==================== design 1
==> design_1/io_placement.png <==
Pins as bars across the die edge, other pins in grey.
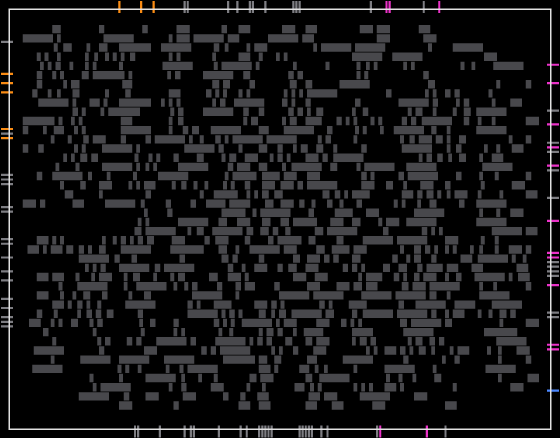

===== src/rtl/risc_net_pkg.sv =====
// Shared widths, opcode constants and the decoded-entry layout for the RISC-Net pipeline.
package risc_net_pkg;

    localparam int OPC_W   = 8;
    localparam int FIELD_W = 12;
    localparam int OP_W    = 16;
    localparam int INSTR_W = OPC_W + 2 * FIELD_W;
    localparam int NUM_OPS = 16;
    localparam int CNT_W   = 8;

    // The opcode MSB marks an immediate form, which sign-extends the second operand.
    localparam int IMM_BIT = OPC_W - 1;

    localparam logic [OPC_W-1:0] OPC_NOP = 8'h00;
    localparam logic [OPC_W-1:0] OPC_ADD = 8'h01;
    localparam logic [OPC_W-1:0] OPC_SUB = 8'h02;
    localparam logic [OPC_W-1:0] OPC_AND = 8'h03;
    localparam logic [OPC_W-1:0] OPC_OR  = 8'h04;
    localparam logic [OPC_W-1:0] OPC_XOR = 8'h05;

    typedef struct packed {
        logic [OPC_W-1:0] opcode;
        logic [OP_W-1:0]  op1;
        logic [OP_W-1:0]  op2;
        logic             illegal;
    } decoded_t;

endpackage


===== src/rtl/instr_decode_pipe_if.sv =====
// Fetch-side and execute-side handshake bundle of the decode stage, plus flush and the illegal count.
interface instr_decode_pipe_if #(
    parameter int INSTR_W = risc_net_pkg::INSTR_W,
    parameter int OPC_W   = risc_net_pkg::OPC_W,
    parameter int OP_W    = risc_net_pkg::OP_W,
    parameter int CNT_W   = risc_net_pkg::CNT_W
) ();

    logic               flush;
    logic               in_valid;
    logic               in_ready;
    logic [INSTR_W-1:0] instruction;
    logic               out_valid;
    logic               out_ready;
    logic [OPC_W-1:0]   opcode;
    logic [OP_W-1:0]    op1;
    logic [OP_W-1:0]    op2;
    logic               illegal;
    logic [CNT_W-1:0]   illegal_cnt;

    modport master (
        output flush, in_valid, instruction, out_ready,
        input  in_ready, out_valid, opcode, op1, op2, illegal, illegal_cnt
    );

    modport slave (
        input  flush, in_valid, instruction, out_ready,
        output in_ready, out_valid, opcode, op1, op2, illegal, illegal_cnt
    );

endinterface


===== src/rtl/instr_decode_pipe_skid_buf.sv =====
// Generic two-entry valid/ready skid buffer with flush; R0 drives the output, R1 absorbs one stalled beat.
module decode_skid_buf #(
    parameter int WIDTH = $bits(risc_net_pkg::decoded_t)
) (
    input  logic             clk,
    input  logic             rst_n,
    input  logic             flush_i,
    input  logic             in_valid_i,
    output logic             in_ready_o,
    input  logic [WIDTH-1:0] in_data_i,
    output logic             out_valid_o,
    input  logic             out_ready_i,
    output logic [WIDTH-1:0] out_data_o
);

    typedef enum logic [1:0] {
        OCC_EMPTY = 2'd0,
        OCC_ONE   = 2'd1,
        OCC_TWO   = 2'd2
    } occ_e;

    occ_e             state_q, state_d;
    logic [WIDTH-1:0] r0_q, r0_d;
    logic [WIDTH-1:0] r1_q, r1_d;
    logic             inReady_q, inReady_d;
    logic             accept;
    logic             deliver;

    assign accept      = in_valid_i && inReady_q;
    assign deliver     = (state_q != OCC_EMPTY) && out_ready_i;
    assign in_ready_o  = inReady_q;
    assign out_valid_o = (state_q != OCC_EMPTY);
    assign out_data_o  = r0_q;

    always_ff @(posedge clk or negedge rst_n) begin
        if (!rst_n) begin
            state_q   <= OCC_EMPTY;
            r0_q      <= '0;
            r1_q      <= '0;
            inReady_q <= 1'b1;
        end else begin
            state_q   <= state_d;
            r0_q      <= r0_d;
            r1_q      <= r1_d;
            inReady_q <= inReady_d;
        end
    end

    // Accept is impossible in OCC_TWO because ready was already low there.
    always_comb begin
        state_d = state_q;
        r0_d    = r0_q;
        r1_d    = r1_q;
        if (flush_i) begin
            state_d = OCC_EMPTY;
        end else begin
            case (state_q)
                OCC_EMPTY: begin
                    if (accept) begin
                        r0_d    = in_data_i;
                        state_d = OCC_ONE;
                    end
                end
                OCC_ONE: begin
                    if (accept && deliver) begin
                        r0_d = in_data_i;
                    end else if (deliver) begin
                        state_d = OCC_EMPTY;
                    end else if (accept) begin
                        r1_d    = in_data_i;
                        state_d = OCC_TWO;
                    end
                end
                OCC_TWO: begin
                    if (deliver) begin
                        r0_d    = r1_q;
                        state_d = OCC_ONE;
                    end
                end
                default: state_d = OCC_EMPTY;
            endcase
        end
        inReady_d = (state_d != OCC_TWO);
    end

endmodule


===== src/rtl/instr_decode_pipe.sv =====
// RISC-Net decode stage: splits an instruction into opcode and extended operands, buffers it
// behind a two-entry skid buffer and keeps a saturating count of delivered illegal entries.
module instr_decode_pipe #(
    parameter int          INSTR_W = risc_net_pkg::INSTR_W,
    parameter int          OPC_W   = risc_net_pkg::OPC_W,
    parameter int          FIELD_W = risc_net_pkg::FIELD_W,
    parameter int          OP_W    = risc_net_pkg::OP_W,
    parameter int unsigned NUM_OPS = risc_net_pkg::NUM_OPS,
    parameter int          CNT_W   = risc_net_pkg::CNT_W
) (
    input logic                clk,
    input logic                rst_n,
    instr_decode_pipe_if.slave bus
);

    import risc_net_pkg::*;

    typedef struct packed {
        logic [OPC_W-1:0] opcode;
        logic [OP_W-1:0]  op1;
        logic [OP_W-1:0]  op2;
        logic             illegal;
    } entry_t;

    localparam int ENTRY_W = $bits(entry_t);

    logic [OPC_W-1:0]   opcField;
    logic [FIELD_W-1:0] field1;
    logic [FIELD_W-1:0] field2;
    logic               legal;
    entry_t             decoded;
    entry_t             held;
    logic [ENTRY_W-1:0] heldBits;
    logic               inReady;
    logic               outValid;
    logic [CNT_W-1:0]   illegalCnt_q, illegalCnt_d;

    assign opcField = bus.instruction[OPC_W-1:0];
    assign field1   = bus.instruction[OPC_W+FIELD_W-1:OPC_W];
    assign field2   = bus.instruction[INSTR_W-1:OPC_W+FIELD_W];
    assign legal    = (32'(opcField[OPC_W-2:0]) < NUM_OPS);

    // Illegal opcodes are squashed to a NOP with zero operands but still flow downstream.
    always_comb begin
        decoded         = '0;
        decoded.opcode  = OPC_W'(OPC_NOP);
        decoded.illegal = 1'b1;
        if (legal) begin
            decoded.opcode  = opcField;
            decoded.op1     = OP_W'(field1);
            decoded.op2     = opcField[OPC_W-1] ? OP_W'($signed(field2)) : OP_W'(field2);
            decoded.illegal = 1'b0;
        end
    end

    decode_skid_buf #(
        .WIDTH (ENTRY_W)
    ) u_skid (
        .clk         (clk),
        .rst_n       (rst_n),
        .flush_i     (bus.flush),
        .in_valid_i  (bus.in_valid),
        .in_ready_o  (inReady),
        .in_data_i   (decoded),
        .out_valid_o (outValid),
        .out_ready_i (bus.out_ready),
        .out_data_o  (heldBits)
    );

    assign held = heldBits;

    // A delivery coinciding with flush still leaves the stage but is deliberately not counted.
    always_comb begin
        illegalCnt_d = illegalCnt_q;
        if (outValid && bus.out_ready && !bus.flush && held.illegal && (illegalCnt_q != '1)) begin
            illegalCnt_d = illegalCnt_q + CNT_W'(1);
        end
    end

    always_ff @(posedge clk or negedge rst_n) begin
        if (!rst_n) begin
            illegalCnt_q <= '0;
        end else begin
            illegalCnt_q <= illegalCnt_d;
        end
    end

    assign bus.in_ready    = inReady;
    assign bus.out_valid   = outValid;
    assign bus.opcode      = held.opcode;
    assign bus.op1         = held.op1;
    assign bus.op2         = held.op2;
    assign bus.illegal     = held.illegal;
    assign bus.illegal_cnt = illegalCnt_q;

endmodule


===== src/flat_wrapper.sv =====
// flat-port wrapper written by rule: the top's interface ports become plain ports
module instr_decode_pipe_flat import risc_net_pkg::*;
#(
    parameter int          INSTR_W = risc_net_pkg::INSTR_W,
    parameter int          OPC_W   = risc_net_pkg::OPC_W,
    parameter int          FIELD_W = risc_net_pkg::FIELD_W,
    parameter int          OP_W    = risc_net_pkg::OP_W,
    parameter int unsigned NUM_OPS = risc_net_pkg::NUM_OPS,
    parameter int          CNT_W   = risc_net_pkg::CNT_W
)
  (clk, rst_n, bus_flush, bus_in_valid, bus_instruction, bus_out_ready, bus_in_ready, bus_out_valid, bus_opcode, bus_op1, bus_op2, bus_illegal, bus_illegal_cnt);
  instr_decode_pipe_if #(.INSTR_W(INSTR_W), .OPC_W(OPC_W), .OP_W(OP_W), .CNT_W(CNT_W)) bus_i ();
  input logic clk;
  input logic rst_n;
  input wire logic [$bits(bus_i.flush)-1:0] bus_flush;
  input wire logic [$bits(bus_i.in_valid)-1:0] bus_in_valid;
  input wire logic [$bits(bus_i.instruction)-1:0] bus_instruction;
  input wire logic [$bits(bus_i.out_ready)-1:0] bus_out_ready;
  output wire logic [$bits(bus_i.in_ready)-1:0] bus_in_ready;
  output wire logic [$bits(bus_i.out_valid)-1:0] bus_out_valid;
  output wire logic [$bits(bus_i.opcode)-1:0] bus_opcode;
  output wire logic [$bits(bus_i.op1)-1:0] bus_op1;
  output wire logic [$bits(bus_i.op2)-1:0] bus_op2;
  output wire logic [$bits(bus_i.illegal)-1:0] bus_illegal;
  output wire logic [$bits(bus_i.illegal_cnt)-1:0] bus_illegal_cnt;
  assign bus_i.flush = bus_flush;
  assign bus_i.in_valid = bus_in_valid;
  assign bus_i.instruction = bus_instruction;
  assign bus_i.out_ready = bus_out_ready;
  assign bus_in_ready = bus_i.in_ready;
  assign bus_out_valid = bus_i.out_valid;
  assign bus_opcode = bus_i.opcode;
  assign bus_op1 = bus_i.op1;
  assign bus_op2 = bus_i.op2;
  assign bus_illegal = bus_i.illegal;
  assign bus_illegal_cnt = bus_i.illegal_cnt;
  instr_decode_pipe #(.INSTR_W(INSTR_W), .OPC_W(OPC_W), .FIELD_W(FIELD_W), .OP_W(OP_W), .NUM_OPS(NUM_OPS), .CNT_W(CNT_W)) u_core (.clk(clk), .rst_n(rst_n), .bus(bus_i));
endmodule

===== config.mk =====
export PLATFORM = sky130hd
export DESIGN_NAME = instr_decode_pipe_flat
export DESIGN_NICKNAME = d
export VERILOG_FILES = /design/src/rtl/risc_net_pkg.sv /design/src/rtl/instr_decode_pipe_if.sv /design/src/rtl/instr_decode_pipe_skid_buf.sv /design/src/rtl/instr_decode_pipe.sv /design/src/flat_wrapper.sv
export SDC_FILE = /design/constraint.sdc
export NUM_CORES = 1
export LEC_CHECK = 0
export ABC_AREA = 1
export ABC_CLOCK_PERIOD_IN_PS = 1280
export CELL_PAD_IN_SITES_DETAIL_PLACEMENT = 1
export CELL_PAD_IN_SITES_GLOBAL_PLACEMENT = 2
export CORE_AREA = 3 3 157 121
export DETAILED_ROUTE_END_ITERATION = 12
export DIE_AREA = 0 0 160 124
export GPL_TIMING_DRIVEN = 0
export PLACE_DENSITY_LB_ADDON = 0.1
export SLEW_MARGIN = 10
export SYNTH_ARGS = -nofsm -noshare
export SYNTH_HDL_FRONTEND = slang
export SYNTH_HIERARCHICAL = 1
export SYNTH_SLANG_ARGS = --single-unit

===== constraint.sdc =====
create_clock -name clk -period 1.28 [get_ports clk]
set_input_delay 0.256 -clock clk [delete_from_list [all_inputs] [get_ports clk]]
set_output_delay 0.256 -clock clk [all_outputs]
set_load 0.02 [all_outputs]

==================== design 2
**src/rtl/ship_move_ctrl_pkg.sv**
```systemverilog
// rtl/ship_move_ctrl_pkg.sv - shared constants and encodings for the ship movement slice
package ship_pkg;

    localparam int LEFT_LIMIT     = 0;
    localparam int RIGHT_LIMIT    = 19;
    localparam int RESET_POSITION = 5;

    typedef enum logic [1:0] {
        DIR_NONE  = 2'b00,
        DIR_LEFT  = 2'b01,
        DIR_RIGHT = 2'b10
    } dir_e;

    typedef enum logic [1:0] {
        IDLE   = 2'b00,
        DELAY  = 2'b01,
        REPEAT = 2'b10
    } state_e;

endpackage

```
**src/rtl/ship_move_ctrl_if.sv**
```systemverilog
// rtl/ship_move_ctrl_if.sv - control/status bundle between the move sequencer and its countdown
interface ship_move_ctrl_if #(
    parameter int CNT_W = 23
);
    logic             load;
    logic [CNT_W-1:0] load_value;
    logic             clear;
    logic             zero;

    modport master (output load, output load_value, output clear, input zero);
    modport slave  (input load, input load_value, input clear, output zero);
endinterface

```
**src/rtl/ship_move_timer.sv**
```systemverilog
// rtl/ship_move_timer.sv - loadable countdown that parks at zero
module ship_move_timer #(
    parameter int CNT_W = 23
) (
    input  logic           i_clk_25MHz,
    input  logic           i_reset,
    ship_move_ctrl_if.slave tmr
);

    logic [CNT_W-1:0] cnt_q;
    logic [CNT_W-1:0] cnt_d;

    // clear beats load; otherwise count down and hold at zero
    always_comb begin
        cnt_d = cnt_q;
        if (tmr.clear) begin
            cnt_d = '0;
        end else if (tmr.load) begin
            cnt_d = tmr.load_value;
        end else if (cnt_q != '0) begin
            cnt_d = cnt_q - CNT_W'(1);
        end
    end

    // countdown register
    always_ff @(posedge i_clk_25MHz) begin
        if (i_reset) begin
            cnt_q <= '0;
        end else begin
            cnt_q <= cnt_d;
        end
    end

    assign tmr.zero = (cnt_q == '0);

endmodule

```
**src/rtl/ship_move_ctrl.sv**
```systemverilog
// rtl/ship_move_ctrl.sv - typematic left/right move pulse sequencer for the player ship
module ship_move_ctrl
    import ship_pkg::*;
#(
    parameter int REPEAT_DELAY  = 6_250_000,
    parameter int REPEAT_PERIOD = 2_500_000,
    parameter int CNT_W         = 23
) (
    input  logic       i_clk_25MHz,
    input  logic       i_reset,
    input  logic       i_enable,
    input  logic       i_left_debounced,
    input  logic       i_right_debounced,
    input  logic [4:0] i_ship_x,
    output logic       o_move_left,
    output logic       o_move_right,
    output logic [1:0] o_dir,
    output logic       o_repeating
);

    localparam logic [CNT_W-1:0] DELAY_LOAD  = CNT_W'(REPEAT_DELAY - 1);
    localparam logic [CNT_W-1:0] PERIOD_LOAD = CNT_W'(REPEAT_PERIOD - 1);

    ship_move_ctrl_if #(.CNT_W(CNT_W)) tmr_if ();

    ship_move_timer #(.CNT_W(CNT_W)) u_timer (
        .i_clk_25MHz (i_clk_25MHz),
        .i_reset     (i_reset),
        .tmr         (tmr_if.slave)
    );

    state_e state_q, state_d;
    dir_e   dir_q, dir_d;
    logic   prev_left_q, prev_left_d;
    logic   prev_right_q, prev_right_d;
    logic   move_left_q, move_left_d;
    logic   move_right_q, move_right_d;
    logic   repeating_q, repeating_d;
    logic   pulse;

    logic   active_held;
    logic   other_held;
    logic   other_rise;
    dir_e   other_dir;

    // level/edge view of the buttons relative to the current direction
    always_comb begin
        active_held = (dir_q == DIR_LEFT) ? i_left_debounced : i_right_debounced;
        other_held  = (dir_q == DIR_LEFT) ? i_right_debounced : i_left_debounced;
        other_rise  = (dir_q == DIR_LEFT) ? (i_right_debounced & ~prev_right_q)
                                          : (i_left_debounced & ~prev_left_q);
        other_dir   = (dir_q == DIR_LEFT) ? DIR_RIGHT : DIR_LEFT;
    end

    // state register; edge detectors track the buttons even while disabled
    always_ff @(posedge i_clk_25MHz) begin
        if (i_reset) begin
            state_q      <= IDLE;
            dir_q        <= DIR_NONE;
            prev_left_q  <= 1'b0;
            prev_right_q <= 1'b0;
            move_left_q  <= 1'b0;
            move_right_q <= 1'b0;
            repeating_q  <= 1'b0;
        end else begin
            state_q      <= state_d;
            dir_q        <= dir_d;
            prev_left_q  <= prev_left_d;
            prev_right_q <= prev_right_d;
            move_left_q  <= move_left_d;
            move_right_q <= move_right_d;
            repeating_q  <= repeating_d;
        end
    end

    // next state: release beats opposite press, which beats repeat expiry
    always_comb begin
        state_d           = state_q;
        dir_d             = dir_q;
        pulse             = 1'b0;
        tmr_if.load       = 1'b0;
        tmr_if.load_value = DELAY_LOAD;
        tmr_if.clear      = 1'b0;
        prev_left_d       = i_left_debounced;
        prev_right_d      = i_right_debounced;
        if (!i_enable) begin
            state_d      = IDLE;
            dir_d        = DIR_NONE;
            tmr_if.clear = 1'b1;
        end else begin
            case (state_q)
                IDLE: begin
                    dir_d = DIR_NONE;
                    if (i_left_debounced ^ i_right_debounced) begin
                        dir_d       = i_left_debounced ? DIR_LEFT : DIR_RIGHT;
                        pulse       = 1'b1;
                        tmr_if.load = 1'b1;
                        state_d     = DELAY;
                    end
                end
                DELAY, REPEAT: begin
                    if (!active_held) begin
                        if (other_held) begin
                            dir_d       = other_dir;
                            pulse       = 1'b1;
                            tmr_if.load = 1'b1;
                            state_d     = DELAY;
                        end else begin
                            dir_d        = DIR_NONE;
                            tmr_if.clear = 1'b1;
                            state_d      = IDLE;
                        end
                    end else if (other_rise) begin
                        dir_d       = other_dir;
                        pulse       = 1'b1;
                        tmr_if.load = 1'b1;
                        state_d     = DELAY;
                    end else if (tmr_if.zero) begin
                        pulse             = 1'b1;
                        tmr_if.load       = 1'b1;
                        tmr_if.load_value = PERIOD_LOAD;
                        state_d           = REPEAT;
                    end
                end
                default: begin
                    state_d      = IDLE;
                    dir_d        = DIR_NONE;
                    tmr_if.clear = 1'b1;
                end
            endcase
        end
    end

    // outputs: steer the pulse by direction and mask it at the playfield edge
    always_comb begin
        move_left_d  = pulse && (dir_d == DIR_LEFT)  && (i_ship_x != 5'(LEFT_LIMIT));
        move_right_d = pulse && (dir_d == DIR_RIGHT) && (i_ship_x != 5'(RIGHT_LIMIT));
        repeating_d  = (state_d == REPEAT);
    end

    assign o_move_left  = move_left_q;
    assign o_move_right = move_right_q;
    assign o_dir        = dir_q;
    assign o_repeating  = repeating_q;

endmodule

```
**config.mk**
```make
export PLATFORM = sky130hd
export DESIGN_NAME = ship_move_ctrl
export DESIGN_NICKNAME = d
export VERILOG_FILES = /design/src/rtl/ship_move_ctrl_pkg.sv /design/src/rtl/ship_move_ctrl_if.sv /design/src/rtl/ship_move_timer.sv /design/src/rtl/ship_move_ctrl.sv
export SDC_FILE = /design/constraint.sdc
export NUM_CORES = 1
export LEC_CHECK = 0
export ABC_CLOCK_PERIOD_IN_PS = 3200
export CORE_ASPECT_RATIO = 0.8
export CORE_MARGIN = 4
export CORE_UTILIZATION = 41
export DETAILED_ROUTE_END_ITERATION = 6
export GPL_TIMING_DRIVEN = 0
export PLACE_DENSITY_LB_ADDON = 0.15
export SYNTH_ARGS = -nofsm -noshare
export SYNTH_HDL_FRONTEND = slang
export SYNTH_SLANG_ARGS = --single-unit
```
**constraint.sdc**
```tcl
create_clock -name i_clk_25MHz -period 3.2 [get_ports i_clk_25MHz]
set_input_delay 0.64 -clock i_clk_25MHz [delete_from_list [all_inputs] [get_ports i_clk_25MHz]]
set_output_delay 0.64 -clock i_clk_25MHz [all_outputs]
set_load 0.05 [all_outputs]
```
==================== design 3
File: src/rtl/display_source_seq.sv
// Registered display-source selector: shows one of CHANNELS values, chosen manually
// or by timed rotation through the enabled channels, with a hold that freezes everything.
module display_source_seq #(
    parameter int WIDTH    = 14,
    parameter int CHANNELS = 4,
    parameter int SEL_W    = $clog2(CHANNELS),
    parameter int DWELL    = 100_000_000
) (
    input  logic                      clk,
    input  logic                      reset,
    input  logic [CHANNELS*WIDTH-1:0] ch_data,
    input  logic [CHANNELS-1:0]       ch_en,
    input  logic [SEL_W-1:0]          sel_manual,
    input  logic                      auto_en,
    input  logic                      hold,
    output logic [WIDTH-1:0]          out,
    output logic [SEL_W-1:0]          cur_sel,
    output logic                      sel_changed
);

    localparam int CNT_W = (DWELL > 1) ? $clog2(DWELL) : 1;
    localparam logic [CNT_W-1:0] CNT_LAST = CNT_W'(DWELL - 1);
    localparam logic [SEL_W-1:0] SEL_MAX  = SEL_W'(CHANNELS - 1);

    logic [CNT_W-1:0] cnt_q, cnt_d;
    logic [SEL_W-1:0] sel_q, sel_d;
    logic [WIDTH-1:0] out_q, out_d;
    logic             chg_q, chg_d;
    logic [SEL_W-1:0] nextAuto;
    logic [SEL_W-1:0] nextSel;
    logic             found;

    // Circular search for the first enabled channel after the current one; the
    // current channel itself is never a candidate, so a lone or empty mask stays put.
    always_comb begin
        nextAuto = sel_q;
        found    = 1'b0;
        for (int i = 1; i < CHANNELS; i++) begin
            if (!found && ch_en[(int'(sel_q) + i) % CHANNELS]) begin
                nextAuto = SEL_W'((int'(sel_q) + i) % CHANNELS);
                found    = 1'b1;
            end
        end
    end

    always_comb begin
        cnt_d   = cnt_q;
        sel_d   = sel_q;
        out_d   = out_q;
        chg_d   = 1'b0;
        nextSel = sel_q;
        if (!hold) begin
            if (auto_en) begin
                if (cnt_q == CNT_LAST) begin
                    cnt_d   = '0;
                    nextSel = nextAuto;
                end else begin
                    cnt_d   = cnt_q + CNT_W'(1);
                    nextSel = sel_q;
                end
            end else begin
                cnt_d   = '0;
                nextSel = (sel_manual > SEL_MAX) ? SEL_MAX : sel_manual;
            end
            sel_d = nextSel;
            out_d = ch_data[int'(nextSel)*WIDTH +: WIDTH];
            chg_d = (nextSel != sel_q);
        end
    end

    always_ff @(posedge clk) begin
        if (reset) begin
            cnt_q <= '0;
            sel_q <= '0;
            out_q <= '0;
            chg_q <= 1'b0;
        end else begin
            cnt_q <= cnt_d;
            sel_q <= sel_d;
            out_q <= out_d;
            chg_q <= chg_d;
        end
    end

    assign out         = out_q;
    assign cur_sel     = sel_q;
    assign sel_changed = chg_q;

endmodule

File: config.mk
export PLATFORM = sky130hd
export DESIGN_NAME = display_source_seq
export DESIGN_NICKNAME = d
export VERILOG_FILES = /design/src/rtl/display_source_seq.sv
export SDC_FILE = /design/constraint.sdc
export NUM_CORES = 1
export LEC_CHECK = 0
export CAP_MARGIN = 15
export CORE_MARGIN = 4
export CORE_UTILIZATION = 40
export CTS_BUF_LIST = sky130_fd_sc_hd__clkbuf_8
export CTS_CLUSTER_DIAMETER = 100
export CTS_CLUSTER_SIZE = 8
export DETAILED_ROUTE_END_ITERATION = 8
export GPL_ROUTABILITY_DRIVEN = 0
export PLACE_DENSITY = 0.76
export SETUP_SLACK_MARGIN = 0.2
export SLEW_MARGIN = 30
export SYNTH_ARGS = -nofsm -noshare
export SYNTH_HDL_FRONTEND = slang
export SYNTH_SLANG_ARGS = --single-unit
File: constraint.sdc
create_clock -name clk -period 4.08 [get_ports clk]
set_clock_uncertainty 0.05 [all_clocks]
set_input_delay 0.612 -clock clk [delete_from_list [all_inputs] [get_ports clk]]
set_output_delay 0.612 -clock clk [all_outputs]
set_load 0.01 [all_outputs]
==> design_1/logic_types.png <==
Scale bar: 50 um.
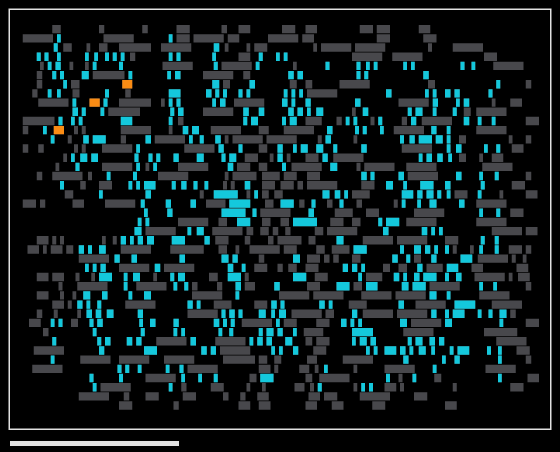
- cyan: nand cells (cells 423; where spread over the die)
- orange: xor and xnor cells (cells 3)

Notes on design_1/io_placement.png above:
- orange: bus_illegal_cnt (pins 8; direction output; edge 5 left, 3 top)
- blue: rst_n (pins 1; direction input; edge right)
- magenta: bus_op1 (pins 16; direction output; edge 11 right, 3 top, 2 bottom)
- all pins by edge: 25 bottom, 23 right, 22 left, 18 top

==> ci_impl_report.md, design 1 <==
### Flow metrics

| Metric | Value |
|---|---|
| Status | finished with violations |
| Failing checks | negative setup slack |
| Final setup margin | -141 ps |
| Synth Register Bits | 93 |
| Clock Pin Slew Worst Setup and Hold Paths | 60 ps |
| FF+latch count | 93 |
| Final setup vio count | 85 |
| Top fanout value on the critical path | 5 |
| Power density cells | 1080 nW/um2 |
| First-pass GRT wire length | 25800 um |
| DRT Pass-1 Iters | 4 |
| Fin util | 0.405 |
| Iter 0 DRT Violations | 178 |
| Seq/total area | 0.328 |
| Reg-to-reg startpoint | u_core/u_skid/state_q[1]$_DFF_PN0_ |
| WP data required | 1020 ps |
| # placed instances | 990 |
| Largest net degree at the start of global routing | 54 |
| Number of logic gates | 484 |
| Final Instance Area | 7120 um2 |
| Routed met2 length | 7680 um |
| Die width | 160 um |
| Placer Congestion | 0.776 |
| Fraction of cell area in non-clock buffers | 0.215 |
| Hold slack | 398 ps |
| Post-Route WL | 16000 um |
| # Cells Yosys | 647 |
| Buf/Inv on CP | 3 |
| Clock latency (worst-skew pair) | 350 ps |
[design 1: registers in the layout (all words and copies together), names as in the netlist]
signal / count
u_core/u_skid/out_data_o: 41
u_core/u_skid/r1_q: 41
u_core/bus.illegal_cnt: 8
u_core/u_skid/state_q: 2
u_core/u_skid/in_ready_o: 1
[design 1: layer usage]
metal  global-route usage  vias up
li1                     -     2290
met1                0.217     2274
met2                0.276       60
met3               0.0316       10
met4               0.0374        0
met5                    0        -
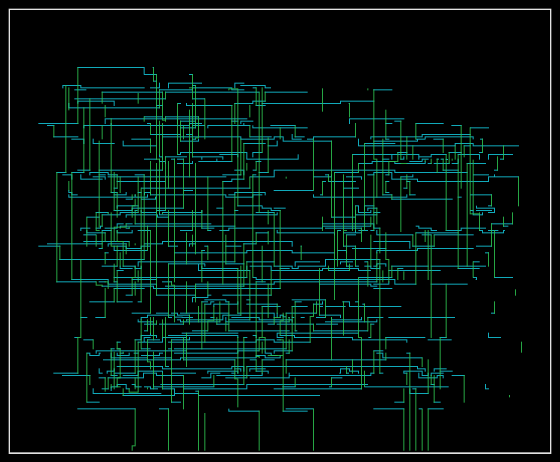
(design_2/wires.png)
Only two layers are drawn.
- cyan: metal 1 (wire length 2260 um)
- green: metal 2 (wire length 1530 um)

==> design_2/io_placement.png <==
Pins as bars across the die edge, other pins in grey.
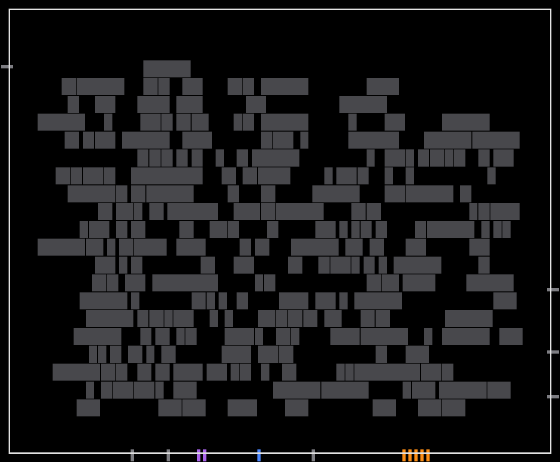
- purple: o_dir (pins 2; direction output; edge bottom)
- blue: i_right_debounced (pins 1; direction input; edge bottom)
- orange: i_ship_x (pins 5; direction input; edge bottom)

==> ci_impl_report.md, design 2 <==
### Flow metrics

| Metric | Value |
|---|---|
| Status | completed |
| Final setup vio count | 0 |
| Yosys warning tally | 0 |
| CORE AREA | 4230 um2 |
| Pint | 1.16 mW |
| Setup repair bufs after CTS | 0 |
| Most used cell, CP | or2_1 |
| Top fanout value on the critical path | 9 |
| Mean number of vias per cell | 5.32 |
| Row Count | 21 |
| YS chip area | 1810 um2 |
| Slew HR | 0.559 |
| Port Buffer Count | 14 |
| Critical path origin | i_left_debounced |
| Buf/Inv on CP | 2 |
| Final Hold Violation Tally | 0 |
| Flop pwr share | 0.281 |
| WP data required | 3410 ps |
| Post-cts resize count | 0 |
| Highest metal used | met4 |
## design 2: registers in the layout, summed over array words and instances (netlist names)
signal	cells
u_timer.cnt_q	23
o_dir	2
state_q	2
o_move_left	1
o_move_right	1
o_repeating	1
prev_left_q	1
prev_right_q	1
## design 2: cell type report
class | count | area, um2 | share of cell area
inverters | 8 | 30.0 | 0.0141
clock buffers | 6 | 72.6 | 0.0341
well taps | 57 | 71.3 | 0.0335
flip-flops and latches | 32 | 641 | 0.301
multi-input cells | 167 | 1110 | 0.520
plain buffers | 5 | 30.0 | 0.0141
clock inverters | 2 | 35.0 | 0.0165
repair buffers | 14 | 143 | 0.0670
==> design_3/clocks.png <==
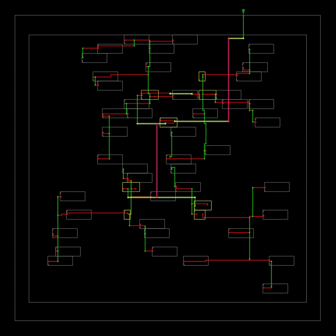
Clk power: 0.276 mW
FF+latch count: 44

==> ci_impl_report.md, design 3 <==
### Flow metrics

| Metric | Value |
|---|---|
| Cts hold-fix bufs | 0 |
| Area fraction in xor and xnor cells | 0.0682 |
| Init Core Util | 0.418 |
| Iter 0 DRT Violations | 109 |
| Max stage delay on crit path | 570 ps |
| Leakage Power | 1.26 nW |
| # placed instances | 472 |
| Final nets | 469 |
| Top cell excl fill/tap | clkdlybuf4s50_1 |
| GRT met1 Usage | 0.230 |
| Row Count | 29 |
| Comb area share | 0.437 |
| Die width | 90.1 um |
| Clock root buffer | clkbuf_8 |
| GRT overflow | 0 |
| Highest metal used | met4 |
| Final setup vio count | 0 |
| Distinct lib cells | 57 |
| Hold crit path type | register to register |
| R2R setup slack | 890 ps |
| Yosys warning tally | 0 |
| Tool Warnings | 26 |
| Top-area cell share | 0.327 |
| Status | completed |
| Pint | 0.679 mW |
| Synth Register Bits | 44 |
| Final Hold Violation Tally | 0 |
| Number of logic gates | 241 |
| YS chip area | 2700 um2 |
| Critical path's slowest cell | a211oi_4 |
| Synthesized Nets | 393 |
| CTS tree | built |
| Total CTS buffers | 5 |
| Routed met2 length | 3630 um |
| Filler instances | 595 |
| # H-tree levels | 2 |
| Clk pwr share | 0.297 |
| Clock Pin Slew Worst Setup and Hold Paths | 90 ps |
| Chip area | 8120 um2 |
| N_diodes | 0 |
| Bufs w/o clock | 90 |
| Hpwl dp | 5440 um |
| Fraction of cell area in non-clock buffers | 0.246 |
| Top fanout value on the critical path | 16 |
| WP data required | 4230 ps |
[design 3: worst paths after layout]
| check | start | to | cells after the start |
|---|---|---|---|
| worst max-delay path | cnt_q[10]$_SDFFE_PP0N_ | out[9]$_SDFFE_PP0N_ | 8 |
| worst max register to register | cnt_q[10]$_SDFFE_PP0N_ | out[9]$_SDFFE_PP0N_ | 8 |
| worst min register to register | out[0]$_SDFFE_PP0N_ | out[0]$_SDFFE_PP0N_ | 2 |
| worst min-delay path | out[0]$_SDFFE_PP0N_ | out[0]$_SDFFE_PP0N_ | 2 |

## Gallery

Sequential cells coloured by netlist name.
Plate I
Scale bar: 20 um.
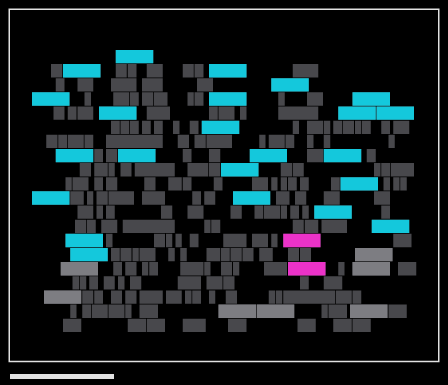
Plate II
Scale bar: 50 um.
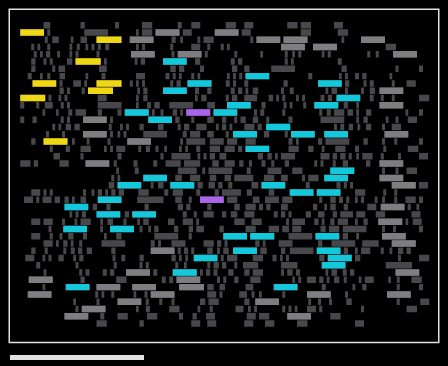
Plate III
Scale bar: 20 um.
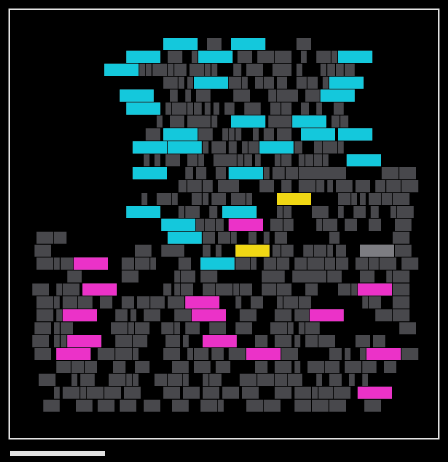
Plate III: design 3
Plate II: design 1
Plate I: design 2
- most cells: Plate II
- largest die: Plate II

Key to Plate II:
- yellow: u_core/bus.illegal_cnt (placed flops 8; where top left)
- purple: u_core/u_skid/state_q (placed flops 2)
- cyan: u_core/u_skid/r1_q (placed flops 41)
- not coloured: 42


==================== design 4
File: src/rtl/arms_bus_pkg.sv
// Shared types and constants for the two-master Avalon memory arbiter.
package arms_bus_pkg;

    typedef enum logic [1:0] {
        IDLE    = 2'd0,
        GRANT_D = 2'd1,
        GRANT_I = 2'd2
    } arb_state_t;

    localparam int unsigned MAX_WAIT_DEFAULT = 64;

endpackage

File: src/rtl/avalon_mem_arbiter.sv
// Round-robin arbiter sharing one Avalon RAM slave between a data master and an
// instruction master, with a sticky slave-stall timeout flag.
module avalon_mem_arbiter
    import arms_bus_pkg::*;
#(
    parameter int unsigned MAX_WAIT = MAX_WAIT_DEFAULT
) (
    input  logic        clk,
    input  logic        reset,
    input  logic [31:0] d_address,
    input  logic [3:0]  d_byteenable,
    input  logic        d_read,
    input  logic        d_write,
    input  logic [31:0] d_writedata,
    output logic        d_waitrequest,
    output logic [31:0] d_readdata,
    input  logic [31:0] i_address,
    input  logic        i_read,
    output logic        i_waitrequest,
    output logic [31:0] i_readdata,
    output logic [31:0] s_address,
    output logic [3:0]  s_byteenable,
    output logic        s_read,
    output logic        s_write,
    output logic [31:0] s_writedata,
    input  logic        s_waitrequest,
    input  logic [31:0] s_readdata,
    output logic        timeout
);

    localparam logic [7:0] MAX_WAIT_C = 8'(MAX_WAIT);

    arb_state_t  state;
    arb_state_t  state_nxt;
    logic        last_d;
    logic [7:0]  wait_cnt;
    logic        d_req;
    logic        complete;

    assign d_req      = d_read | d_write;
    assign d_readdata = s_readdata;
    assign i_readdata = s_readdata;
    assign complete   = (state != IDLE) && (s_read || s_write) && !s_waitrequest;

    // Slave-side mux: only the granted master reaches the slave.
    always_comb begin
        s_address     = '0;
        s_byteenable  = '0;
        s_read        = 1'b0;
        s_write       = 1'b0;
        s_writedata   = '0;
        d_waitrequest = 1'b1;
        i_waitrequest = 1'b1;
        case (state)
            GRANT_D: begin
                s_address     = d_address;
                s_byteenable  = d_byteenable;
                s_write       = d_write;
                s_read        = d_read & ~d_write;
                s_writedata   = d_writedata;
                d_waitrequest = s_waitrequest;
            end
            GRANT_I: begin
                s_address     = i_address;
                s_byteenable  = 4'b1111;
                s_read        = i_read;
                i_waitrequest = s_waitrequest;
            end
            default: ;
        endcase
    end

    // Grants always end in IDLE, which guarantees the one-cycle gap between transfers.
    always_comb begin
        state_nxt = state;
        case (state)
            IDLE: begin
                if (d_req && i_read)
                    state_nxt = last_d ? GRANT_I : GRANT_D;
                else if (d_req)
                    state_nxt = GRANT_D;
                else if (i_read)
                    state_nxt = GRANT_I;
            end
            GRANT_D: if (complete || !d_req)  state_nxt = IDLE;
            GRANT_I: if (complete || !i_read) state_nxt = IDLE;
            default: state_nxt = IDLE;
        endcase
    end

    always_ff @(posedge clk) begin
        if (reset) begin
            state    <= IDLE;
            last_d   <= 1'b0;
            wait_cnt <= '0;
            timeout  <= 1'b0;
        end else begin
            state <= state_nxt;
            if (complete)
                last_d <= (state == GRANT_D);
            // IDLE precedes every grant, so clearing here clears on grant entry.
            if (state == IDLE)
                wait_cnt <= '0;
            else if (s_waitrequest && wait_cnt != MAX_WAIT_C)
                wait_cnt <= wait_cnt + 8'd1;
            if (wait_cnt == MAX_WAIT_C)
                timeout <= 1'b1;
        end
    end

endmodule

File: config.mk
export PLATFORM = sky130hd
export DESIGN_NAME = avalon_mem_arbiter
export DESIGN_NICKNAME = d
export VERILOG_FILES = /design/src/rtl/arms_bus_pkg.sv /design/src/rtl/avalon_mem_arbiter.sv
export SDC_FILE = /design/constraint.sdc
export NUM_CORES = 1
export LEC_CHECK = 0
export CAP_MARGIN = 25
export CORE_AREA = 4 4 104 106
export CTS_CLUSTER_DIAMETER = 30
export CTS_CLUSTER_SIZE = 24
export DETAILED_ROUTE_END_ITERATION = 10
export DIE_AREA = 0 0 108 110
export DONT_BUFFER_PORTS = 1
export GPL_ROUTABILITY_DRIVEN = 0
export PLACE_DENSITY = 0.3
export SLEW_MARGIN = 20
export SYNTH_ARGS = -nofsm -noshare
export SYNTH_HDL_FRONTEND = slang
export SYNTH_SLANG_ARGS = --single-unit
File: constraint.sdc
create_clock -name clk -period 3.9 [get_ports clk]
set_clock_uncertainty 0.15 [all_clocks]
set_input_delay 0.975 -clock clk [delete_from_list [all_inputs] [get_ports clk]]
set_output_delay 0.975 -clock clk [all_outputs]
set_load 0.1 [all_outputs]
==================== design 5
`src/rtl/seq_arb_pkg.sv`:
```
// Shared types and helpers for the sequencing-bus arbiter and its round-robin picker.
package seq_arb_pkg;

  typedef enum logic [1:0] {ST_IDLE, ST_GRANT, ST_GAP} arb_state_t;

  localparam int REL_COUNT_W = 16;
  localparam int MAX_REQ     = 16;

  // Index of the set bit of a one-hot vector; 0 when the vector is empty.
  function automatic logic [3:0] onehot_to_idx(input logic [MAX_REQ-1:0] oh);
    logic [3:0] idx;
    idx = '0;
    for (int i = 0; i < MAX_REQ; i++)
      if (oh[i]) idx = 4'(i);
    return idx;
  endfunction

endpackage

```
`src/rtl/seq_bus_arbiter_rr_pick.sv`:
```
// Combinational rotating-priority picker: first set req bit at or above ptr, wrapping at NUM_REQ.
module rr_pick #(
  parameter  int NUM_REQ = 4,
  localparam int PTR_W   = $clog2(NUM_REQ)
) (
  input  logic [NUM_REQ-1:0] req,
  input  logic [PTR_W-1:0]   ptr,
  output logic [NUM_REQ-1:0] pick,
  output logic               valid
);

  logic [PTR_W-1:0] idx;

  always_comb begin
    pick  = '0;
    valid = 1'b0;
    idx   = '0;
    for (int k = 0; k < NUM_REQ; k++) begin
      idx = PTR_W'((int'(ptr) + k) % NUM_REQ);
      if (!valid && req[idx]) begin
        pick[idx] = 1'b1;
        valid     = 1'b1;
      end
    end
  end

endmodule

```
`src/rtl/seq_bus_arbiter.sv`:
```
// Round-robin owner arbitration for a shared configuration bus with watchdog revocation and dead gap.
module seq_bus_arbiter
  import seq_arb_pkg::*;
#(
  parameter int NUM_REQ        = 4,
  parameter int TIMEOUT_CYCLES = 1024,
  parameter int IDLE_GAP       = 1
) (
  input  logic                   clk,
  input  logic                   rst,
  input  logic [NUM_REQ-1:0]     req,
  input  logic [NUM_REQ-1:0]     rel,
  input  logic [NUM_REQ-1:0]     clr_timeout,
  output logic [NUM_REQ-1:0]     gnt,
  output logic                   busy,
  output logic [NUM_REQ-1:0]     timeout_flag,
  output logic [REL_COUNT_W-1:0] rel_count
);

  localparam int PTR_W = $clog2(NUM_REQ);
  localparam int TMR_W = $clog2(TIMEOUT_CYCLES + 1);

  arb_state_t             state_q, state_d;
  logic [PTR_W-1:0]       ptr_q, ptr_d, ptr_next;
  logic [TMR_W-1:0]       timer_q, timer_d;
  logic [7:0]             gap_q, gap_d;
  logic [NUM_REQ-1:0]     gnt_d, flag_d, flag_set, pick;
  logic [REL_COUNT_W-1:0] cnt_d;
  logic [3:0]             owner_idx;
  logic                   pick_vld, rel_hit, expire, grant_end;

  rr_pick #(.NUM_REQ(NUM_REQ)) u_pick (
    .req   (req),
    .ptr   (ptr_q),
    .pick  (pick),
    .valid (pick_vld)
  );

  // rel only counts on the bit that currently owns the bus; it beats a same-cycle expiry.
  assign rel_hit   = |(rel & gnt);
  assign expire    = (timer_q == TMR_W'(1));
  assign grant_end = (state_q == ST_GRANT) && (rel_hit || expire);
  assign owner_idx = onehot_to_idx(MAX_REQ'(gnt));
  assign ptr_next  = PTR_W'((int'(owner_idx) + 1) % NUM_REQ);

  always_ff @(posedge clk) begin
    if (rst) begin
      state_q      <= ST_IDLE;
      gnt          <= '0;
      busy         <= 1'b0;
      timeout_flag <= '0;
      rel_count    <= '0;
      ptr_q        <= '0;
      timer_q      <= '0;
      gap_q        <= '0;
    end else begin
      state_q      <= state_d;
      gnt          <= gnt_d;
      busy         <= |gnt_d;
      timeout_flag <= flag_d;
      rel_count    <= cnt_d;
      ptr_q        <= ptr_d;
      timer_q      <= timer_d;
      gap_q        <= gap_d;
    end
  end

  always_comb begin
    state_d = state_q;
    unique case (state_q)
      ST_IDLE:  if (pick_vld) state_d = ST_GRANT;
      ST_GRANT: if (grant_end) state_d = (IDLE_GAP > 0) ? ST_GAP : ST_IDLE;
      ST_GAP:   if (gap_q <= 8'd1) state_d = ST_IDLE;
      default:  state_d = ST_IDLE;
    endcase
  end

  always_comb begin
    gnt_d    = gnt;
    timer_d  = timer_q;
    gap_d    = gap_q;
    ptr_d    = ptr_q;
    cnt_d    = rel_count;
    flag_set = '0;
    unique case (state_q)
      ST_IDLE: begin
        if (pick_vld) begin
          gnt_d   = pick;
          timer_d = TMR_W'(TIMEOUT_CYCLES);
        end
      end
      ST_GRANT: begin
        if (grant_end) begin
          gnt_d = '0;
          ptr_d = ptr_next;
          gap_d = 8'(IDLE_GAP);
          if (rel_hit) cnt_d = rel_count + REL_COUNT_W'(1);
          else         flag_set = gnt;
        end else begin
          timer_d = timer_q - TMR_W'(1);
        end
      end
      ST_GAP:  gap_d = gap_q - 8'd1;
      default: ;
    endcase
    // A watchdog set in the same cycle as a clear of that bit must survive.
    flag_d = flag_set | (timeout_flag & ~clr_timeout);
  end

endmodule

```
`config.mk`:
```
export PLATFORM = sky130hd
export DESIGN_NAME = seq_bus_arbiter
export DESIGN_NICKNAME = d
export VERILOG_FILES = /design/src/rtl/seq_arb_pkg.sv /design/src/rtl/seq_bus_arbiter_rr_pick.sv /design/src/rtl/seq_bus_arbiter.sv
export SDC_FILE = /design/constraint.sdc
export NUM_CORES = 1
export LEC_CHECK = 0
export CAP_MARGIN = 20
export CELL_PAD_IN_SITES_DETAIL_PLACEMENT = 1
export CELL_PAD_IN_SITES_GLOBAL_PLACEMENT = 2
export CORE_MARGIN = 5
export CORE_UTILIZATION = 32
export CTS_BUF_LIST = sky130_fd_sc_hd__clkbuf_8
export DETAILED_ROUTE_END_ITERATION = 10
export HOLD_SLACK_MARGIN = 0.12
export PLACE_DENSITY = 0.75
export RECOVER_POWER = 50
export SYNTH_ARGS = -nofsm -noshare
export SYNTH_HDL_FRONTEND = slang
export SYNTH_SLANG_ARGS = --single-unit
```
`constraint.sdc`:
```
create_clock -name clk -period 3.3 [get_ports clk]
set_input_delay 0.495 -clock clk [delete_from_list [all_inputs] [get_ports clk]]
set_output_delay 0.495 -clock clk [all_outputs]
set_load 0.005 [all_outputs]
```
==================== design 6
--- src/rtl/wb_rr_arbiter.sv ---
// Round-robin Wishbone arbiter: NUM_MASTERS requesters share one slave port.
// One owner holds the bus per cyc tenure. A watchdog turns a missing response into an err pulse.
module wb_rr_arbiter #(
  parameter int unsigned NUM_MASTERS     = 4,
  parameter int unsigned C_WB_DATA_WIDTH = 32,
  parameter int unsigned C_WB_ADDR_WIDTH = 32,
  parameter int unsigned TIMEOUT_CYCLES  = 255
) (
  input  logic                                         wb_clk_i,
  input  logic                                         wb_rst_n_i,
  input  logic [NUM_MASTERS-1:0]                       m_cyc_i,
  input  logic [NUM_MASTERS-1:0]                       m_stb_i,
  input  logic [NUM_MASTERS-1:0]                       m_we_i,
  input  logic [NUM_MASTERS*(C_WB_DATA_WIDTH/8)-1:0]   m_sel_i,
  input  logic [NUM_MASTERS*C_WB_ADDR_WIDTH-1:0]       m_adr_i,
  input  logic [NUM_MASTERS*C_WB_DATA_WIDTH-1:0]       m_dat_i,
  output logic [C_WB_DATA_WIDTH-1:0]                   m_dat_o,
  output logic [NUM_MASTERS-1:0]                       m_ack_o,
  output logic [NUM_MASTERS-1:0]                       m_err_o,
  output logic                                         s_cyc_o,
  output logic                                         s_stb_o,
  output logic                                         s_we_o,
  output logic [C_WB_DATA_WIDTH/8-1:0]                 s_sel_o,
  output logic [C_WB_ADDR_WIDTH-1:0]                   s_adr_o,
  output logic [C_WB_DATA_WIDTH-1:0]                   s_dat_o,
  input  logic [C_WB_DATA_WIDTH-1:0]                   s_dat_i,
  input  logic                                         s_ack_i,
  input  logic                                         s_err_i,
  output logic [NUM_MASTERS-1:0]                       grant_o
);

  localparam int unsigned SW = C_WB_DATA_WIDTH / 8;
  localparam int unsigned AW = C_WB_ADDR_WIDTH;
  localparam int unsigned DW = C_WB_DATA_WIDTH;
  localparam int unsigned IW = (NUM_MASTERS > 1) ? $clog2(NUM_MASTERS) : 1;
  localparam int unsigned CW = (TIMEOUT_CYCLES > 0) ? $clog2(TIMEOUT_CYCLES + 1) : 1;
  localparam logic [CW-1:0] TMO_LAST = (TIMEOUT_CYCLES > 0) ? CW'(TIMEOUT_CYCLES - 1) : '0;
  localparam logic [IW-1:0] LAST_IDX = IW'(NUM_MASTERS - 1);

  typedef enum logic {IDLE, OWNED} state_t;

  state_t                 state_q;
  logic [NUM_MASTERS-1:0] grant_q;
  logic [IW-1:0]          ptr_q, owner_q;
  logic [CW-1:0]          tmo_cnt_q, tmo_cnt_d;
  logic [IW-1:0]          ptr_d, pick_idx, cand;
  logic                   pick_valid;
  logic                   owned, owner_cyc, stb_wait, tmo_pulse;

  assign owned     = (state_q == OWNED);
  assign owner_cyc = m_cyc_i[owner_q];
  // Watchdog condition is built from the inputs, not s_stb_o, to keep the comb paths acyclic.
  assign stb_wait  = owned & owner_cyc & m_stb_i[owner_q] & ~s_ack_i & ~s_err_i;
  assign tmo_pulse = (TIMEOUT_CYCLES != 0) && stb_wait && (tmo_cnt_q == TMO_LAST);
  assign ptr_d     = (owner_q == LAST_IDX) ? '0 : owner_q + 1'b1;
  assign tmo_cnt_d = (stb_wait && !tmo_pulse) ? tmo_cnt_q + 1'b1 : '0;
  assign grant_o   = grant_q;
  assign m_dat_o   = s_dat_i;

  // First requester found scanning ptr, ptr+1, ... modulo NUM_MASTERS.
  always_comb begin
    pick_valid = 1'b0;
    pick_idx   = '0;
    cand       = '0;
    for (int unsigned i = 0; i < NUM_MASTERS; i++) begin
      cand = IW'((32'(ptr_q) + i) % NUM_MASTERS);
      if (!pick_valid && m_cyc_i[cand]) begin
        pick_valid = 1'b1;
        pick_idx   = cand;
      end
    end
  end

  always_ff @(posedge wb_clk_i or negedge wb_rst_n_i) begin
    if (!wb_rst_n_i) begin
      state_q   <= IDLE;
      grant_q   <= '0;
      ptr_q     <= '0;
      owner_q   <= '0;
      tmo_cnt_q <= '0;
    end else begin
      case (state_q)
        IDLE: begin
          tmo_cnt_q <= '0;
          if (pick_valid) begin
            state_q <= OWNED;
            owner_q <= pick_idx;
            grant_q <= {{(NUM_MASTERS-1){1'b0}}, 1'b1} << pick_idx;
          end
        end
        OWNED: begin
          if (!owner_cyc) begin
            state_q   <= IDLE;
            grant_q   <= '0;
            ptr_q     <= ptr_d;
            tmo_cnt_q <= '0;
          end else begin
            tmo_cnt_q <= tmo_cnt_d;
          end
        end
        default: begin
          state_q <= IDLE;
          grant_q <= '0;
        end
      endcase
    end
  end

  always_comb begin
    s_cyc_o = 1'b0;
    s_stb_o = 1'b0;
    s_we_o  = 1'b0;
    s_sel_o = '0;
    s_adr_o = '0;
    s_dat_o = '0;
    m_ack_o = '0;
    m_err_o = '0;
    if (owned) begin
      s_cyc_o          = owner_cyc;
      s_stb_o          = m_stb_i[owner_q] & owner_cyc;
      s_we_o           = m_we_i[owner_q];
      s_sel_o          = m_sel_i[owner_q*SW +: SW];
      s_adr_o          = m_adr_i[owner_q*AW +: AW];
      s_dat_o          = m_dat_i[owner_q*DW +: DW];
      m_ack_o[owner_q] = s_ack_i;
      m_err_o[owner_q] = s_err_i | tmo_pulse;
    end
  end

endmodule

--- config.mk ---
export PLATFORM = sky130hd
export DESIGN_NAME = wb_rr_arbiter
export DESIGN_NICKNAME = d
export VERILOG_FILES = /design/src/rtl/wb_rr_arbiter.sv
export SDC_FILE = /design/constraint.sdc
export NUM_CORES = 1
export LEC_CHECK = 0
export CAP_MARGIN = 20
export CELL_PAD_IN_SITES_DETAIL_PLACEMENT = 2
export CELL_PAD_IN_SITES_GLOBAL_PLACEMENT = 2
export CORE_ASPECT_RATIO = 1.25
export CORE_MARGIN = 1
export CORE_UTILIZATION = 12
export CTS_CLUSTER_DIAMETER = 50
export DETAILED_ROUTE_END_ITERATION = 12
export PLACE_DENSITY_LB_ADDON = 0.1
export SYNTH_ARGS = -nofsm -noshare
export SYNTH_HDL_FRONTEND = slang
export SYNTH_SLANG_ARGS = --single-unit
--- constraint.sdc ---
create_clock -name wb_clk_i -period 1.6 [get_ports wb_clk_i]
set_input_delay 0.16 -clock wb_clk_i [delete_from_list [all_inputs] [get_ports wb_clk_i]]
set_output_delay 0.16 -clock wb_clk_i [all_outputs]
set_load 0.1 [all_outputs]
==================== design 7
## config.mk

```make
export PLATFORM = sky130hd
export DESIGN_NAME = compare_arbiter
export DESIGN_NICKNAME = d
export VERILOG_FILES = /design/src/rtl/cmp_arb_pkg.sv /design/src/rtl/rr_arb2.sv /design/src/rtl/compare_arbiter.sv
export SDC_FILE = /design/constraint.sdc
export NUM_CORES = 1
export LEC_CHECK = 0
export ABC_AREA = 1
export CORE_ASPECT_RATIO = 1.75
export CORE_MARGIN = 2
export CORE_UTILIZATION = 30
export DETAILED_ROUTE_END_ITERATION = 10
export PLACE_DENSITY_LB_ADDON = 0.05
export SETUP_SLACK_MARGIN = 0.05
export SYNTH_ARGS = -nofsm -noshare
export SYNTH_HDL_FRONTEND = slang
export SYNTH_HIERARCHICAL = 1
export SYNTH_SLANG_ARGS = --single-unit
```

## constraint.sdc

```tcl
create_clock -name clk -period 2.05 [get_ports clk]
set_clock_uncertainty 0.05 [all_clocks]
set_input_delay 0.205 -clock clk [delete_from_list [all_inputs] [get_ports clk]]
set_output_delay 0.205 -clock clk [all_outputs]
set_load 0.02 [all_outputs]
```

## src/rtl/cmp_arb_pkg.sv

```systemverilog
// cmp_arb_pkg: shared types for compare_arbiter (FSM states, requester ids,
// branch funct3 codes and the branch-condition decoder).
package cmp_arb_pkg;

  typedef enum logic [1:0] {
    ST_IDLE = 2'd0,
    ST_EVAL = 2'd1,
    ST_RESP = 2'd2
  } arb_state_t;

  typedef enum logic {
    REQ_BR  = 1'b0,
    REQ_ALU = 1'b1
  } req_id_t;

  localparam logic [2:0] F3_BEQ  = 3'b000;
  localparam logic [2:0] F3_BNE  = 3'b001;
  localparam logic [2:0] F3_BLT  = 3'b100;
  localparam logic [2:0] F3_BGE  = 3'b101;
  localparam logic [2:0] F3_BLTU = 3'b110;
  localparam logic [2:0] F3_BGEU = 3'b111;

  // Returns {illegal, taken}. Signedness of lt is already applied by the
  // comparator (cmp_signed), so signed/unsigned pairs decode identically.
  function automatic logic [1:0] br_decode(input logic [2:0] f3,
                                           input logic lt, input logic eq);
    logic [1:0] r;
    r = 2'b10;
    case (f3)
      F3_BEQ:           r = {1'b0, eq};
      F3_BNE:           r = {1'b0, ~eq};
      F3_BLT, F3_BLTU:  r = {1'b0, lt};
      F3_BGE, F3_BGEU:  r = {1'b0, ~lt};
      default:          r = 2'b10;
    endcase
    return r;
  endfunction

endpackage

```

## src/rtl/rr_arb2.sv

```systemverilog
// rr_arb2: two-way arbiter. req[0]=branch, req[1]=ALU. With fair=1 a
// conflict goes to the requester not served last; with fair=0 branch wins.
module rr_arb2
  import cmp_arb_pkg::*;
(
  input  logic       clk,
  input  logic       rst_n,
  input  logic [1:0] req,
  input  logic       fair,
  input  logic       advance,
  output logic [1:0] grant
);

  req_id_t last;

  // One-hot grant; only a genuine conflict consults the history.
  always_comb begin
    grant = req;
    if (req == 2'b11)
      grant = (fair && last == REQ_BR) ? 2'b10 : 2'b01;
  end

  // Record who was served; reset as "ALU last" so branch goes first.
  always_ff @(posedge clk or negedge rst_n) begin
    if (!rst_n)
      last <= REQ_ALU;
    else if (advance && |grant)
      last <= grant[1] ? REQ_ALU : REQ_BR;
  end

endmodule

```

## src/rtl/compare_arbiter.sv

```systemverilog
// compare_arbiter: shares one Compare_Unit between the branch resolver and
// the ALU SLT path. One op in flight: IDLE (grant) -> EVAL -> RESP -> IDLE.
// Optional build macro CMP_ARB_STATS_EN adds saturating grant/conflict counters.
module compare_arbiter
  import cmp_arb_pkg::*;
#(
  parameter int XLEN    = 32,
  parameter int FAIR_RR = 1
) (
  input  logic            clk,
  input  logic            rst_n,
  input  logic            flush,
  input  logic            br_valid,
  output logic            br_ready,
  input  logic [XLEN-1:0] br_a,
  input  logic [XLEN-1:0] br_b,
  input  logic [2:0]      br_funct3,
  output logic            br_resp_valid,
  output logic            br_resp_taken,
  output logic            br_resp_illegal,
  input  logic            br_resp_ready,
  input  logic            alu_valid,
  output logic            alu_ready,
  input  logic [XLEN-1:0] alu_a,
  input  logic [XLEN-1:0] alu_b,
  input  logic            alu_unsigned,
  output logic            alu_resp_valid,
  output logic [XLEN-1:0] alu_resp_data,
  input  logic            alu_resp_ready,
  output logic [XLEN-1:0] cmp_a,
  output logic [XLEN-1:0] cmp_b,
  output logic            cmp_signed,
  input  logic            cmp_lt,
  input  logic            cmp_eq
`ifdef CMP_ARB_STATS_EN
  ,
  output logic [31:0]     stat_br_grants,
  output logic [31:0]     stat_alu_grants,
  output logic [31:0]     stat_conflicts
`endif
);

  arb_state_t state;
  req_id_t    owner;
  logic [2:0] f3_q;
  logic [1:0] arb_req;
  logic [1:0] grant;
  logic       idle;

  assign idle = (state == ST_IDLE);

  // Requests only compete in IDLE; flush masks branch, reset masks both so
  // the readys are 0 while rst_n is low.
  assign arb_req = (idle && rst_n) ? {alu_valid, br_valid & ~flush} : 2'b00;

  rr_arb2 u_arb (
    .clk     (clk),
    .rst_n   (rst_n),
    .req     (arb_req),
    .fair    (FAIR_RR != 0),
    .advance (idle),
    .grant   (grant)
  );

  assign br_ready  = grant[0];
  assign alu_ready = grant[1];

  // Operation FSM: latch operands on grant, capture the compare, hold the
  // response until the owner's consumer takes it. Flush kills branch ops only.
  always_ff @(posedge clk or negedge rst_n) begin
    if (!rst_n) begin
      state           <= ST_IDLE;
      owner           <= REQ_BR;
      f3_q            <= '0;
      cmp_a           <= '0;
      cmp_b           <= '0;
      cmp_signed      <= 1'b0;
      br_resp_valid   <= 1'b0;
      br_resp_taken   <= 1'b0;
      br_resp_illegal <= 1'b0;
      alu_resp_valid  <= 1'b0;
      alu_resp_data   <= '0;
    end else begin
      case (state)
        ST_IDLE: begin
          // cmp_* only change on a grant so idle cycles do not toggle them
          if (grant[0]) begin
            cmp_a      <= br_a;
            cmp_b      <= br_b;
            cmp_signed <= ~br_funct3[1];
            f3_q       <= br_funct3;
            owner      <= REQ_BR;
            state      <= ST_EVAL;
          end else if (grant[1]) begin
            cmp_a      <= alu_a;
            cmp_b      <= alu_b;
            cmp_signed <= ~alu_unsigned;
            owner      <= REQ_ALU;
            state      <= ST_EVAL;
          end
        end
        ST_EVAL: begin
          if (owner == REQ_BR) begin
            if (flush) begin
              state <= ST_IDLE;
            end else begin
              {br_resp_illegal, br_resp_taken} <= br_decode(f3_q, cmp_lt, cmp_eq);
              br_resp_valid <= 1'b1;
              state         <= ST_RESP;
            end
          end else begin
            alu_resp_data  <= {{(XLEN-1){1'b0}}, cmp_lt};
            alu_resp_valid <= 1'b1;
            state          <= ST_RESP;
          end
        end
        ST_RESP: begin
          if (owner == REQ_BR) begin
            if (flush || br_resp_ready) begin
              br_resp_valid <= 1'b0;
              state         <= ST_IDLE;
            end
          end else if (alu_resp_ready) begin
            alu_resp_valid <= 1'b0;
            state          <= ST_IDLE;
          end
        end
        default: state <= ST_IDLE;
      endcase
    end
  end

`ifdef CMP_ARB_STATS_EN
  // Saturating counters; conflicts count raw valids, independent of flush.
  always_ff @(posedge clk or negedge rst_n) begin
    if (!rst_n) begin
      stat_br_grants  <= '0;
      stat_alu_grants <= '0;
      stat_conflicts  <= '0;
    end else begin
      if (grant[0] && stat_br_grants != '1)
        stat_br_grants <= stat_br_grants + 32'd1;
      if (grant[1] && stat_alu_grants != '1)
        stat_alu_grants <= stat_alu_grants + 32'd1;
      if (idle && br_valid && alu_valid && stat_conflicts != '1)
        stat_conflicts <= stat_conflicts + 32'd1;
    end
  end
`endif

endmodule
```

==> design_7/io_placement.png <==
Pins as bars across the die edge, other pins in grey.
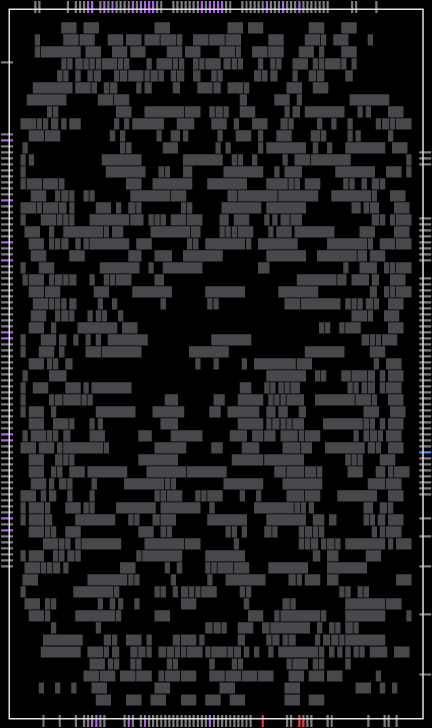
- red: br_funct3 (pins 3; direction input; edge bottom)
- blue: br_valid (pins 1; direction input; edge right)
- purple: br_a (pins 32; direction input; edge 17 top, 10 left, 5 bottom)

==> ci_impl_report.md, design 7 <==
### Flow metrics

| Metric | Value |
|---|---|
| Pint | 5.21 mW |
| Comb area share | 0.256 |
| Yosys aoi share | 0.0963 |
| Routed Antenna Nets | 0 |
| CORE AREA | 13800 um2 |
| WL/cell | 12.7 um |
| Clk_buf instances | 10 |
| Critical path's slowest cell | dfrtp_1 |
| Tot Pwr | 8.69 mW |
| Clk power | 1.51 mW |
| Ys async rst share | 1.00 |
| Max-area cell class | non-clock buffers |
| Layout cells sized above 1 | 0.0955 |
| # DRC | 0 |
| Status | completed |
| Max Cap Violations | 0 |
| Row Count | 57 |
| GRT met1 Usage | 0.172 |
| Top fanout value on the critical path | 15 |
| Achievable Freq | 0.518 GHz |
| Mux share | 0 |
| # Taps | 177 |
| M2 GR Usage | 0.306 |
| Final nets | 963 |
| R2R setup slack | 120 ps |
| Top Layout Cells | nand2_1, clkdlybuf4s50_1, inv_1 |
| Most frequent cells after synthesis | nand2_1, inv_1, dfrtp_1, o21ai_0, buf_4 |
## design 7: worst max path at each step
| stage | from | to | slack, ps | cells past startpoint |
|---|---|---|---|---|
| after floorplan | state[1]$_DFFE_PN0P_ | cmp_a[10]$_DFFE_PN0P_ | 90 | 11 |
| after detailed placement | flush | br_ready | -100 | 7 |
| after global placement | flush | br_ready | -110 | 7 |
| final | state[1]$_DFFE_PN0P_ | cmp_b[22]$_DFFE_PN0P_ | 120 | 12 |
| after global routing | state[1]$_DFFE_PN0P_ | cmp_b[22]$_DFFE_PN0P_ | 10 | 12 |
| after CTS | state[1]$_DFFE_PN0P_ | br_ready | 70 | 6 |
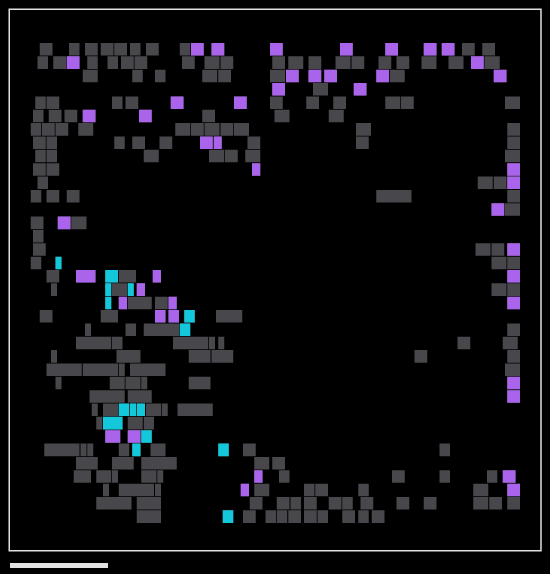
(design_4/logic_types.png)
Scale bar: 20 um.
- cyan: nand cells (cells 15)
- purple: aoi and oai cells (cells 45; where spread over the die)

==> ci_impl_report.md, design 4 <==
### Flow metrics

| Metric | Value |
|---|---|
| Status | completed |
| Final setup vio count | 0 |
| YS chip area | 1920 um2 |
| Init Core Util | 0.196 |
| Ys async rst share | 0 |
| Iter 0 DRT Violations | 91 |
| Power Combinational | 0.917 mW |
| Top cell excl fill/tap | buf_4 |
| Filler instances | 1108 |
| Slew HR | 0.354 |
| Final Instance Area | 2250 um2 |
| Row Count | 36 |
| Dpl ws | 934 ps |
| Average size of a mapped cell | 7.32 um2 |
| Flop area | 240 um2 |
| Clock root buffer | clkbuf_8 |
| Tot Pwr | 1.19 mW |
| Vias post-DR | 1728 |
| # placed instances | 389 |
| Final Hold Violation Tally | 0 |
| Switch Pwr | 0.751 mW |
| Clock latency (worst-skew pair) | 250 ps |
| I/O Pins | 275 |
| Max stage delay on crit path | 420 ps |
| Final setup margin | 734 ps |
[design 4: registers in the layout, indices dropped and copies added, names as in the netlist]
name,count
last_d,1
wait_cnt,8
state,2
timeout,1
[design 4: critical path, delay by kind of cell (launching register included)]
kind | cells | cell delay, ps
adders and majority gates | 1 | 320
DFF | 1 | 340
and+or+nand+nor | 1 | 180
buffers and inverters | 3 | 810
AOI/OAI and AO/OA | 1 | 160
[design 4: metal layers]
layer  vias up  track usage  wire (um)
met5         -            0          0
met4         0       0.0352        141
met3        16       0.0192        595
met2       125        0.174       3820
met1       780        0.112       2440
li1        807            -          -
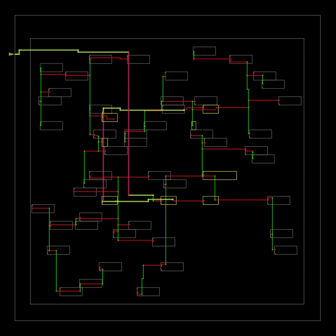
(design_5/clocks.png)
Clk power: 0.431 mW
total CTS buffers: 5

==> design_5/wires.png <==
Only two layers are drawn.
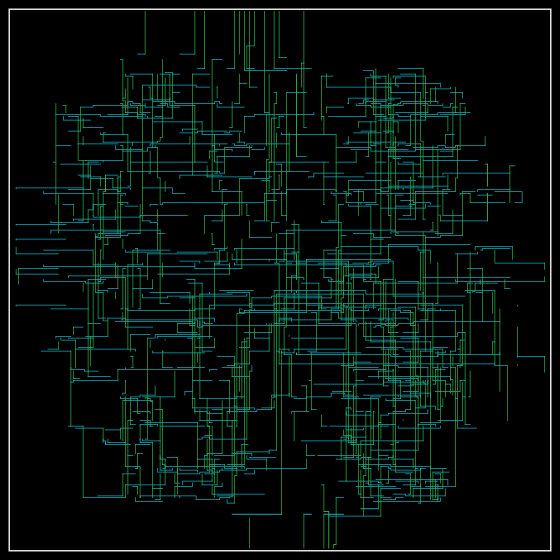
- cyan: metal 1 (wire length 3340 um)
- green: metal 2 (wire length 3070 um)

==> ci_impl_report.md, design 5 <==
### Flow metrics

| Metric | Value |
|---|---|
| Status | completed |
| Pint | 1.28 mW |
| Post-route insts no fill | 450 |
| Worst path cell trace | inv_1 -> ha_1 -> mux4_2 -> a221o_1 -> a221oi_2 -> a211oi_1 -> or3_1 |
| Ys async rst share | 0 |
| GRT overflow | 0 |
| N_diodes | 0 |
| Layout cells sized above 1 | 0.0575 |
| Ys flop type | dfxtp_1 |
| Initial antenna violation count | 0 |
| Peak supply drop | 0.230 mV |
| # Cells Yosys | 306 |
| Area post-placement | 3100 um2 |
| CTS tree | built |
| CP Capture Type | register |
| Cts hold-fix bufs | 0 |
| Final Instance Area | 3200 um2 |
| RR Endpoint | busy$_SDFF_PP0_ |
| Seq share, synth | 0.370 |
| Yosys warning tally | 0 |
| GRT met1 Usage | 0.180 |
| Max Cap Violations | 0 |
| First-pass GRT wire length | 11300 um |
| Post-cts resize count | 0 |
| Fin util | 0.410 |
| Met1 wire length | 3340 um |
| Final Hold Violation Tally | 0 |
| Distinct lib cells | 50 |
| Top fanout value on the critical path | 8 |
| Sw Ratio | 0.385 |
| Tool Warnings | 35 |
| Cells on Worst Hold Path | 2 |
| Routed Antenna Nets | 0 |
| Top Layout Cells | nor2_1, dfxtp_1, dlygate4sd3_1 |
| Met3 usage | 0.0368 |
| Average size of a mapped cell | 8.50 um2 |
| Top cell excl fill/tap | nor2_1 |
| Tot Pwr | 2.08 mW |
| Flop area | 961 um2 |
| Critical path arrival | 3090 ps |
| Setup Skew | 11.9 ps |
| YS chip area | 2600 um2 |
| Die Ht | 100 um |
| Slew at the pin closest to its max-slew limit | 581 ps |
| Achievable Freq | 0.346 GHz |
design 5: cell type report:
class / instances / area share
Clock buffer: 5 / 0.0215
Clock inverter: 3 / 0.0121
Inverter: 14 / 0.0164
Multi-Input combinational cell: 235 / 0.482
Sequential cell: 48 / 0.300
Tap cell: 102 / 0.0398
Timing Repair Buffer: 43 / 0.128
design 5: registers in the layout (all words and copies together) (netlist names):
register,count
timeout_flag,4
rel_count,16
busy,1
state_q,2
timer_q,11
gap_q,8
gnt,4
ptr_q,2
==> design_6/clocks.png <==
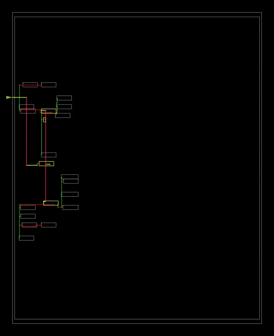
CTS sink cnt: 17
Setup Skew: 1.09 ps
FF+latch count: 17
clock latency (worst-skew pair): 250 ps

==> design_6/logic_types.png <==
Scale bar: 50 um.
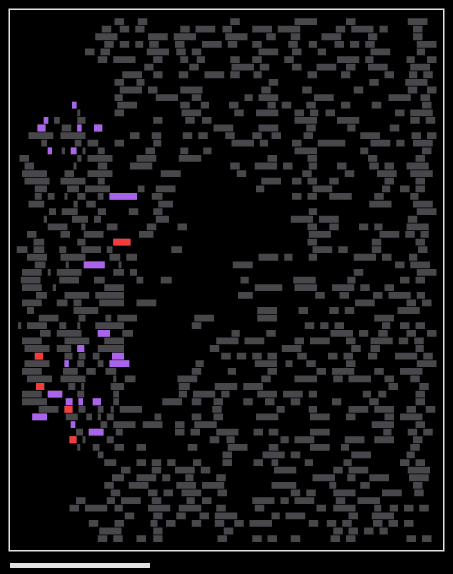
- red: non-inverting ao/oa cells (cells 5)
- purple: aoi and oai cells (cells 21)

==> ci_impl_report.md, design 6 <==
### Flow metrics

| Metric | Value |
|---|---|
| Clock Pin Slew Worst Setup and Hold Paths | 50 ps |
| Status | finished with violations |
| Final setup vio count | 90 |
| # H-tree levels | 1 |
| Worst Setup Start Kind | register |
| Logic pwr share | 0.946 |
| YS chip area | 3510 um2 |
| Met1 wire length | 8880 um |
| Setup repair bufs after CTS | 6 |
| Max stage delay on crit path | 500 ps |
| Total CTS buffers | 3 |
| Final setup margin | -514 ps |
| Routed met2 length | 15000 um |
| Layout cells sized above 1 | 0.484 |
| Failing checks | negative setup slack |
| Slew HR | 0.711 |
| Dpl ws | -314 ps |
| Bufs w/o clock | 427 |
==> design 6: power by group through the flow <==
stage               Sequential [mW]  Combinational, mW  Clock (mW)
finish                        0.721               21.5       0.508
floorplan                     0.952               13.4           0
global placement              0.787               20.5           0
global route                  0.741               22.3       0.545
detailed placement            0.798               20.6           0
CTS                           0.811               21.3       0.528
==> design 6: through the flow <==
step / TNS (ps) / hold slack, ps / utilization
floorplan: -10480 / -136 / -
global placement: -15680 / 321 / 0.306
detailed placement: -17570 / 321 / 0.306
CTS: -38880 / 259 / 0.318
global route: -41170 / 263 / 0.325
finish: -35700 / 248 / 0.325

==================== design 8
==> design_8/flops_by_reg.png <==
Scale bar: 20 um.
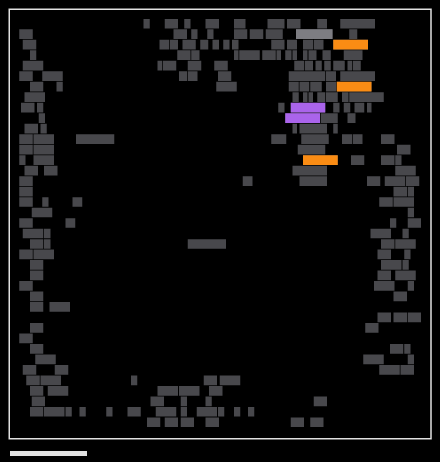

--- config.mk ---
export PLATFORM = sky130hd
export DESIGN_NAME = mem_arbiter
export DESIGN_NICKNAME = d
export VERILOG_FILES = /design/src/rtl/mem_arbiter.sv
export SDC_FILE = /design/constraint.sdc
export NUM_CORES = 1
export LEC_CHECK = 0
export CORE_AREA = 2 2 107 109
export CTS_CLUSTER_SIZE = 8
export DETAILED_ROUTE_END_ITERATION = 12
export DIE_AREA = 0 0 109 111
export PLACE_DENSITY = 0.63
export RECOVER_POWER = 25
export SYNTH_ARGS = -nofsm -noshare
export SYNTH_HDL_FRONTEND = slang
export SYNTH_SLANG_ARGS = --single-unit
--- constraint.sdc ---
create_clock -name clk -period 2.63 [get_ports clk]
set_input_delay 0.526 -clock clk [delete_from_list [all_inputs] [get_ports clk]]
set_output_delay 0.526 -clock clk [all_outputs]
set_load 0.02 [all_outputs]
--- src/rtl/mem_arbiter.sv ---
// Round-robin arbiter sharing one single-port synchronous memory between the
// instruction-fetch and load/store ports; one access in flight, fixed read latency.
module mem_arbiter #(
  parameter int ADDR_W      = 32,
  parameter int DATA_W      = 32,
  parameter int MEM_LATENCY = 1
) (
  input  logic                clk,
  input  logic                reset,
  input  logic                i_req,
  input  logic [ADDR_W-1:0]   i_addr,
  output logic                i_ready,
  output logic                i_rvalid,
  output logic [DATA_W-1:0]   i_rdata,
  input  logic                d_req,
  input  logic                d_we,
  input  logic [ADDR_W-1:0]   d_addr,
  input  logic [DATA_W-1:0]   d_wdata,
  input  logic [DATA_W/8-1:0] d_wstrb,
  output logic                d_ready,
  output logic                d_rvalid,
  output logic [DATA_W-1:0]   d_rdata,
  output logic                m_en,
  output logic [DATA_W/8-1:0] m_we,
  output logic [ADDR_W-1:0]   m_addr,
  output logic [DATA_W-1:0]   m_wdata,
  input  logic [DATA_W-1:0]   m_rdata
);

  localparam int STRB_W = DATA_W / 8;
  localparam logic [2:0] CNT_INIT = 3'(MEM_LATENCY - 1);

  typedef enum logic [1:0] {IDLE, RD_I, RD_D} state_t;
  typedef enum logic {LAST_I, LAST_D} last_t;

  state_t     state_reg, state_next;
  logic [2:0] cnt_reg, cnt_next;
  last_t      last_reg, last_next;

  logic grant_cap;
  logic grant_i;
  logic grant_d;

  always_ff @(posedge clk or posedge reset) begin
    if (reset) begin
      state_reg <= IDLE;
      cnt_reg   <= 3'd0;
      last_reg  <= LAST_D;
    end else begin
      state_reg <= state_next;
      cnt_reg   <= cnt_next;
      last_reg  <= last_next;
    end
  end

  // Read data is a pure pass-through; only the rvalid pulses qualify it.
  assign i_rdata = m_rdata;
  assign d_rdata = m_rdata;

  always_comb begin
    state_next = state_reg;
    cnt_next   = cnt_reg;
    last_next  = last_reg;
    i_ready    = 1'b0;
    d_ready    = 1'b0;
    m_en       = 1'b0;
    m_we       = '0;
    m_addr     = i_addr;
    m_wdata    = d_wdata;

    i_rvalid = (state_reg == RD_I) && (cnt_reg == 3'd0);
    d_rvalid = (state_reg == RD_D) && (cnt_reg == 3'd0);

    // The rvalid cycle of a read is also grant-capable, giving back-to-back reads.
    grant_cap = !reset && ((state_reg == IDLE) || (cnt_reg == 3'd0));
    grant_i   = grant_cap && i_req && (!d_req || (last_reg == LAST_D));
    grant_d   = grant_cap && d_req && (!i_req || (last_reg == LAST_I));

    if (grant_i) begin
      i_ready    = 1'b1;
      m_en       = 1'b1;
      m_addr     = i_addr;
      state_next = RD_I;
      cnt_next   = CNT_INIT;
      last_next  = LAST_I;
    end else if (grant_d) begin
      d_ready   = 1'b1;
      m_addr    = d_addr;
      last_next = LAST_D;
      if (d_we) begin
        // An all-zero strobe is acknowledged without touching memory.
        m_en       = (d_wstrb != {STRB_W{1'b0}});
        m_we       = d_wstrb;
        state_next = IDLE;
        cnt_next   = 3'd0;
      end else begin
        m_en       = 1'b1;
        state_next = RD_D;
        cnt_next   = CNT_INIT;
      end
    end else if (state_reg != IDLE) begin
      if (cnt_reg != 3'd0) begin
        cnt_next = cnt_reg - 3'd1;
      end else begin
        state_next = IDLE;
      end
    end
  end

endmodule

==================== design 9
## src/rtl/irrigation_pkg.sv

```systemverilog
// Shared code map, target/state enums and the mode-to-target decode for the
// irrigation valve decoder.
package irrigation_pkg;

   localparam logic [1:0] CODE_OFF  = 2'b00;
   localparam logic [1:0] CODE_DRIP = 2'b01;
   localparam logic [1:0] CODE_SPR  = 2'b10;
   localparam logic [1:0] CODE_AUTO = 2'b11;

   typedef enum logic [1:0] {TGT_NONE, TGT_DRIP, TGT_SPR} target_t;

   typedef enum logic [1:0] {ST_CLOSED, ST_DRIP_ON, ST_SPR_ON, ST_DEAD} state_t;

   // AUTO waters with drip only while the soil reads dry.
   function automatic target_t decode_target(input logic [1:0] code, input logic dry);
      target_t t;
      t = TGT_NONE;
      case (code)
         CODE_DRIP: t = TGT_DRIP;
         CODE_SPR:  t = TGT_SPR;
         CODE_AUTO: t = dry ? TGT_DRIP : TGT_NONE;
         default:   t = TGT_NONE;
      endcase
      return t;
   endfunction

endpackage

```

## src/rtl/irrigation_code_debouncer.sv

```systemverilog
// Registers the incoming mode code once and accepts it only after it has held
// steady for STABLE_CYCLES consecutive samples.
module irrigation_code_debouncer #(
   parameter int STABLE_CYCLES = 4,
   parameter int CNT_W         = 8
) (
   input  logic       clk,
   input  logic       reset,
   input  logic       b1,
   input  logic       b0,
   output logic [1:0] mode,
   output logic       mode_valid
);
   import irrigation_pkg::*;

   localparam logic [CNT_W-1:0] STAB_LAST = CNT_W'(STABLE_CYCLES - 1);

   logic [1:0]       code_q;
   logic [1:0]       candidate;
   logic [CNT_W-1:0] stab_cnt;

   always_ff @(posedge clk) begin
      if (reset) begin
         code_q     <= CODE_OFF;
         candidate  <= CODE_OFF;
         stab_cnt   <= '0;
         mode       <= CODE_OFF;
         mode_valid <= 1'b0;
      end else begin
         code_q <= {b1, b0};
         if (code_q != candidate) begin
            candidate <= code_q;
            stab_cnt  <= '0;
         end else if (stab_cnt != STAB_LAST) begin
            stab_cnt <= stab_cnt + 1'b1;
         end
         if (stab_cnt == STAB_LAST) begin
            mode       <= candidate;
            mode_valid <= 1'b1;
         end
      end
   end

endmodule

```

## src/rtl/irrigation_valve_decoder.sv

```systemverilog
// Debounced mode decode driving the sprinkler and drip valves with minimum
// on-time, a closed dead time between valve changes, and mutual exclusion.
//
// state      | meaning
// -----------+---------------------------------------------------------
// ST_CLOSED  | both valves closed, waiting for a target valve
// ST_DRIP_ON | drip valve open, on_cnt tracks minimum on-time
// ST_SPR_ON  | sprinkler valve open, on_cnt tracks minimum on-time
// ST_DEAD    | both valves forced closed for DEAD_CYCLES before reopening
module irrigation_valve_decoder #(
   parameter int STABLE_CYCLES = 4,
   parameter int MIN_ON_CYCLES = 16,
   parameter int DEAD_CYCLES   = 8,
   parameter int CNT_W         = 8
) (
   input  logic       clk,
   input  logic       reset,
   input  logic       b1,
   input  logic       b0,
   input  logic       dry,
   output logic [1:0] mode,
   output logic       mode_valid,
   output logic       sprinkler_valve,
   output logic       drip_valve,
   output logic       busy
);
   import irrigation_pkg::*;

   localparam logic [CNT_W-1:0] ON_LAST   = CNT_W'(MIN_ON_CYCLES - 1);
   localparam logic [CNT_W-1:0] DEAD_LAST = CNT_W'(DEAD_CYCLES - 1);

   logic             dry_q;
   target_t          target;
   state_t           state;
   logic [CNT_W-1:0] on_cnt;
   logic [CNT_W-1:0] dead_cnt;
   logic             off_target;

   irrigation_code_debouncer #(
      .STABLE_CYCLES (STABLE_CYCLES),
      .CNT_W         (CNT_W)
   ) u_debouncer (
      .clk        (clk),
      .reset      (reset),
      .b1         (b1),
      .b0         (b0),
      .mode       (mode),
      .mode_valid (mode_valid)
   );

   assign target = decode_target(mode, dry_q);

   // Open valve no longer matches what the mode asks for.
   assign off_target = ((state == ST_DRIP_ON) && (target != TGT_DRIP)) ||
                       ((state == ST_SPR_ON)  && (target != TGT_SPR));

   assign busy = (state == ST_DEAD) || off_target;

   always_ff @(posedge clk) begin
      if (reset) begin
         dry_q           <= 1'b0;
         state           <= ST_CLOSED;
         on_cnt          <= '0;
         dead_cnt        <= '0;
         sprinkler_valve <= 1'b0;
         drip_valve      <= 1'b0;
      end else begin
         dry_q <= dry;
         case (state)
            ST_CLOSED: begin
               on_cnt <= '0;
               if (target == TGT_DRIP) begin
                  state      <= ST_DRIP_ON;
                  drip_valve <= 1'b1;
               end else if (target == TGT_SPR) begin
                  state           <= ST_SPR_ON;
                  sprinkler_valve <= 1'b1;
               end
            end
            ST_DRIP_ON, ST_SPR_ON: begin
               if (on_cnt != ON_LAST) on_cnt <= on_cnt + 1'b1;
               if (off_target && (on_cnt == ON_LAST)) begin
                  state           <= ST_DEAD;
                  dead_cnt        <= '0;
                  drip_valve      <= 1'b0;
                  sprinkler_valve <= 1'b0;
               end
            end
            ST_DEAD: begin
               if (dead_cnt == DEAD_LAST) begin
                  dead_cnt <= '0;
                  on_cnt   <= '0;
                  if (target == TGT_DRIP) begin
                     state      <= ST_DRIP_ON;
                     drip_valve <= 1'b1;
                  end else if (target == TGT_SPR) begin
                     state           <= ST_SPR_ON;
                     sprinkler_valve <= 1'b1;
                  end else begin
                     state <= ST_CLOSED;
                  end
               end else begin
                  dead_cnt <= dead_cnt + 1'b1;
               end
            end
            default: begin
               state           <= ST_CLOSED;
               drip_valve      <= 1'b0;
               sprinkler_valve <= 1'b0;
            end
         endcase
      end
   end

endmodule

```

## config.mk

```make
export PLATFORM = sky130hd
export DESIGN_NAME = irrigation_valve_decoder
export DESIGN_NICKNAME = d
export VERILOG_FILES = /design/src/rtl/irrigation_pkg.sv /design/src/rtl/irrigation_code_debouncer.sv /design/src/rtl/irrigation_valve_decoder.sv
export SDC_FILE = /design/constraint.sdc
export NUM_CORES = 1
export LEC_CHECK = 0
export CAP_MARGIN = 10
export CORE_MARGIN = 2
export CORE_UTILIZATION = 53
export DETAILED_ROUTE_END_ITERATION = 7
export HOLD_SLACK_MARGIN = 0.15
export PLACE_DENSITY = 0.79
export RECOVER_POWER = 100
export SYNTH_ARGS = -nofsm -noshare
export SYNTH_HDL_FRONTEND = slang
export SYNTH_HIERARCHICAL = 1
export SYNTH_SLANG_ARGS = --single-unit
export TNS_END_PERCENT = 5
```

## constraint.sdc

```tcl
create_clock -name clk -period 2 [get_ports clk]
set_input_delay 0.2 -clock clk [delete_from_list [all_inputs] [get_ports clk]]
set_output_delay 0.2 -clock clk [all_outputs]
set_load 0.01 [all_outputs]
```

==================== design 10
**src/rtl/fwd_hazard_ctrl_if.sv**
```systemverilog
//------------------------------------------------------------------------------
// Module : fwd_hazard_ctrl_if
// Pipeline-side bundle for fwd_hazard_ctrl: stage status, results and bypass outputs.
// Optional FWD_HAZARD_PERF_EN adds the performance counter outputs.
// Rev    : 1.0
//------------------------------------------------------------------------------
`default_nettype none

interface fwd_hazard_ctrl_if #(
    parameter int XLEN = 32,
    parameter int AW   = 5
);
    logic            id_valid;
    logic [AW-1:0]   id_rs1;
    logic [AW-1:0]   id_rs2;
    logic            id_rs1_used;
    logic            id_rs2_used;
    logic [AW-1:0]   id_rd;
    logic            id_wen;
    logic            ex_valid;
    logic            ex_wen;
    logic            ex_is_load;
    logic [AW-1:0]   ex_rd;
    logic [XLEN-1:0] ex_result;
    logic            mem_valid;
    logic            mem_wen;
    logic            mem_is_load;
    logic [AW-1:0]   mem_rd;
    logic [XLEN-1:0] mem_alu;
    logic [XLEN-1:0] mem_ld_data;
    logic            wb_valid;
    logic            wb_wen;
    logic [AW-1:0]   wb_rd;
    logic [XLEN-1:0] wb_data;
    logic            mc_issue;
    logic [AW-1:0]   mc_issue_rd;
    logic            mc_done;
    logic [AW-1:0]   mc_done_rd;
    logic [XLEN-1:0] mc_result;
    logic            op1_fwd;
    logic            op2_fwd;
    logic [XLEN-1:0] op1_data;
    logic [XLEN-1:0] op2_data;
    logic            stall_id;
    logic            mc_timeout;
`ifdef FWD_HAZARD_PERF_EN
    logic [31:0]     perf_ldu_stalls;
    logic [31:0]     perf_mc_stalls;
    logic [31:0]     perf_fwd_count;
`endif

    modport master (
        output id_valid, id_rs1, id_rs2, id_rs1_used, id_rs2_used, id_rd, id_wen,
        output ex_valid, ex_wen, ex_is_load, ex_rd, ex_result,
        output mem_valid, mem_wen, mem_is_load, mem_rd, mem_alu, mem_ld_data,
        output wb_valid, wb_wen, wb_rd, wb_data,
        output mc_issue, mc_issue_rd, mc_done, mc_done_rd, mc_result,
`ifdef FWD_HAZARD_PERF_EN
        input  perf_ldu_stalls, perf_mc_stalls, perf_fwd_count,
`endif
        input  op1_fwd, op2_fwd, op1_data, op2_data, stall_id, mc_timeout
    );

    modport slave (
        input  id_valid, id_rs1, id_rs2, id_rs1_used, id_rs2_used, id_rd, id_wen,
        input  ex_valid, ex_wen, ex_is_load, ex_rd, ex_result,
        input  mem_valid, mem_wen, mem_is_load, mem_rd, mem_alu, mem_ld_data,
        input  wb_valid, wb_wen, wb_rd, wb_data,
        input  mc_issue, mc_issue_rd, mc_done, mc_done_rd, mc_result,
`ifdef FWD_HAZARD_PERF_EN
        output perf_ldu_stalls, perf_mc_stalls, perf_fwd_count,
`endif
        output op1_fwd, op2_fwd, op1_data, op2_data, stall_id, mc_timeout
    );
endinterface

`default_nettype wire

```
**src/rtl/fwd_hazard_ctrl.sv**
```systemverilog
//------------------------------------------------------------------------------
// Module : fwd_hazard_ctrl
// Operand forwarding, load-use stall, MC scoreboard and stall watchdog.
// Optional FWD_HAZARD_PERF_EN adds saturating stall/forward counters.
// Rev    : 1.0
//------------------------------------------------------------------------------
`default_nettype none

module fwd_hazard_ctrl #(
    parameter int XLEN       = 32,
    parameter int NUM_REGS   = 32,
    parameter int MC_TIMEOUT = 64
) (
    input  wire logic       clk,
    input  wire logic       rst_n,
    fwd_hazard_ctrl_if.slave bus
);
    localparam int c_AW = (NUM_REGS > 1) ? $clog2(NUM_REGS) : 1;
    localparam int c_CW = $clog2(MC_TIMEOUT + 1);
    localparam logic [c_CW-1:0] c_LIMIT = c_CW'(MC_TIMEOUT);

    typedef enum logic [0:0] {
        RUN     = 1'b0,
        MC_WAIT = 1'b1
    } state_t;

    state_t              r_state;
    state_t              w_state_next;
    logic [NUM_REGS-1:0] r_sb;
    logic [NUM_REGS-1:0] w_sb_next;
    logic [c_CW-1:0]     r_cnt;
    logic [c_CW-1:0]     w_cnt_next;
    logic                r_timeout;

    logic [c_AW-1:0]     w_rs   [2];
    logic [1:0]          w_used;
    logic [1:0]          w_fwd;
    logic [XLEN-1:0]     w_data [2];
    logic [1:0]          w_ldu;
    logic [1:0]          w_raw;
    logic                w_waw;
    logic                w_sb_stall;
    logic                w_ldu_stall;
    logic                w_stall;

    always_comb begin
        w_rs[0]   = bus.id_rs1;
        w_rs[1]   = bus.id_rs2;
        w_used[0] = bus.id_rs1_used;
        w_used[1] = bus.id_rs2_used;
    end

    // Per-operand match; priority MC completion > EX > MEM > WB, x0 excluded.
    always_comb begin
        for (int i = 0; i < 2; i++) begin
            w_fwd[i]  = 1'b0;
            w_data[i] = '0;
            w_ldu[i]  = 1'b0;
            w_raw[i]  = 1'b0;
            if (w_used[i] && (w_rs[i] != '0)) begin
                if (bus.mc_done && (bus.mc_done_rd == w_rs[i])) begin
                    w_fwd[i]  = 1'b1;
                    w_data[i] = bus.mc_result;
                end else begin
                    w_raw[i] = r_sb[w_rs[i]];
                    if (bus.ex_valid && bus.ex_wen && (bus.ex_rd == w_rs[i])) begin
                        w_fwd[i]  = 1'b1;
                        w_data[i] = bus.ex_result;
                    end else if (bus.mem_valid && bus.mem_wen && (bus.mem_rd == w_rs[i])) begin
                        w_fwd[i]  = 1'b1;
                        w_data[i] = bus.mem_is_load ? bus.mem_ld_data : bus.mem_alu;
                    end else if (bus.wb_valid && bus.wb_wen && (bus.wb_rd == w_rs[i])) begin
                        w_fwd[i]  = 1'b1;
                        w_data[i] = bus.wb_data;
                    end
                end
                // Load-use depends on the EX match alone, even if MC would win the data mux.
                w_ldu[i] = bus.ex_valid && bus.ex_wen && bus.ex_is_load
                           && (bus.ex_rd == w_rs[i]);
            end
        end
    end

    always_comb begin
        w_waw       = bus.id_wen && r_sb[bus.id_rd];
        w_sb_stall  = bus.id_valid && (w_raw[0] || w_raw[1] || w_waw);
        w_ldu_stall = w_ldu[0] || w_ldu[1];
        w_stall     = w_sb_stall || w_ldu_stall;
    end

    always_comb begin
        bus.stall_id   = rst_n & w_stall;
        bus.op1_fwd    = rst_n & w_fwd[0];
        bus.op2_fwd    = rst_n & w_fwd[1];
        bus.op1_data   = rst_n ? w_data[0] : '0;
        bus.op2_data   = rst_n ? w_data[1] : '0;
        bus.mc_timeout = r_timeout;
    end

    // Clear first, then set, so a same-cycle reissue keeps the entry pending.
    always_comb begin
        w_sb_next = r_sb;
        if (bus.mc_done) begin
            w_sb_next[bus.mc_done_rd] = 1'b0;
        end
        if (bus.mc_issue) begin
            w_sb_next[bus.mc_issue_rd] = 1'b1;
        end
        w_sb_next[0] = 1'b0;
    end

    always_comb begin
        w_state_next = r_state;
        case (r_state)
            RUN:     if (w_sb_stall)  w_state_next = MC_WAIT;
            MC_WAIT: if (!w_sb_stall) w_state_next = RUN;
            default: w_state_next = RUN;
        endcase
    end

    always_comb begin
        w_cnt_next = '0;
        if (r_state == MC_WAIT) begin
            w_cnt_next = (r_cnt == c_LIMIT) ? r_cnt : r_cnt + 1'b1;
        end
    end

    always_ff @(posedge clk or negedge rst_n) begin
        if (!rst_n) begin
            r_state   <= RUN;
            r_sb      <= '0;
            r_cnt     <= '0;
            r_timeout <= 1'b0;
        end else begin
            r_state <= w_state_next;
            r_sb    <= w_sb_next;
            r_cnt   <= w_cnt_next;
            if ((r_state == MC_WAIT) && (w_cnt_next == c_LIMIT)) begin
                r_timeout <= 1'b1;
            end
        end
    end

`ifdef FWD_HAZARD_PERF_EN
    logic [31:0] r_perf_ldu;
    logic [31:0] r_perf_mc;
    logic [31:0] r_perf_fwd;

    always_ff @(posedge clk or negedge rst_n) begin
        if (!rst_n) begin
            r_perf_ldu <= '0;
            r_perf_mc  <= '0;
            r_perf_fwd <= '0;
        end else begin
            if (w_ldu_stall && (r_perf_ldu != '1)) r_perf_ldu <= r_perf_ldu + 1'b1;
            if (w_sb_stall && (r_perf_mc != '1))   r_perf_mc  <= r_perf_mc + 1'b1;
            if ((w_fwd != 2'b00) && (r_perf_fwd != '1)) r_perf_fwd <= r_perf_fwd + 1'b1;
        end
    end

    always_comb begin
        bus.perf_ldu_stalls = r_perf_ldu;
        bus.perf_mc_stalls  = r_perf_mc;
        bus.perf_fwd_count  = r_perf_fwd;
    end
`endif

endmodule

`default_nettype wire

```
**src/flat_wrapper.sv**
```systemverilog
// flat-port wrapper written by rule: the top's interface ports become plain ports
module fwd_hazard_ctrl_flat 
#(
    parameter int XLEN       = 32,
    parameter int NUM_REGS   = 32,
    parameter int MC_TIMEOUT = 64
)
  (clk, rst_n, bus_id_valid, bus_id_rs1, bus_id_rs2, bus_id_rs1_used, bus_id_rs2_used, bus_id_rd, bus_id_wen, bus_ex_valid, bus_ex_wen, bus_ex_is_load, bus_ex_rd, bus_ex_result, bus_mem_valid, bus_mem_wen, bus_mem_is_load, bus_mem_rd, bus_mem_alu, bus_mem_ld_data, bus_wb_valid, bus_wb_wen, bus_wb_rd, bus_wb_data, bus_mc_issue, bus_mc_issue_rd, bus_mc_done, bus_mc_done_rd, bus_mc_result, bus_op1_fwd, bus_op2_fwd, bus_op1_data, bus_op2_data, bus_stall_id, bus_mc_timeout);
  fwd_hazard_ctrl_if #(.XLEN(XLEN), .AW((5))) bus_i ();
  input  wire logic clk;
  input  wire logic rst_n;
  input wire logic [$bits(bus_i.id_valid)-1:0] bus_id_valid;
  input wire logic [$bits(bus_i.id_rs1)-1:0] bus_id_rs1;
  input wire logic [$bits(bus_i.id_rs2)-1:0] bus_id_rs2;
  input wire logic [$bits(bus_i.id_rs1_used)-1:0] bus_id_rs1_used;
  input wire logic [$bits(bus_i.id_rs2_used)-1:0] bus_id_rs2_used;
  input wire logic [$bits(bus_i.id_rd)-1:0] bus_id_rd;
  input wire logic [$bits(bus_i.id_wen)-1:0] bus_id_wen;
  input wire logic [$bits(bus_i.ex_valid)-1:0] bus_ex_valid;
  input wire logic [$bits(bus_i.ex_wen)-1:0] bus_ex_wen;
  input wire logic [$bits(bus_i.ex_is_load)-1:0] bus_ex_is_load;
  input wire logic [$bits(bus_i.ex_rd)-1:0] bus_ex_rd;
  input wire logic [$bits(bus_i.ex_result)-1:0] bus_ex_result;
  input wire logic [$bits(bus_i.mem_valid)-1:0] bus_mem_valid;
  input wire logic [$bits(bus_i.mem_wen)-1:0] bus_mem_wen;
  input wire logic [$bits(bus_i.mem_is_load)-1:0] bus_mem_is_load;
  input wire logic [$bits(bus_i.mem_rd)-1:0] bus_mem_rd;
  input wire logic [$bits(bus_i.mem_alu)-1:0] bus_mem_alu;
  input wire logic [$bits(bus_i.mem_ld_data)-1:0] bus_mem_ld_data;
  input wire logic [$bits(bus_i.wb_valid)-1:0] bus_wb_valid;
  input wire logic [$bits(bus_i.wb_wen)-1:0] bus_wb_wen;
  input wire logic [$bits(bus_i.wb_rd)-1:0] bus_wb_rd;
  input wire logic [$bits(bus_i.wb_data)-1:0] bus_wb_data;
  input wire logic [$bits(bus_i.mc_issue)-1:0] bus_mc_issue;
  input wire logic [$bits(bus_i.mc_issue_rd)-1:0] bus_mc_issue_rd;
  input wire logic [$bits(bus_i.mc_done)-1:0] bus_mc_done;
  input wire logic [$bits(bus_i.mc_done_rd)-1:0] bus_mc_done_rd;
  input wire logic [$bits(bus_i.mc_result)-1:0] bus_mc_result;
  output wire logic [$bits(bus_i.op1_fwd)-1:0] bus_op1_fwd;
  output wire logic [$bits(bus_i.op2_fwd)-1:0] bus_op2_fwd;
  output wire logic [$bits(bus_i.op1_data)-1:0] bus_op1_data;
  output wire logic [$bits(bus_i.op2_data)-1:0] bus_op2_data;
  output wire logic [$bits(bus_i.stall_id)-1:0] bus_stall_id;
  output wire logic [$bits(bus_i.mc_timeout)-1:0] bus_mc_timeout;
  assign bus_i.id_valid = bus_id_valid;
  assign bus_i.id_rs1 = bus_id_rs1;
  assign bus_i.id_rs2 = bus_id_rs2;
  assign bus_i.id_rs1_used = bus_id_rs1_used;
  assign bus_i.id_rs2_used = bus_id_rs2_used;
  assign bus_i.id_rd = bus_id_rd;
  assign bus_i.id_wen = bus_id_wen;
  assign bus_i.ex_valid = bus_ex_valid;
  assign bus_i.ex_wen = bus_ex_wen;
  assign bus_i.ex_is_load = bus_ex_is_load;
  assign bus_i.ex_rd = bus_ex_rd;
  assign bus_i.ex_result = bus_ex_result;
  assign bus_i.mem_valid = bus_mem_valid;
  assign bus_i.mem_wen = bus_mem_wen;
  assign bus_i.mem_is_load = bus_mem_is_load;
  assign bus_i.mem_rd = bus_mem_rd;
  assign bus_i.mem_alu = bus_mem_alu;
  assign bus_i.mem_ld_data = bus_mem_ld_data;
  assign bus_i.wb_valid = bus_wb_valid;
  assign bus_i.wb_wen = bus_wb_wen;
  assign bus_i.wb_rd = bus_wb_rd;
  assign bus_i.wb_data = bus_wb_data;
  assign bus_i.mc_issue = bus_mc_issue;
  assign bus_i.mc_issue_rd = bus_mc_issue_rd;
  assign bus_i.mc_done = bus_mc_done;
  assign bus_i.mc_done_rd = bus_mc_done_rd;
  assign bus_i.mc_result = bus_mc_result;
  assign bus_op1_fwd = bus_i.op1_fwd;
  assign bus_op2_fwd = bus_i.op2_fwd;
  assign bus_op1_data = bus_i.op1_data;
  assign bus_op2_data = bus_i.op2_data;
  assign bus_stall_id = bus_i.stall_id;
  assign bus_mc_timeout = bus_i.mc_timeout;
  fwd_hazard_ctrl #(.XLEN(XLEN), .NUM_REGS(NUM_REGS), .MC_TIMEOUT(MC_TIMEOUT)) u_core (.clk(clk), .rst_n(rst_n), .bus(bus_i));
endmodule
```
**config.mk**
```make
export PLATFORM = sky130hd
export DESIGN_NAME = fwd_hazard_ctrl_flat
export DESIGN_NICKNAME = d
export VERILOG_FILES = /design/src/rtl/fwd_hazard_ctrl_if.sv /design/src/rtl/fwd_hazard_ctrl.sv /design/src/flat_wrapper.sv
export SDC_FILE = /design/constraint.sdc
export NUM_CORES = 1
export LEC_CHECK = 0
export ABC_AREA = 0
export CAP_MARGIN = 10
export CORE_MARGIN = 2
export CORE_UTILIZATION = 35
export DETAILED_ROUTE_END_ITERATION = 12
export PLACE_DENSITY = 0.74
export SYNTH_ARGS = -nofsm -noshare
export SYNTH_HDL_FRONTEND = slang
export SYNTH_SLANG_ARGS = --single-unit
```
**constraint.sdc**
```tcl
create_clock -name clk -period 2.3 [get_ports clk]
set_input_delay 0.46 -clock clk [delete_from_list [all_inputs] [get_ports clk]]
set_output_delay 0.46 -clock clk [all_outputs]
set_load 0.1 [all_outputs]
```
==================== design 11
File: src/rtl/interval_timer_16b.sv
// interval_timer_16b: measures cycles between start and stop with a saturating 16-bit count
module interval_timer_16b (
  input  logic        clk,
  input  logic        rst,
  input  logic        start,
  input  logic        stop,
  input  logic        ack,
  input  logic        clear,
  output logic [15:0] count,
  output logic        running,
  output logic        valid,
  output logic        overflow
);
  typedef enum logic [1:0] {IDLE, RUN, DONE} state_t;
  state_t state, state_nx;
  logic [15:0] count_nx;
  logic overflow_nx;
  // next-state, count and overflow; clear beats everything, each state samples only its own input
  always_comb begin
    state_nx = state;
    count_nx = count;
    overflow_nx = overflow;
    if (clear) begin
      state_nx = IDLE;
      count_nx = '0;
      overflow_nx = 1'b0;
    end else begin
      case (state)
        IDLE: begin
          count_nx = '0;
          state_nx = start ? RUN : IDLE;
          overflow_nx = start ? 1'b0 : overflow;
        end
        RUN: begin
          state_nx = stop ? DONE : RUN;
          count_nx = (stop || count == 16'hFFFF) ? count : count + 16'd1;
          overflow_nx = overflow | (!stop && count == 16'hFFFF);
        end
        DONE: begin
          state_nx = ack ? IDLE : DONE;
          count_nx = ack ? '0 : count;
        end
        default: begin
          state_nx = IDLE;
          count_nx = '0;
          overflow_nx = 1'b0;
        end
      endcase
    end
  end
  // state and datapath registers, cleared asynchronously by the active-low reset
  always_ff @(posedge clk or negedge rst) begin
    if (!rst) begin
      state <= IDLE;
      count <= '0;
      overflow <= 1'b0;
    end else begin
      state <= state_nx;
      count <= count_nx;
      overflow <= overflow_nx;
    end
  end
  assign running = (state == RUN);
  assign valid = (state == DONE);
endmodule
File: config.mk
export PLATFORM = sky130hd
export DESIGN_NAME = interval_timer_16b
export DESIGN_NICKNAME = d
export VERILOG_FILES = /design/src/rtl/interval_timer_16b.sv
export SDC_FILE = /design/constraint.sdc
export NUM_CORES = 1
export LEC_CHECK = 0
export CORE_MARGIN = 10
export CORE_UTILIZATION = 53
export CTS_CLUSTER_SIZE = 28
export DETAILED_ROUTE_END_ITERATION = 8
export GPL_TIMING_DRIVEN = 0
export PLACE_DENSITY = 0.83
export SYNTH_ARGS = -nofsm -noshare
export SYNTH_HDL_FRONTEND = slang
export SYNTH_SLANG_ARGS = --single-unit
File: constraint.sdc
create_clock -name clk -period 3.15 [get_ports clk]
set_clock_uncertainty 0.05 [all_clocks]
set_input_delay 0.315 -clock clk [delete_from_list [all_inputs] [get_ports clk]]
set_output_delay 0.315 -clock clk [all_outputs]
set_load 0.01 [all_outputs]
==> design_9/wires.png <==
Only two layers are drawn.
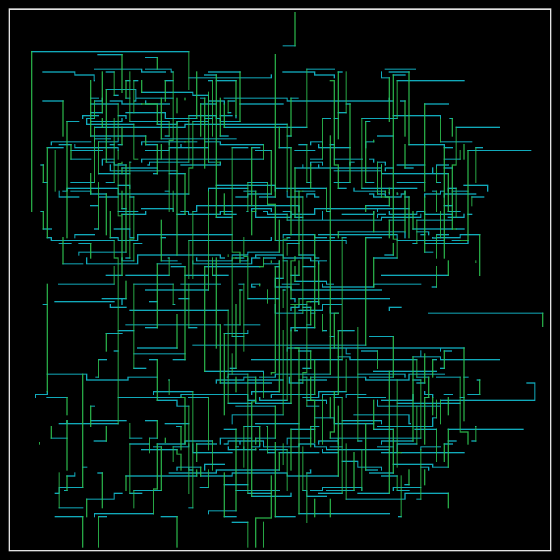
- green: metal 2 (wire length 1610 um)
- cyan: metal 1 (wire length 1720 um)

==> ci_impl_report.md, design 9 <==
### Flow metrics

| Metric | Value |
|---|---|
| Final Hold Violation Tally | 0 |
| Synthesized Nets | 225 |
| Pwr top | sequential cells |
| Status | completed |
| Final nets | 248 |
| Worst Setup Start Kind | register |
| Hold crit path type | input pin to register |
| Yosys aoi share | 0.173 |
| Pint | 1.17 mW |
| Sw Ratio | 0.233 |
| Layout cells sized above 1 | 0.176 |
| Top cell excl fill/tap | dfxtp_1 |
| Most common cell in the netlist | dfxtp_1 |
| Achievable Freq | 0.530 GHz |
| Top Layout Cells | dfxtp_1, a21oi_1, o21ai_0 |
| Post-synth EDFFs | 0 |
| Final setup margin | 113 ps |
| CTS tree | built |
| Dpl ws | 4.59 ps |
| Yosys warning tally | 6 |
| Reg-to-reg startpoint | dead_cnt[3]$_SDFFE_PP0P_ |
| Top fanout value on the critical path | 5 |
| Critical path origin | dead_cnt[3]$_SDFFE_PP0P_ |
| Final setup vio count | 0 |
| Worst path cell trace | or4_4 -> o31ai_4 -> nand4_2 -> or3_1 -> a21oi_1 |
| Slew HR | 0.715 |
| Clock latency (worst-skew pair) | 340 ps |
| Synthesized instance count | 209 |
| Cells on worst reg2reg path | 5 |
| Vias post-DR | 1551 |
| Most frequent cells after synthesis | dfxtp_1, a21oi_1, o21ai_0, nand3_1 |
| Bufs w/o clock | 23 |
| # Cells Yosys | 209 |
[design 9: stage by stage]
stage,instance area (um2),util
6_report,2200,0.655
5_1_grt,2200,0.655
4_1_cts,2170,0.644
3_5_place_dp,2060,0.614
3_3_place_gp,2060,0.614
2_1_floorplan,1860,-
[design 9: routing by layer]
layer	routed length [um]	share of wire	track usage	up-vias
met3	120	0.034	0.0661	5
met2	1610	0.46	0.324	20
li1	-	-	-	811
met4	48	0.014	0.0679	0
met5	0	0	0	-
met1	1720	0.49	0.229	715
==> design_11/flops_by_reg.png <==
Scale bar: 20 um.
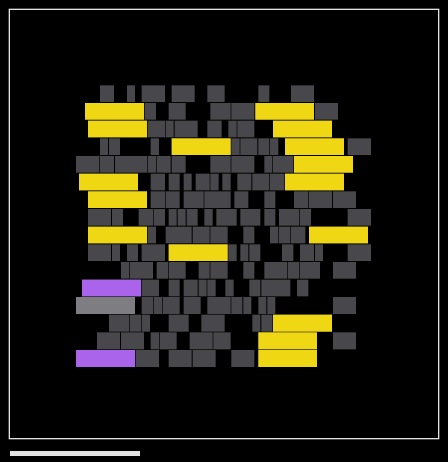
- purple: state (placed flops 2)
- yellow: count (placed flops 16)

==> design_11/io_placement.png <==
Pins as bars across the die edge, other pins in grey.
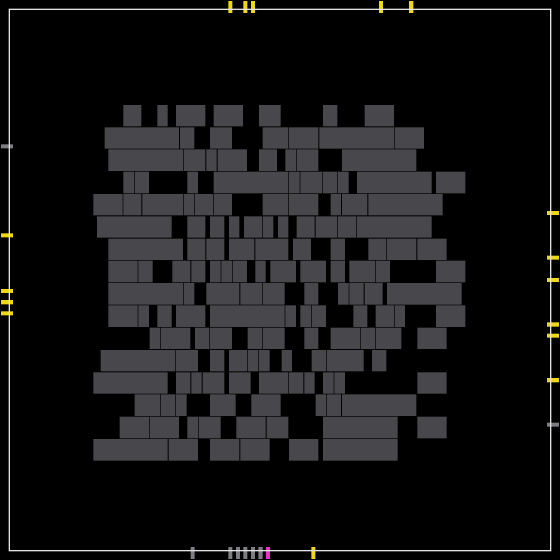
- yellow: count (pins 16; direction output; edge 6 right, 5 top, 4 left, 1 bottom)
- magenta: running (pins 1; direction output; edge bottom)

==> ci_impl_report.md, design 11 <==
### Flow metrics

| Metric | Value |
|---|---|
| First-pass GRT wire length | 4870 um |
| Hpwl dp | 2190 um |
| Peak supply drop | 0.254 mV |
| CP Capture Type | register |
| WP data required | 3350 ps |
| Highest metal used | met4 |
| Fin util | 0.717 |
| Total CTS buffers | 3 |
| Status | completed |
| CTS tree | built |
| Vias in the first global route | 1106 |
| Cts hold-fix bufs | 0 |
| Crit path depth | 6 |
| R2R setup slack | 1170 ps |
| Slew HR | 0.440 |
| Met3 routed WL | 291 um |
[design 11: power breakdown]
part / total, mW / internal [mW] / switching (mW)
registers: 0.251 / 0.247 / 0.00423
logic: 0.0435 / 0.0189 / 0.0246
clock network: 0.124 / 0.0474 / 0.0761
total: 0.418 / 0.313 / 0.105
[design 11: kinds of logic (layout without fill, tap and decap cells)]
logic type               Yosys count  count (layout)  synth area share
flip-flops                        19              19             0.425
AND-OR/OR-AND                     40              40             0.246
multiplexers                       2               2            0.0179
AND/OR/NAND/NOR                   55              55             0.262
buffers and inverters              9              37            0.0380
adder cells (fa/ha/maj)            1               1            0.0112
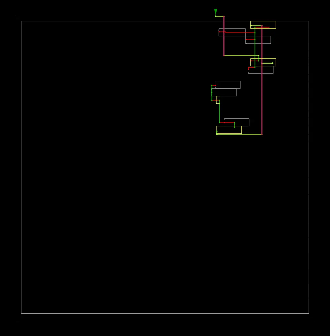
(design_8/clocks.png)
clk_buf instances: 4
Clk power: 0.260 mW
total CTS buffers: 3

==> design_8/wires.png <==
Only two layers are drawn.
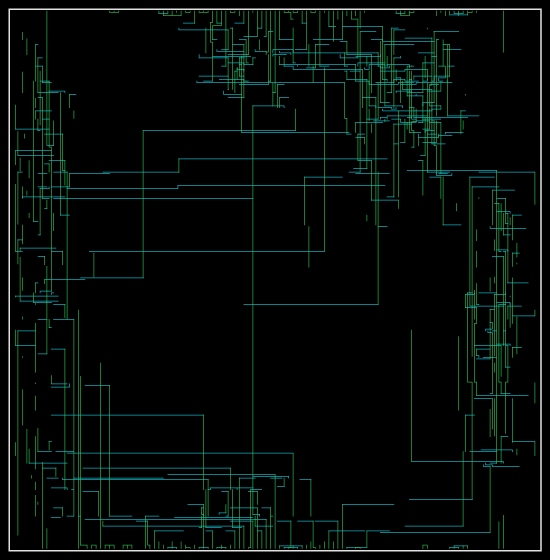
- cyan: metal 1 (wire length 1740 um)
- green: metal 2 (wire length 2570 um)

About design_8/flops_by_reg.png:
- purple: state_reg (placed flops 2)
- orange: cnt_reg (placed flops 3)
- not coloured: 1

==> ci_impl_report.md, design 8 <==
### Flow metrics

| Metric | Value |
|---|---|
| Status | completed |
| Critical path arrival | 2020 ps |
| # Taps | 143 |
| Hpwl dp | 4330 um |
| Met3 usage | 0.0400 |
| # DRC | 0 |
| Top Layout Cells | clkdlybuf4s50_1, buf_2, mux2_4 |
| Slew HR | 0.719 |
| Clk pwr share | 0.338 |
| Seq share, synth | 0.0920 |
| R2R setup slack | 1030 ps |
| Max Cap Violations | 0 |
| Most used routing layer | met2 |
| Layout cells sized above 1 | 0.477 |
| Main logic family after synthesis | buffers and inverters |
| I/O Pins | 274 |
| M2 GR Usage | 0.146 |
| Achievable Freq | 0.393 GHz |
| Syn Std Cell Area | 1650 um2 |
-- design 8: synthesized netlist by cell type (all sizes together), types with 2 or more instances --
library cell	count	area [um2]
o21ai	7	35.0
inv	5	18.8
nand2b	2	12.5
and3	4	25.0
nor2	3	13.8
nor3b	2	15.0
mux2	32	469
ha	2	25.0
a21oi	2	10.0
buf	99	754
dfrtp	5	125
nand2	4	15.0
-- design 8: cell families after synthesis --
| kind of cell | Yosys count |
|---|---|
| buffers and inverters | 104 |
| multiplexers | 32 |
| AND/OR/NAND/NOR | 20 |
| AND-OR/OR-AND | 14 |
| flip-flops | 6 |
| adder cells (fa/ha/maj) | 2 |
==> design_10/clocks.png <==
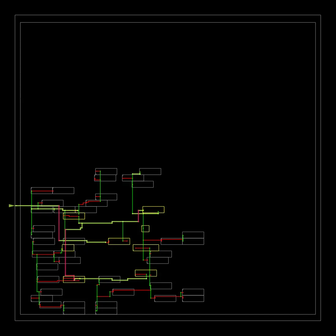
clk_buf instances: 6
clock latency (worst-skew pair): 290 ps
total CTS buffers: 5
CTS sink cnt: 40

==> ci_impl_report.md, design 10 <==
### Flow metrics

| Metric | Value |
|---|---|
| Max stage delay on crit path | 300 ps |
| Final setup margin | -632 ps |
| Cells on worst reg2reg path | 6 |
| M2 GR Usage | 0.645 |
| Final setup vio count | 67 |
| Largest register FFs | 31 |
| Leakage Power | 4.47 nW |
| Min Tclk post-route | 2930 ps |
| Cts hold-fix bufs | 0 |
| Clk power | 0.847 mW |
| CORE AREA | 15800 um2 |
| Yosys warning tally | 0 |
| Seq/total area | 0.0807 |
| GRT overflow | 0 |
| Post-synth EDFFs | 0 |
| Tot Pwr | 3.83 mW |
| Hold crit path type | input pin to async pin |
| I/O Pins | 284 |
| # H-tree levels | 2 |
| Distinct lib cells | 53 |
| Kind of critical path | input pin to output pin |
| Status | finished with violations |
| Top-area cell share | 0.177 |
| Switch Pwr | 1.39 mW |
| # Taps | 216 |
| Fin util | 0.784 |
| R2R setup slack | 350 ps |
| Initial antenna violation count | 4 |
| Iter 0 DRT Violations | 1006 |
| Comb area share | 0.436 |
| Peak supply drop | 0.452 mV |
| Failing checks | negative setup slack |
| Routed Antenna Nets | 0 |
| And+or+nand+nor area frac | 0.154 |
| Average size of a mapped cell | 8.27 um2 |
| Main logic family after synthesis | AND-OR/OR-AND gates |
==> design 10: metrics by stage <==
stage	setup slack, ps	hold slack, ps	std cells
2_1_floorplan	-477	164	683
3_3_place_gp	-1060	453	1200
3_5_place_dp	-1050	467	1200
4_1_cts	-576	480	1271
5_1_grt	-682	520	1284
6_report	-632	474	1284
==> design 10: critical path: cells and delay by family <==
| kind | cells | cell delay [ps] |
|---|---|---|
| AOI/OAI and AO/OA | 4 | 780 |
| buffers and inverters | 4 | 770 |
| xor gates and xnor gates | 1 | 230 |
| and+or+nand+nor | 1 | 220 |

==> screenshots <==
Gate-type map.
image #1
Scale bar: 20 um.
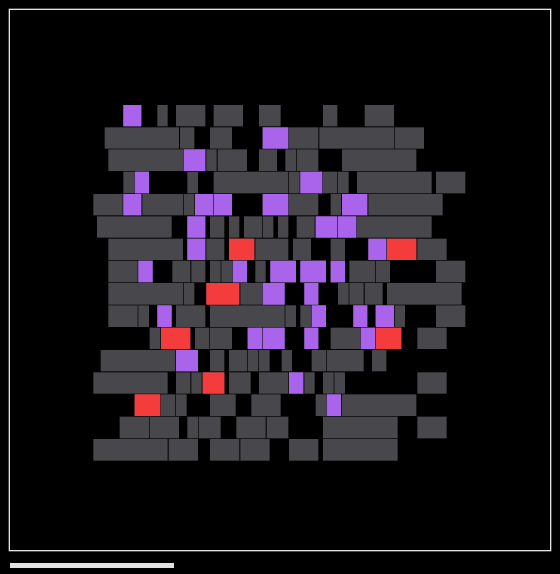
image #2
Scale bar: 20 um.
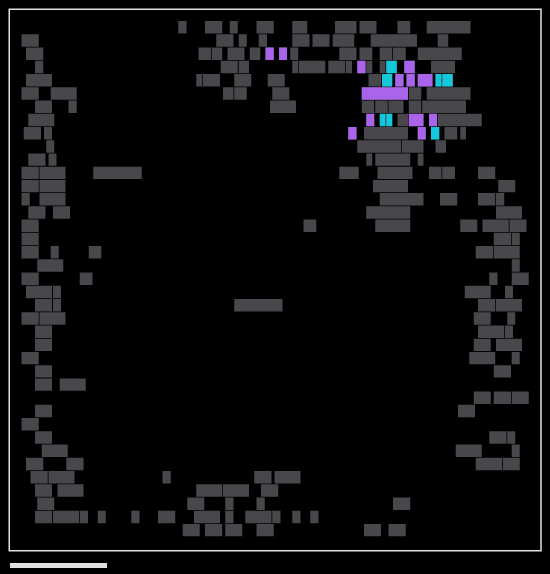
image #3
Scale bar: 20 um.
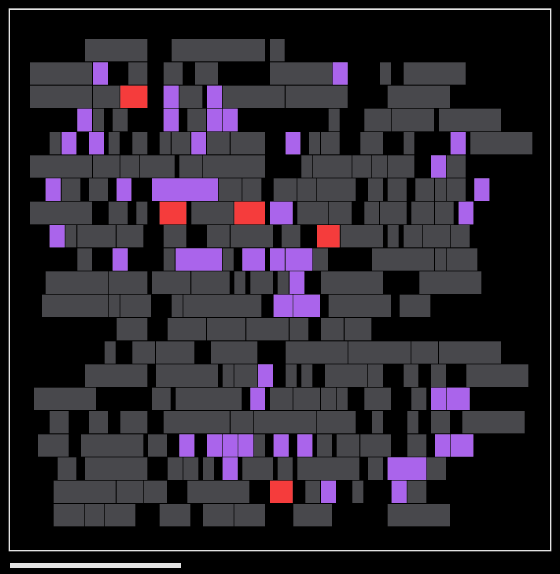
image #4
Scale bar: 50 um.
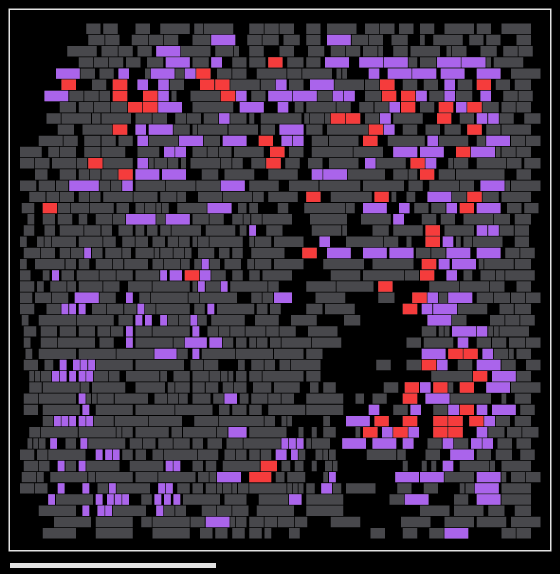
- image #3 = design 9
- image #2 = design 8
- image #1 = design 11
- image #4 = design 10
The one with the fewest cells is image #1.
The one with the largest die is image #4.

Key to image #2:
- cyan: nand cells (cells 7; where top right)
- purple: aoi and oai cells (cells 13; where top right)



==> screenshots <==
Sequential cells coloured by netlist name.
(a)
Scale bar: 50 um.
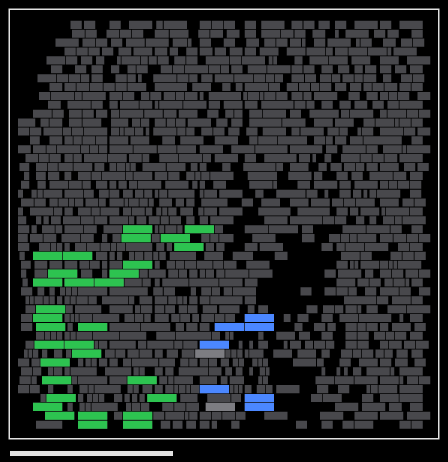
(b)
Scale bar: 20 um.
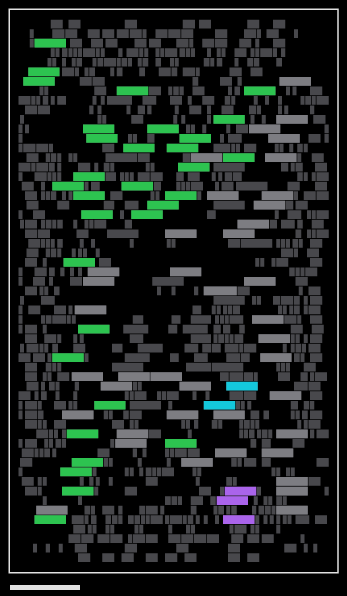
(c)
Scale bar: 20 um.
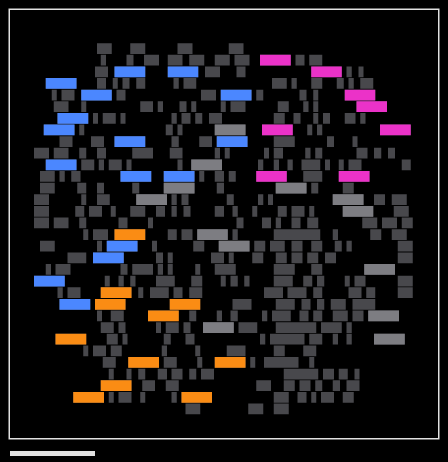
(d)
Scale bar: 20 um.
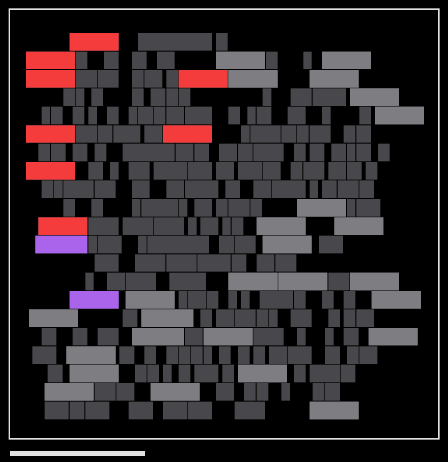
(e)
Scale bar: 50 um.
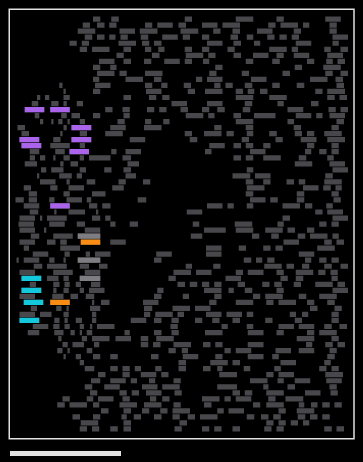
(f)
Scale bar: 20 um.
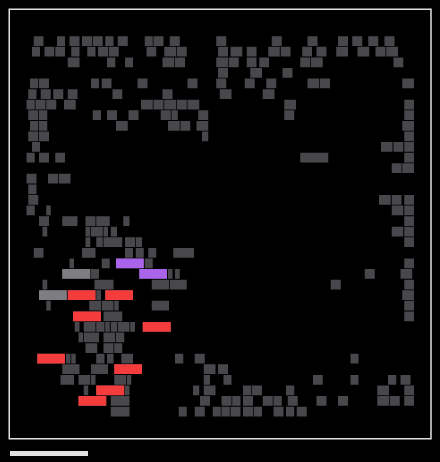
(c) is design 5.
(a) is design 10.
(e) is design 6.
(d) is design 9.
(b) is design 7.
(f) is design 4.

Key to (a):
- green: u_core.r_sb (placed flops 31)
- blue: u_core.r_cnt (placed flops 7; where bottom middle)
- not coloured: 2


==> screenshots <==
Signal wires by layer.
Only two layers are drawn.
shot_01.png
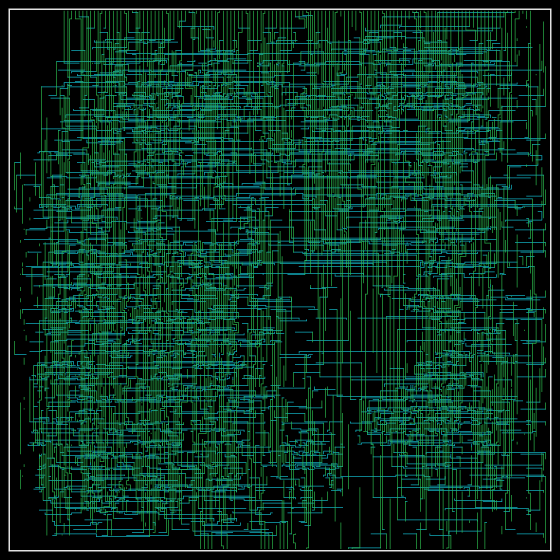
shot_02.png
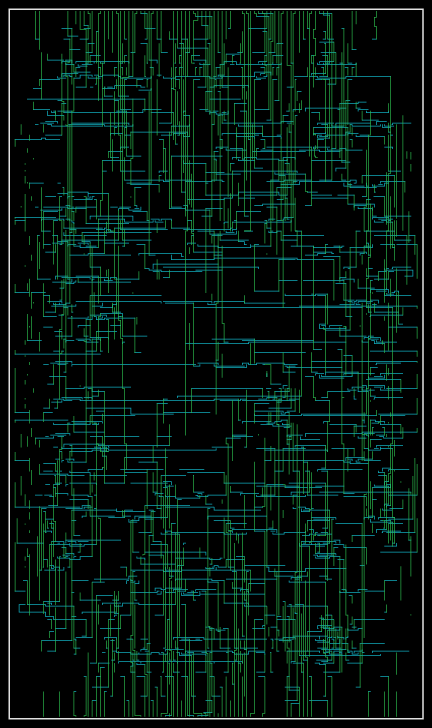
shot_03.png
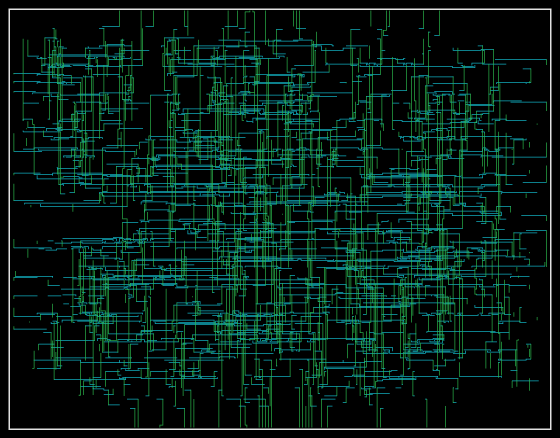
shot_04.png
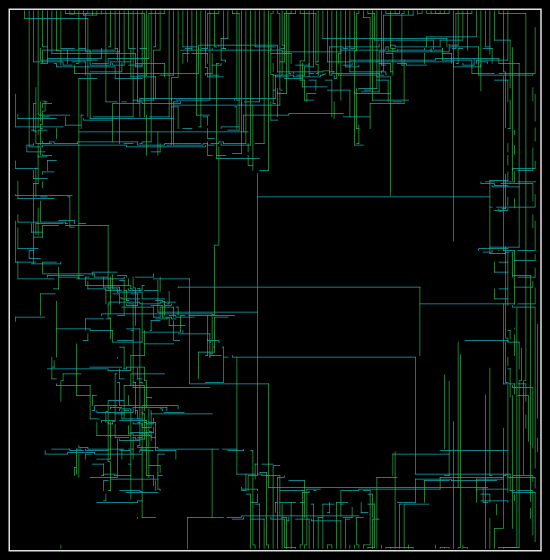
shot_05.png
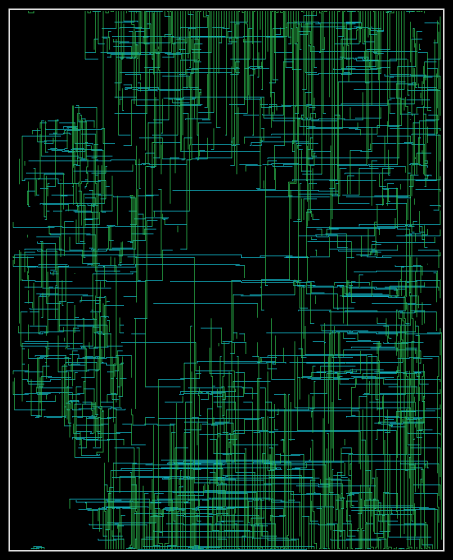
shot_06.png
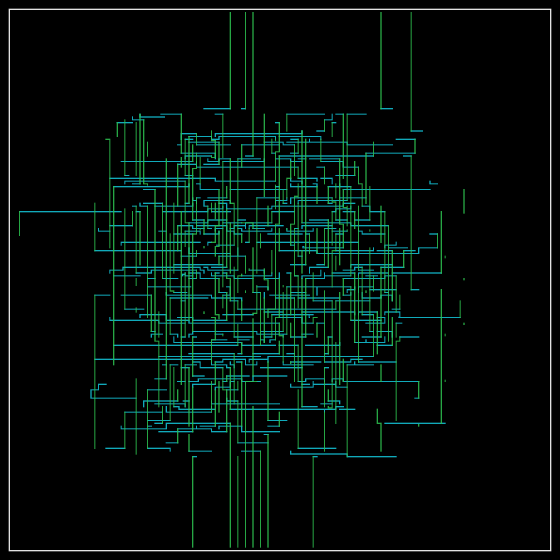
- least wire: shot_06.png
- most wire: shot_01.png
Design 11 is shot_06.png.
Design 4 is shot_04.png.
Design 7 is shot_02.png.
Design 6 is shot_05.png.
Design 10 is shot_01.png.
Design 1 is shot_03.png.

Key to shot_01.png:
- green: metal 2 (wire length 17000 um)
- cyan: metal 1 (wire length 11900 um)

No activity file was given, so power comes from the tool's default toggle rates.
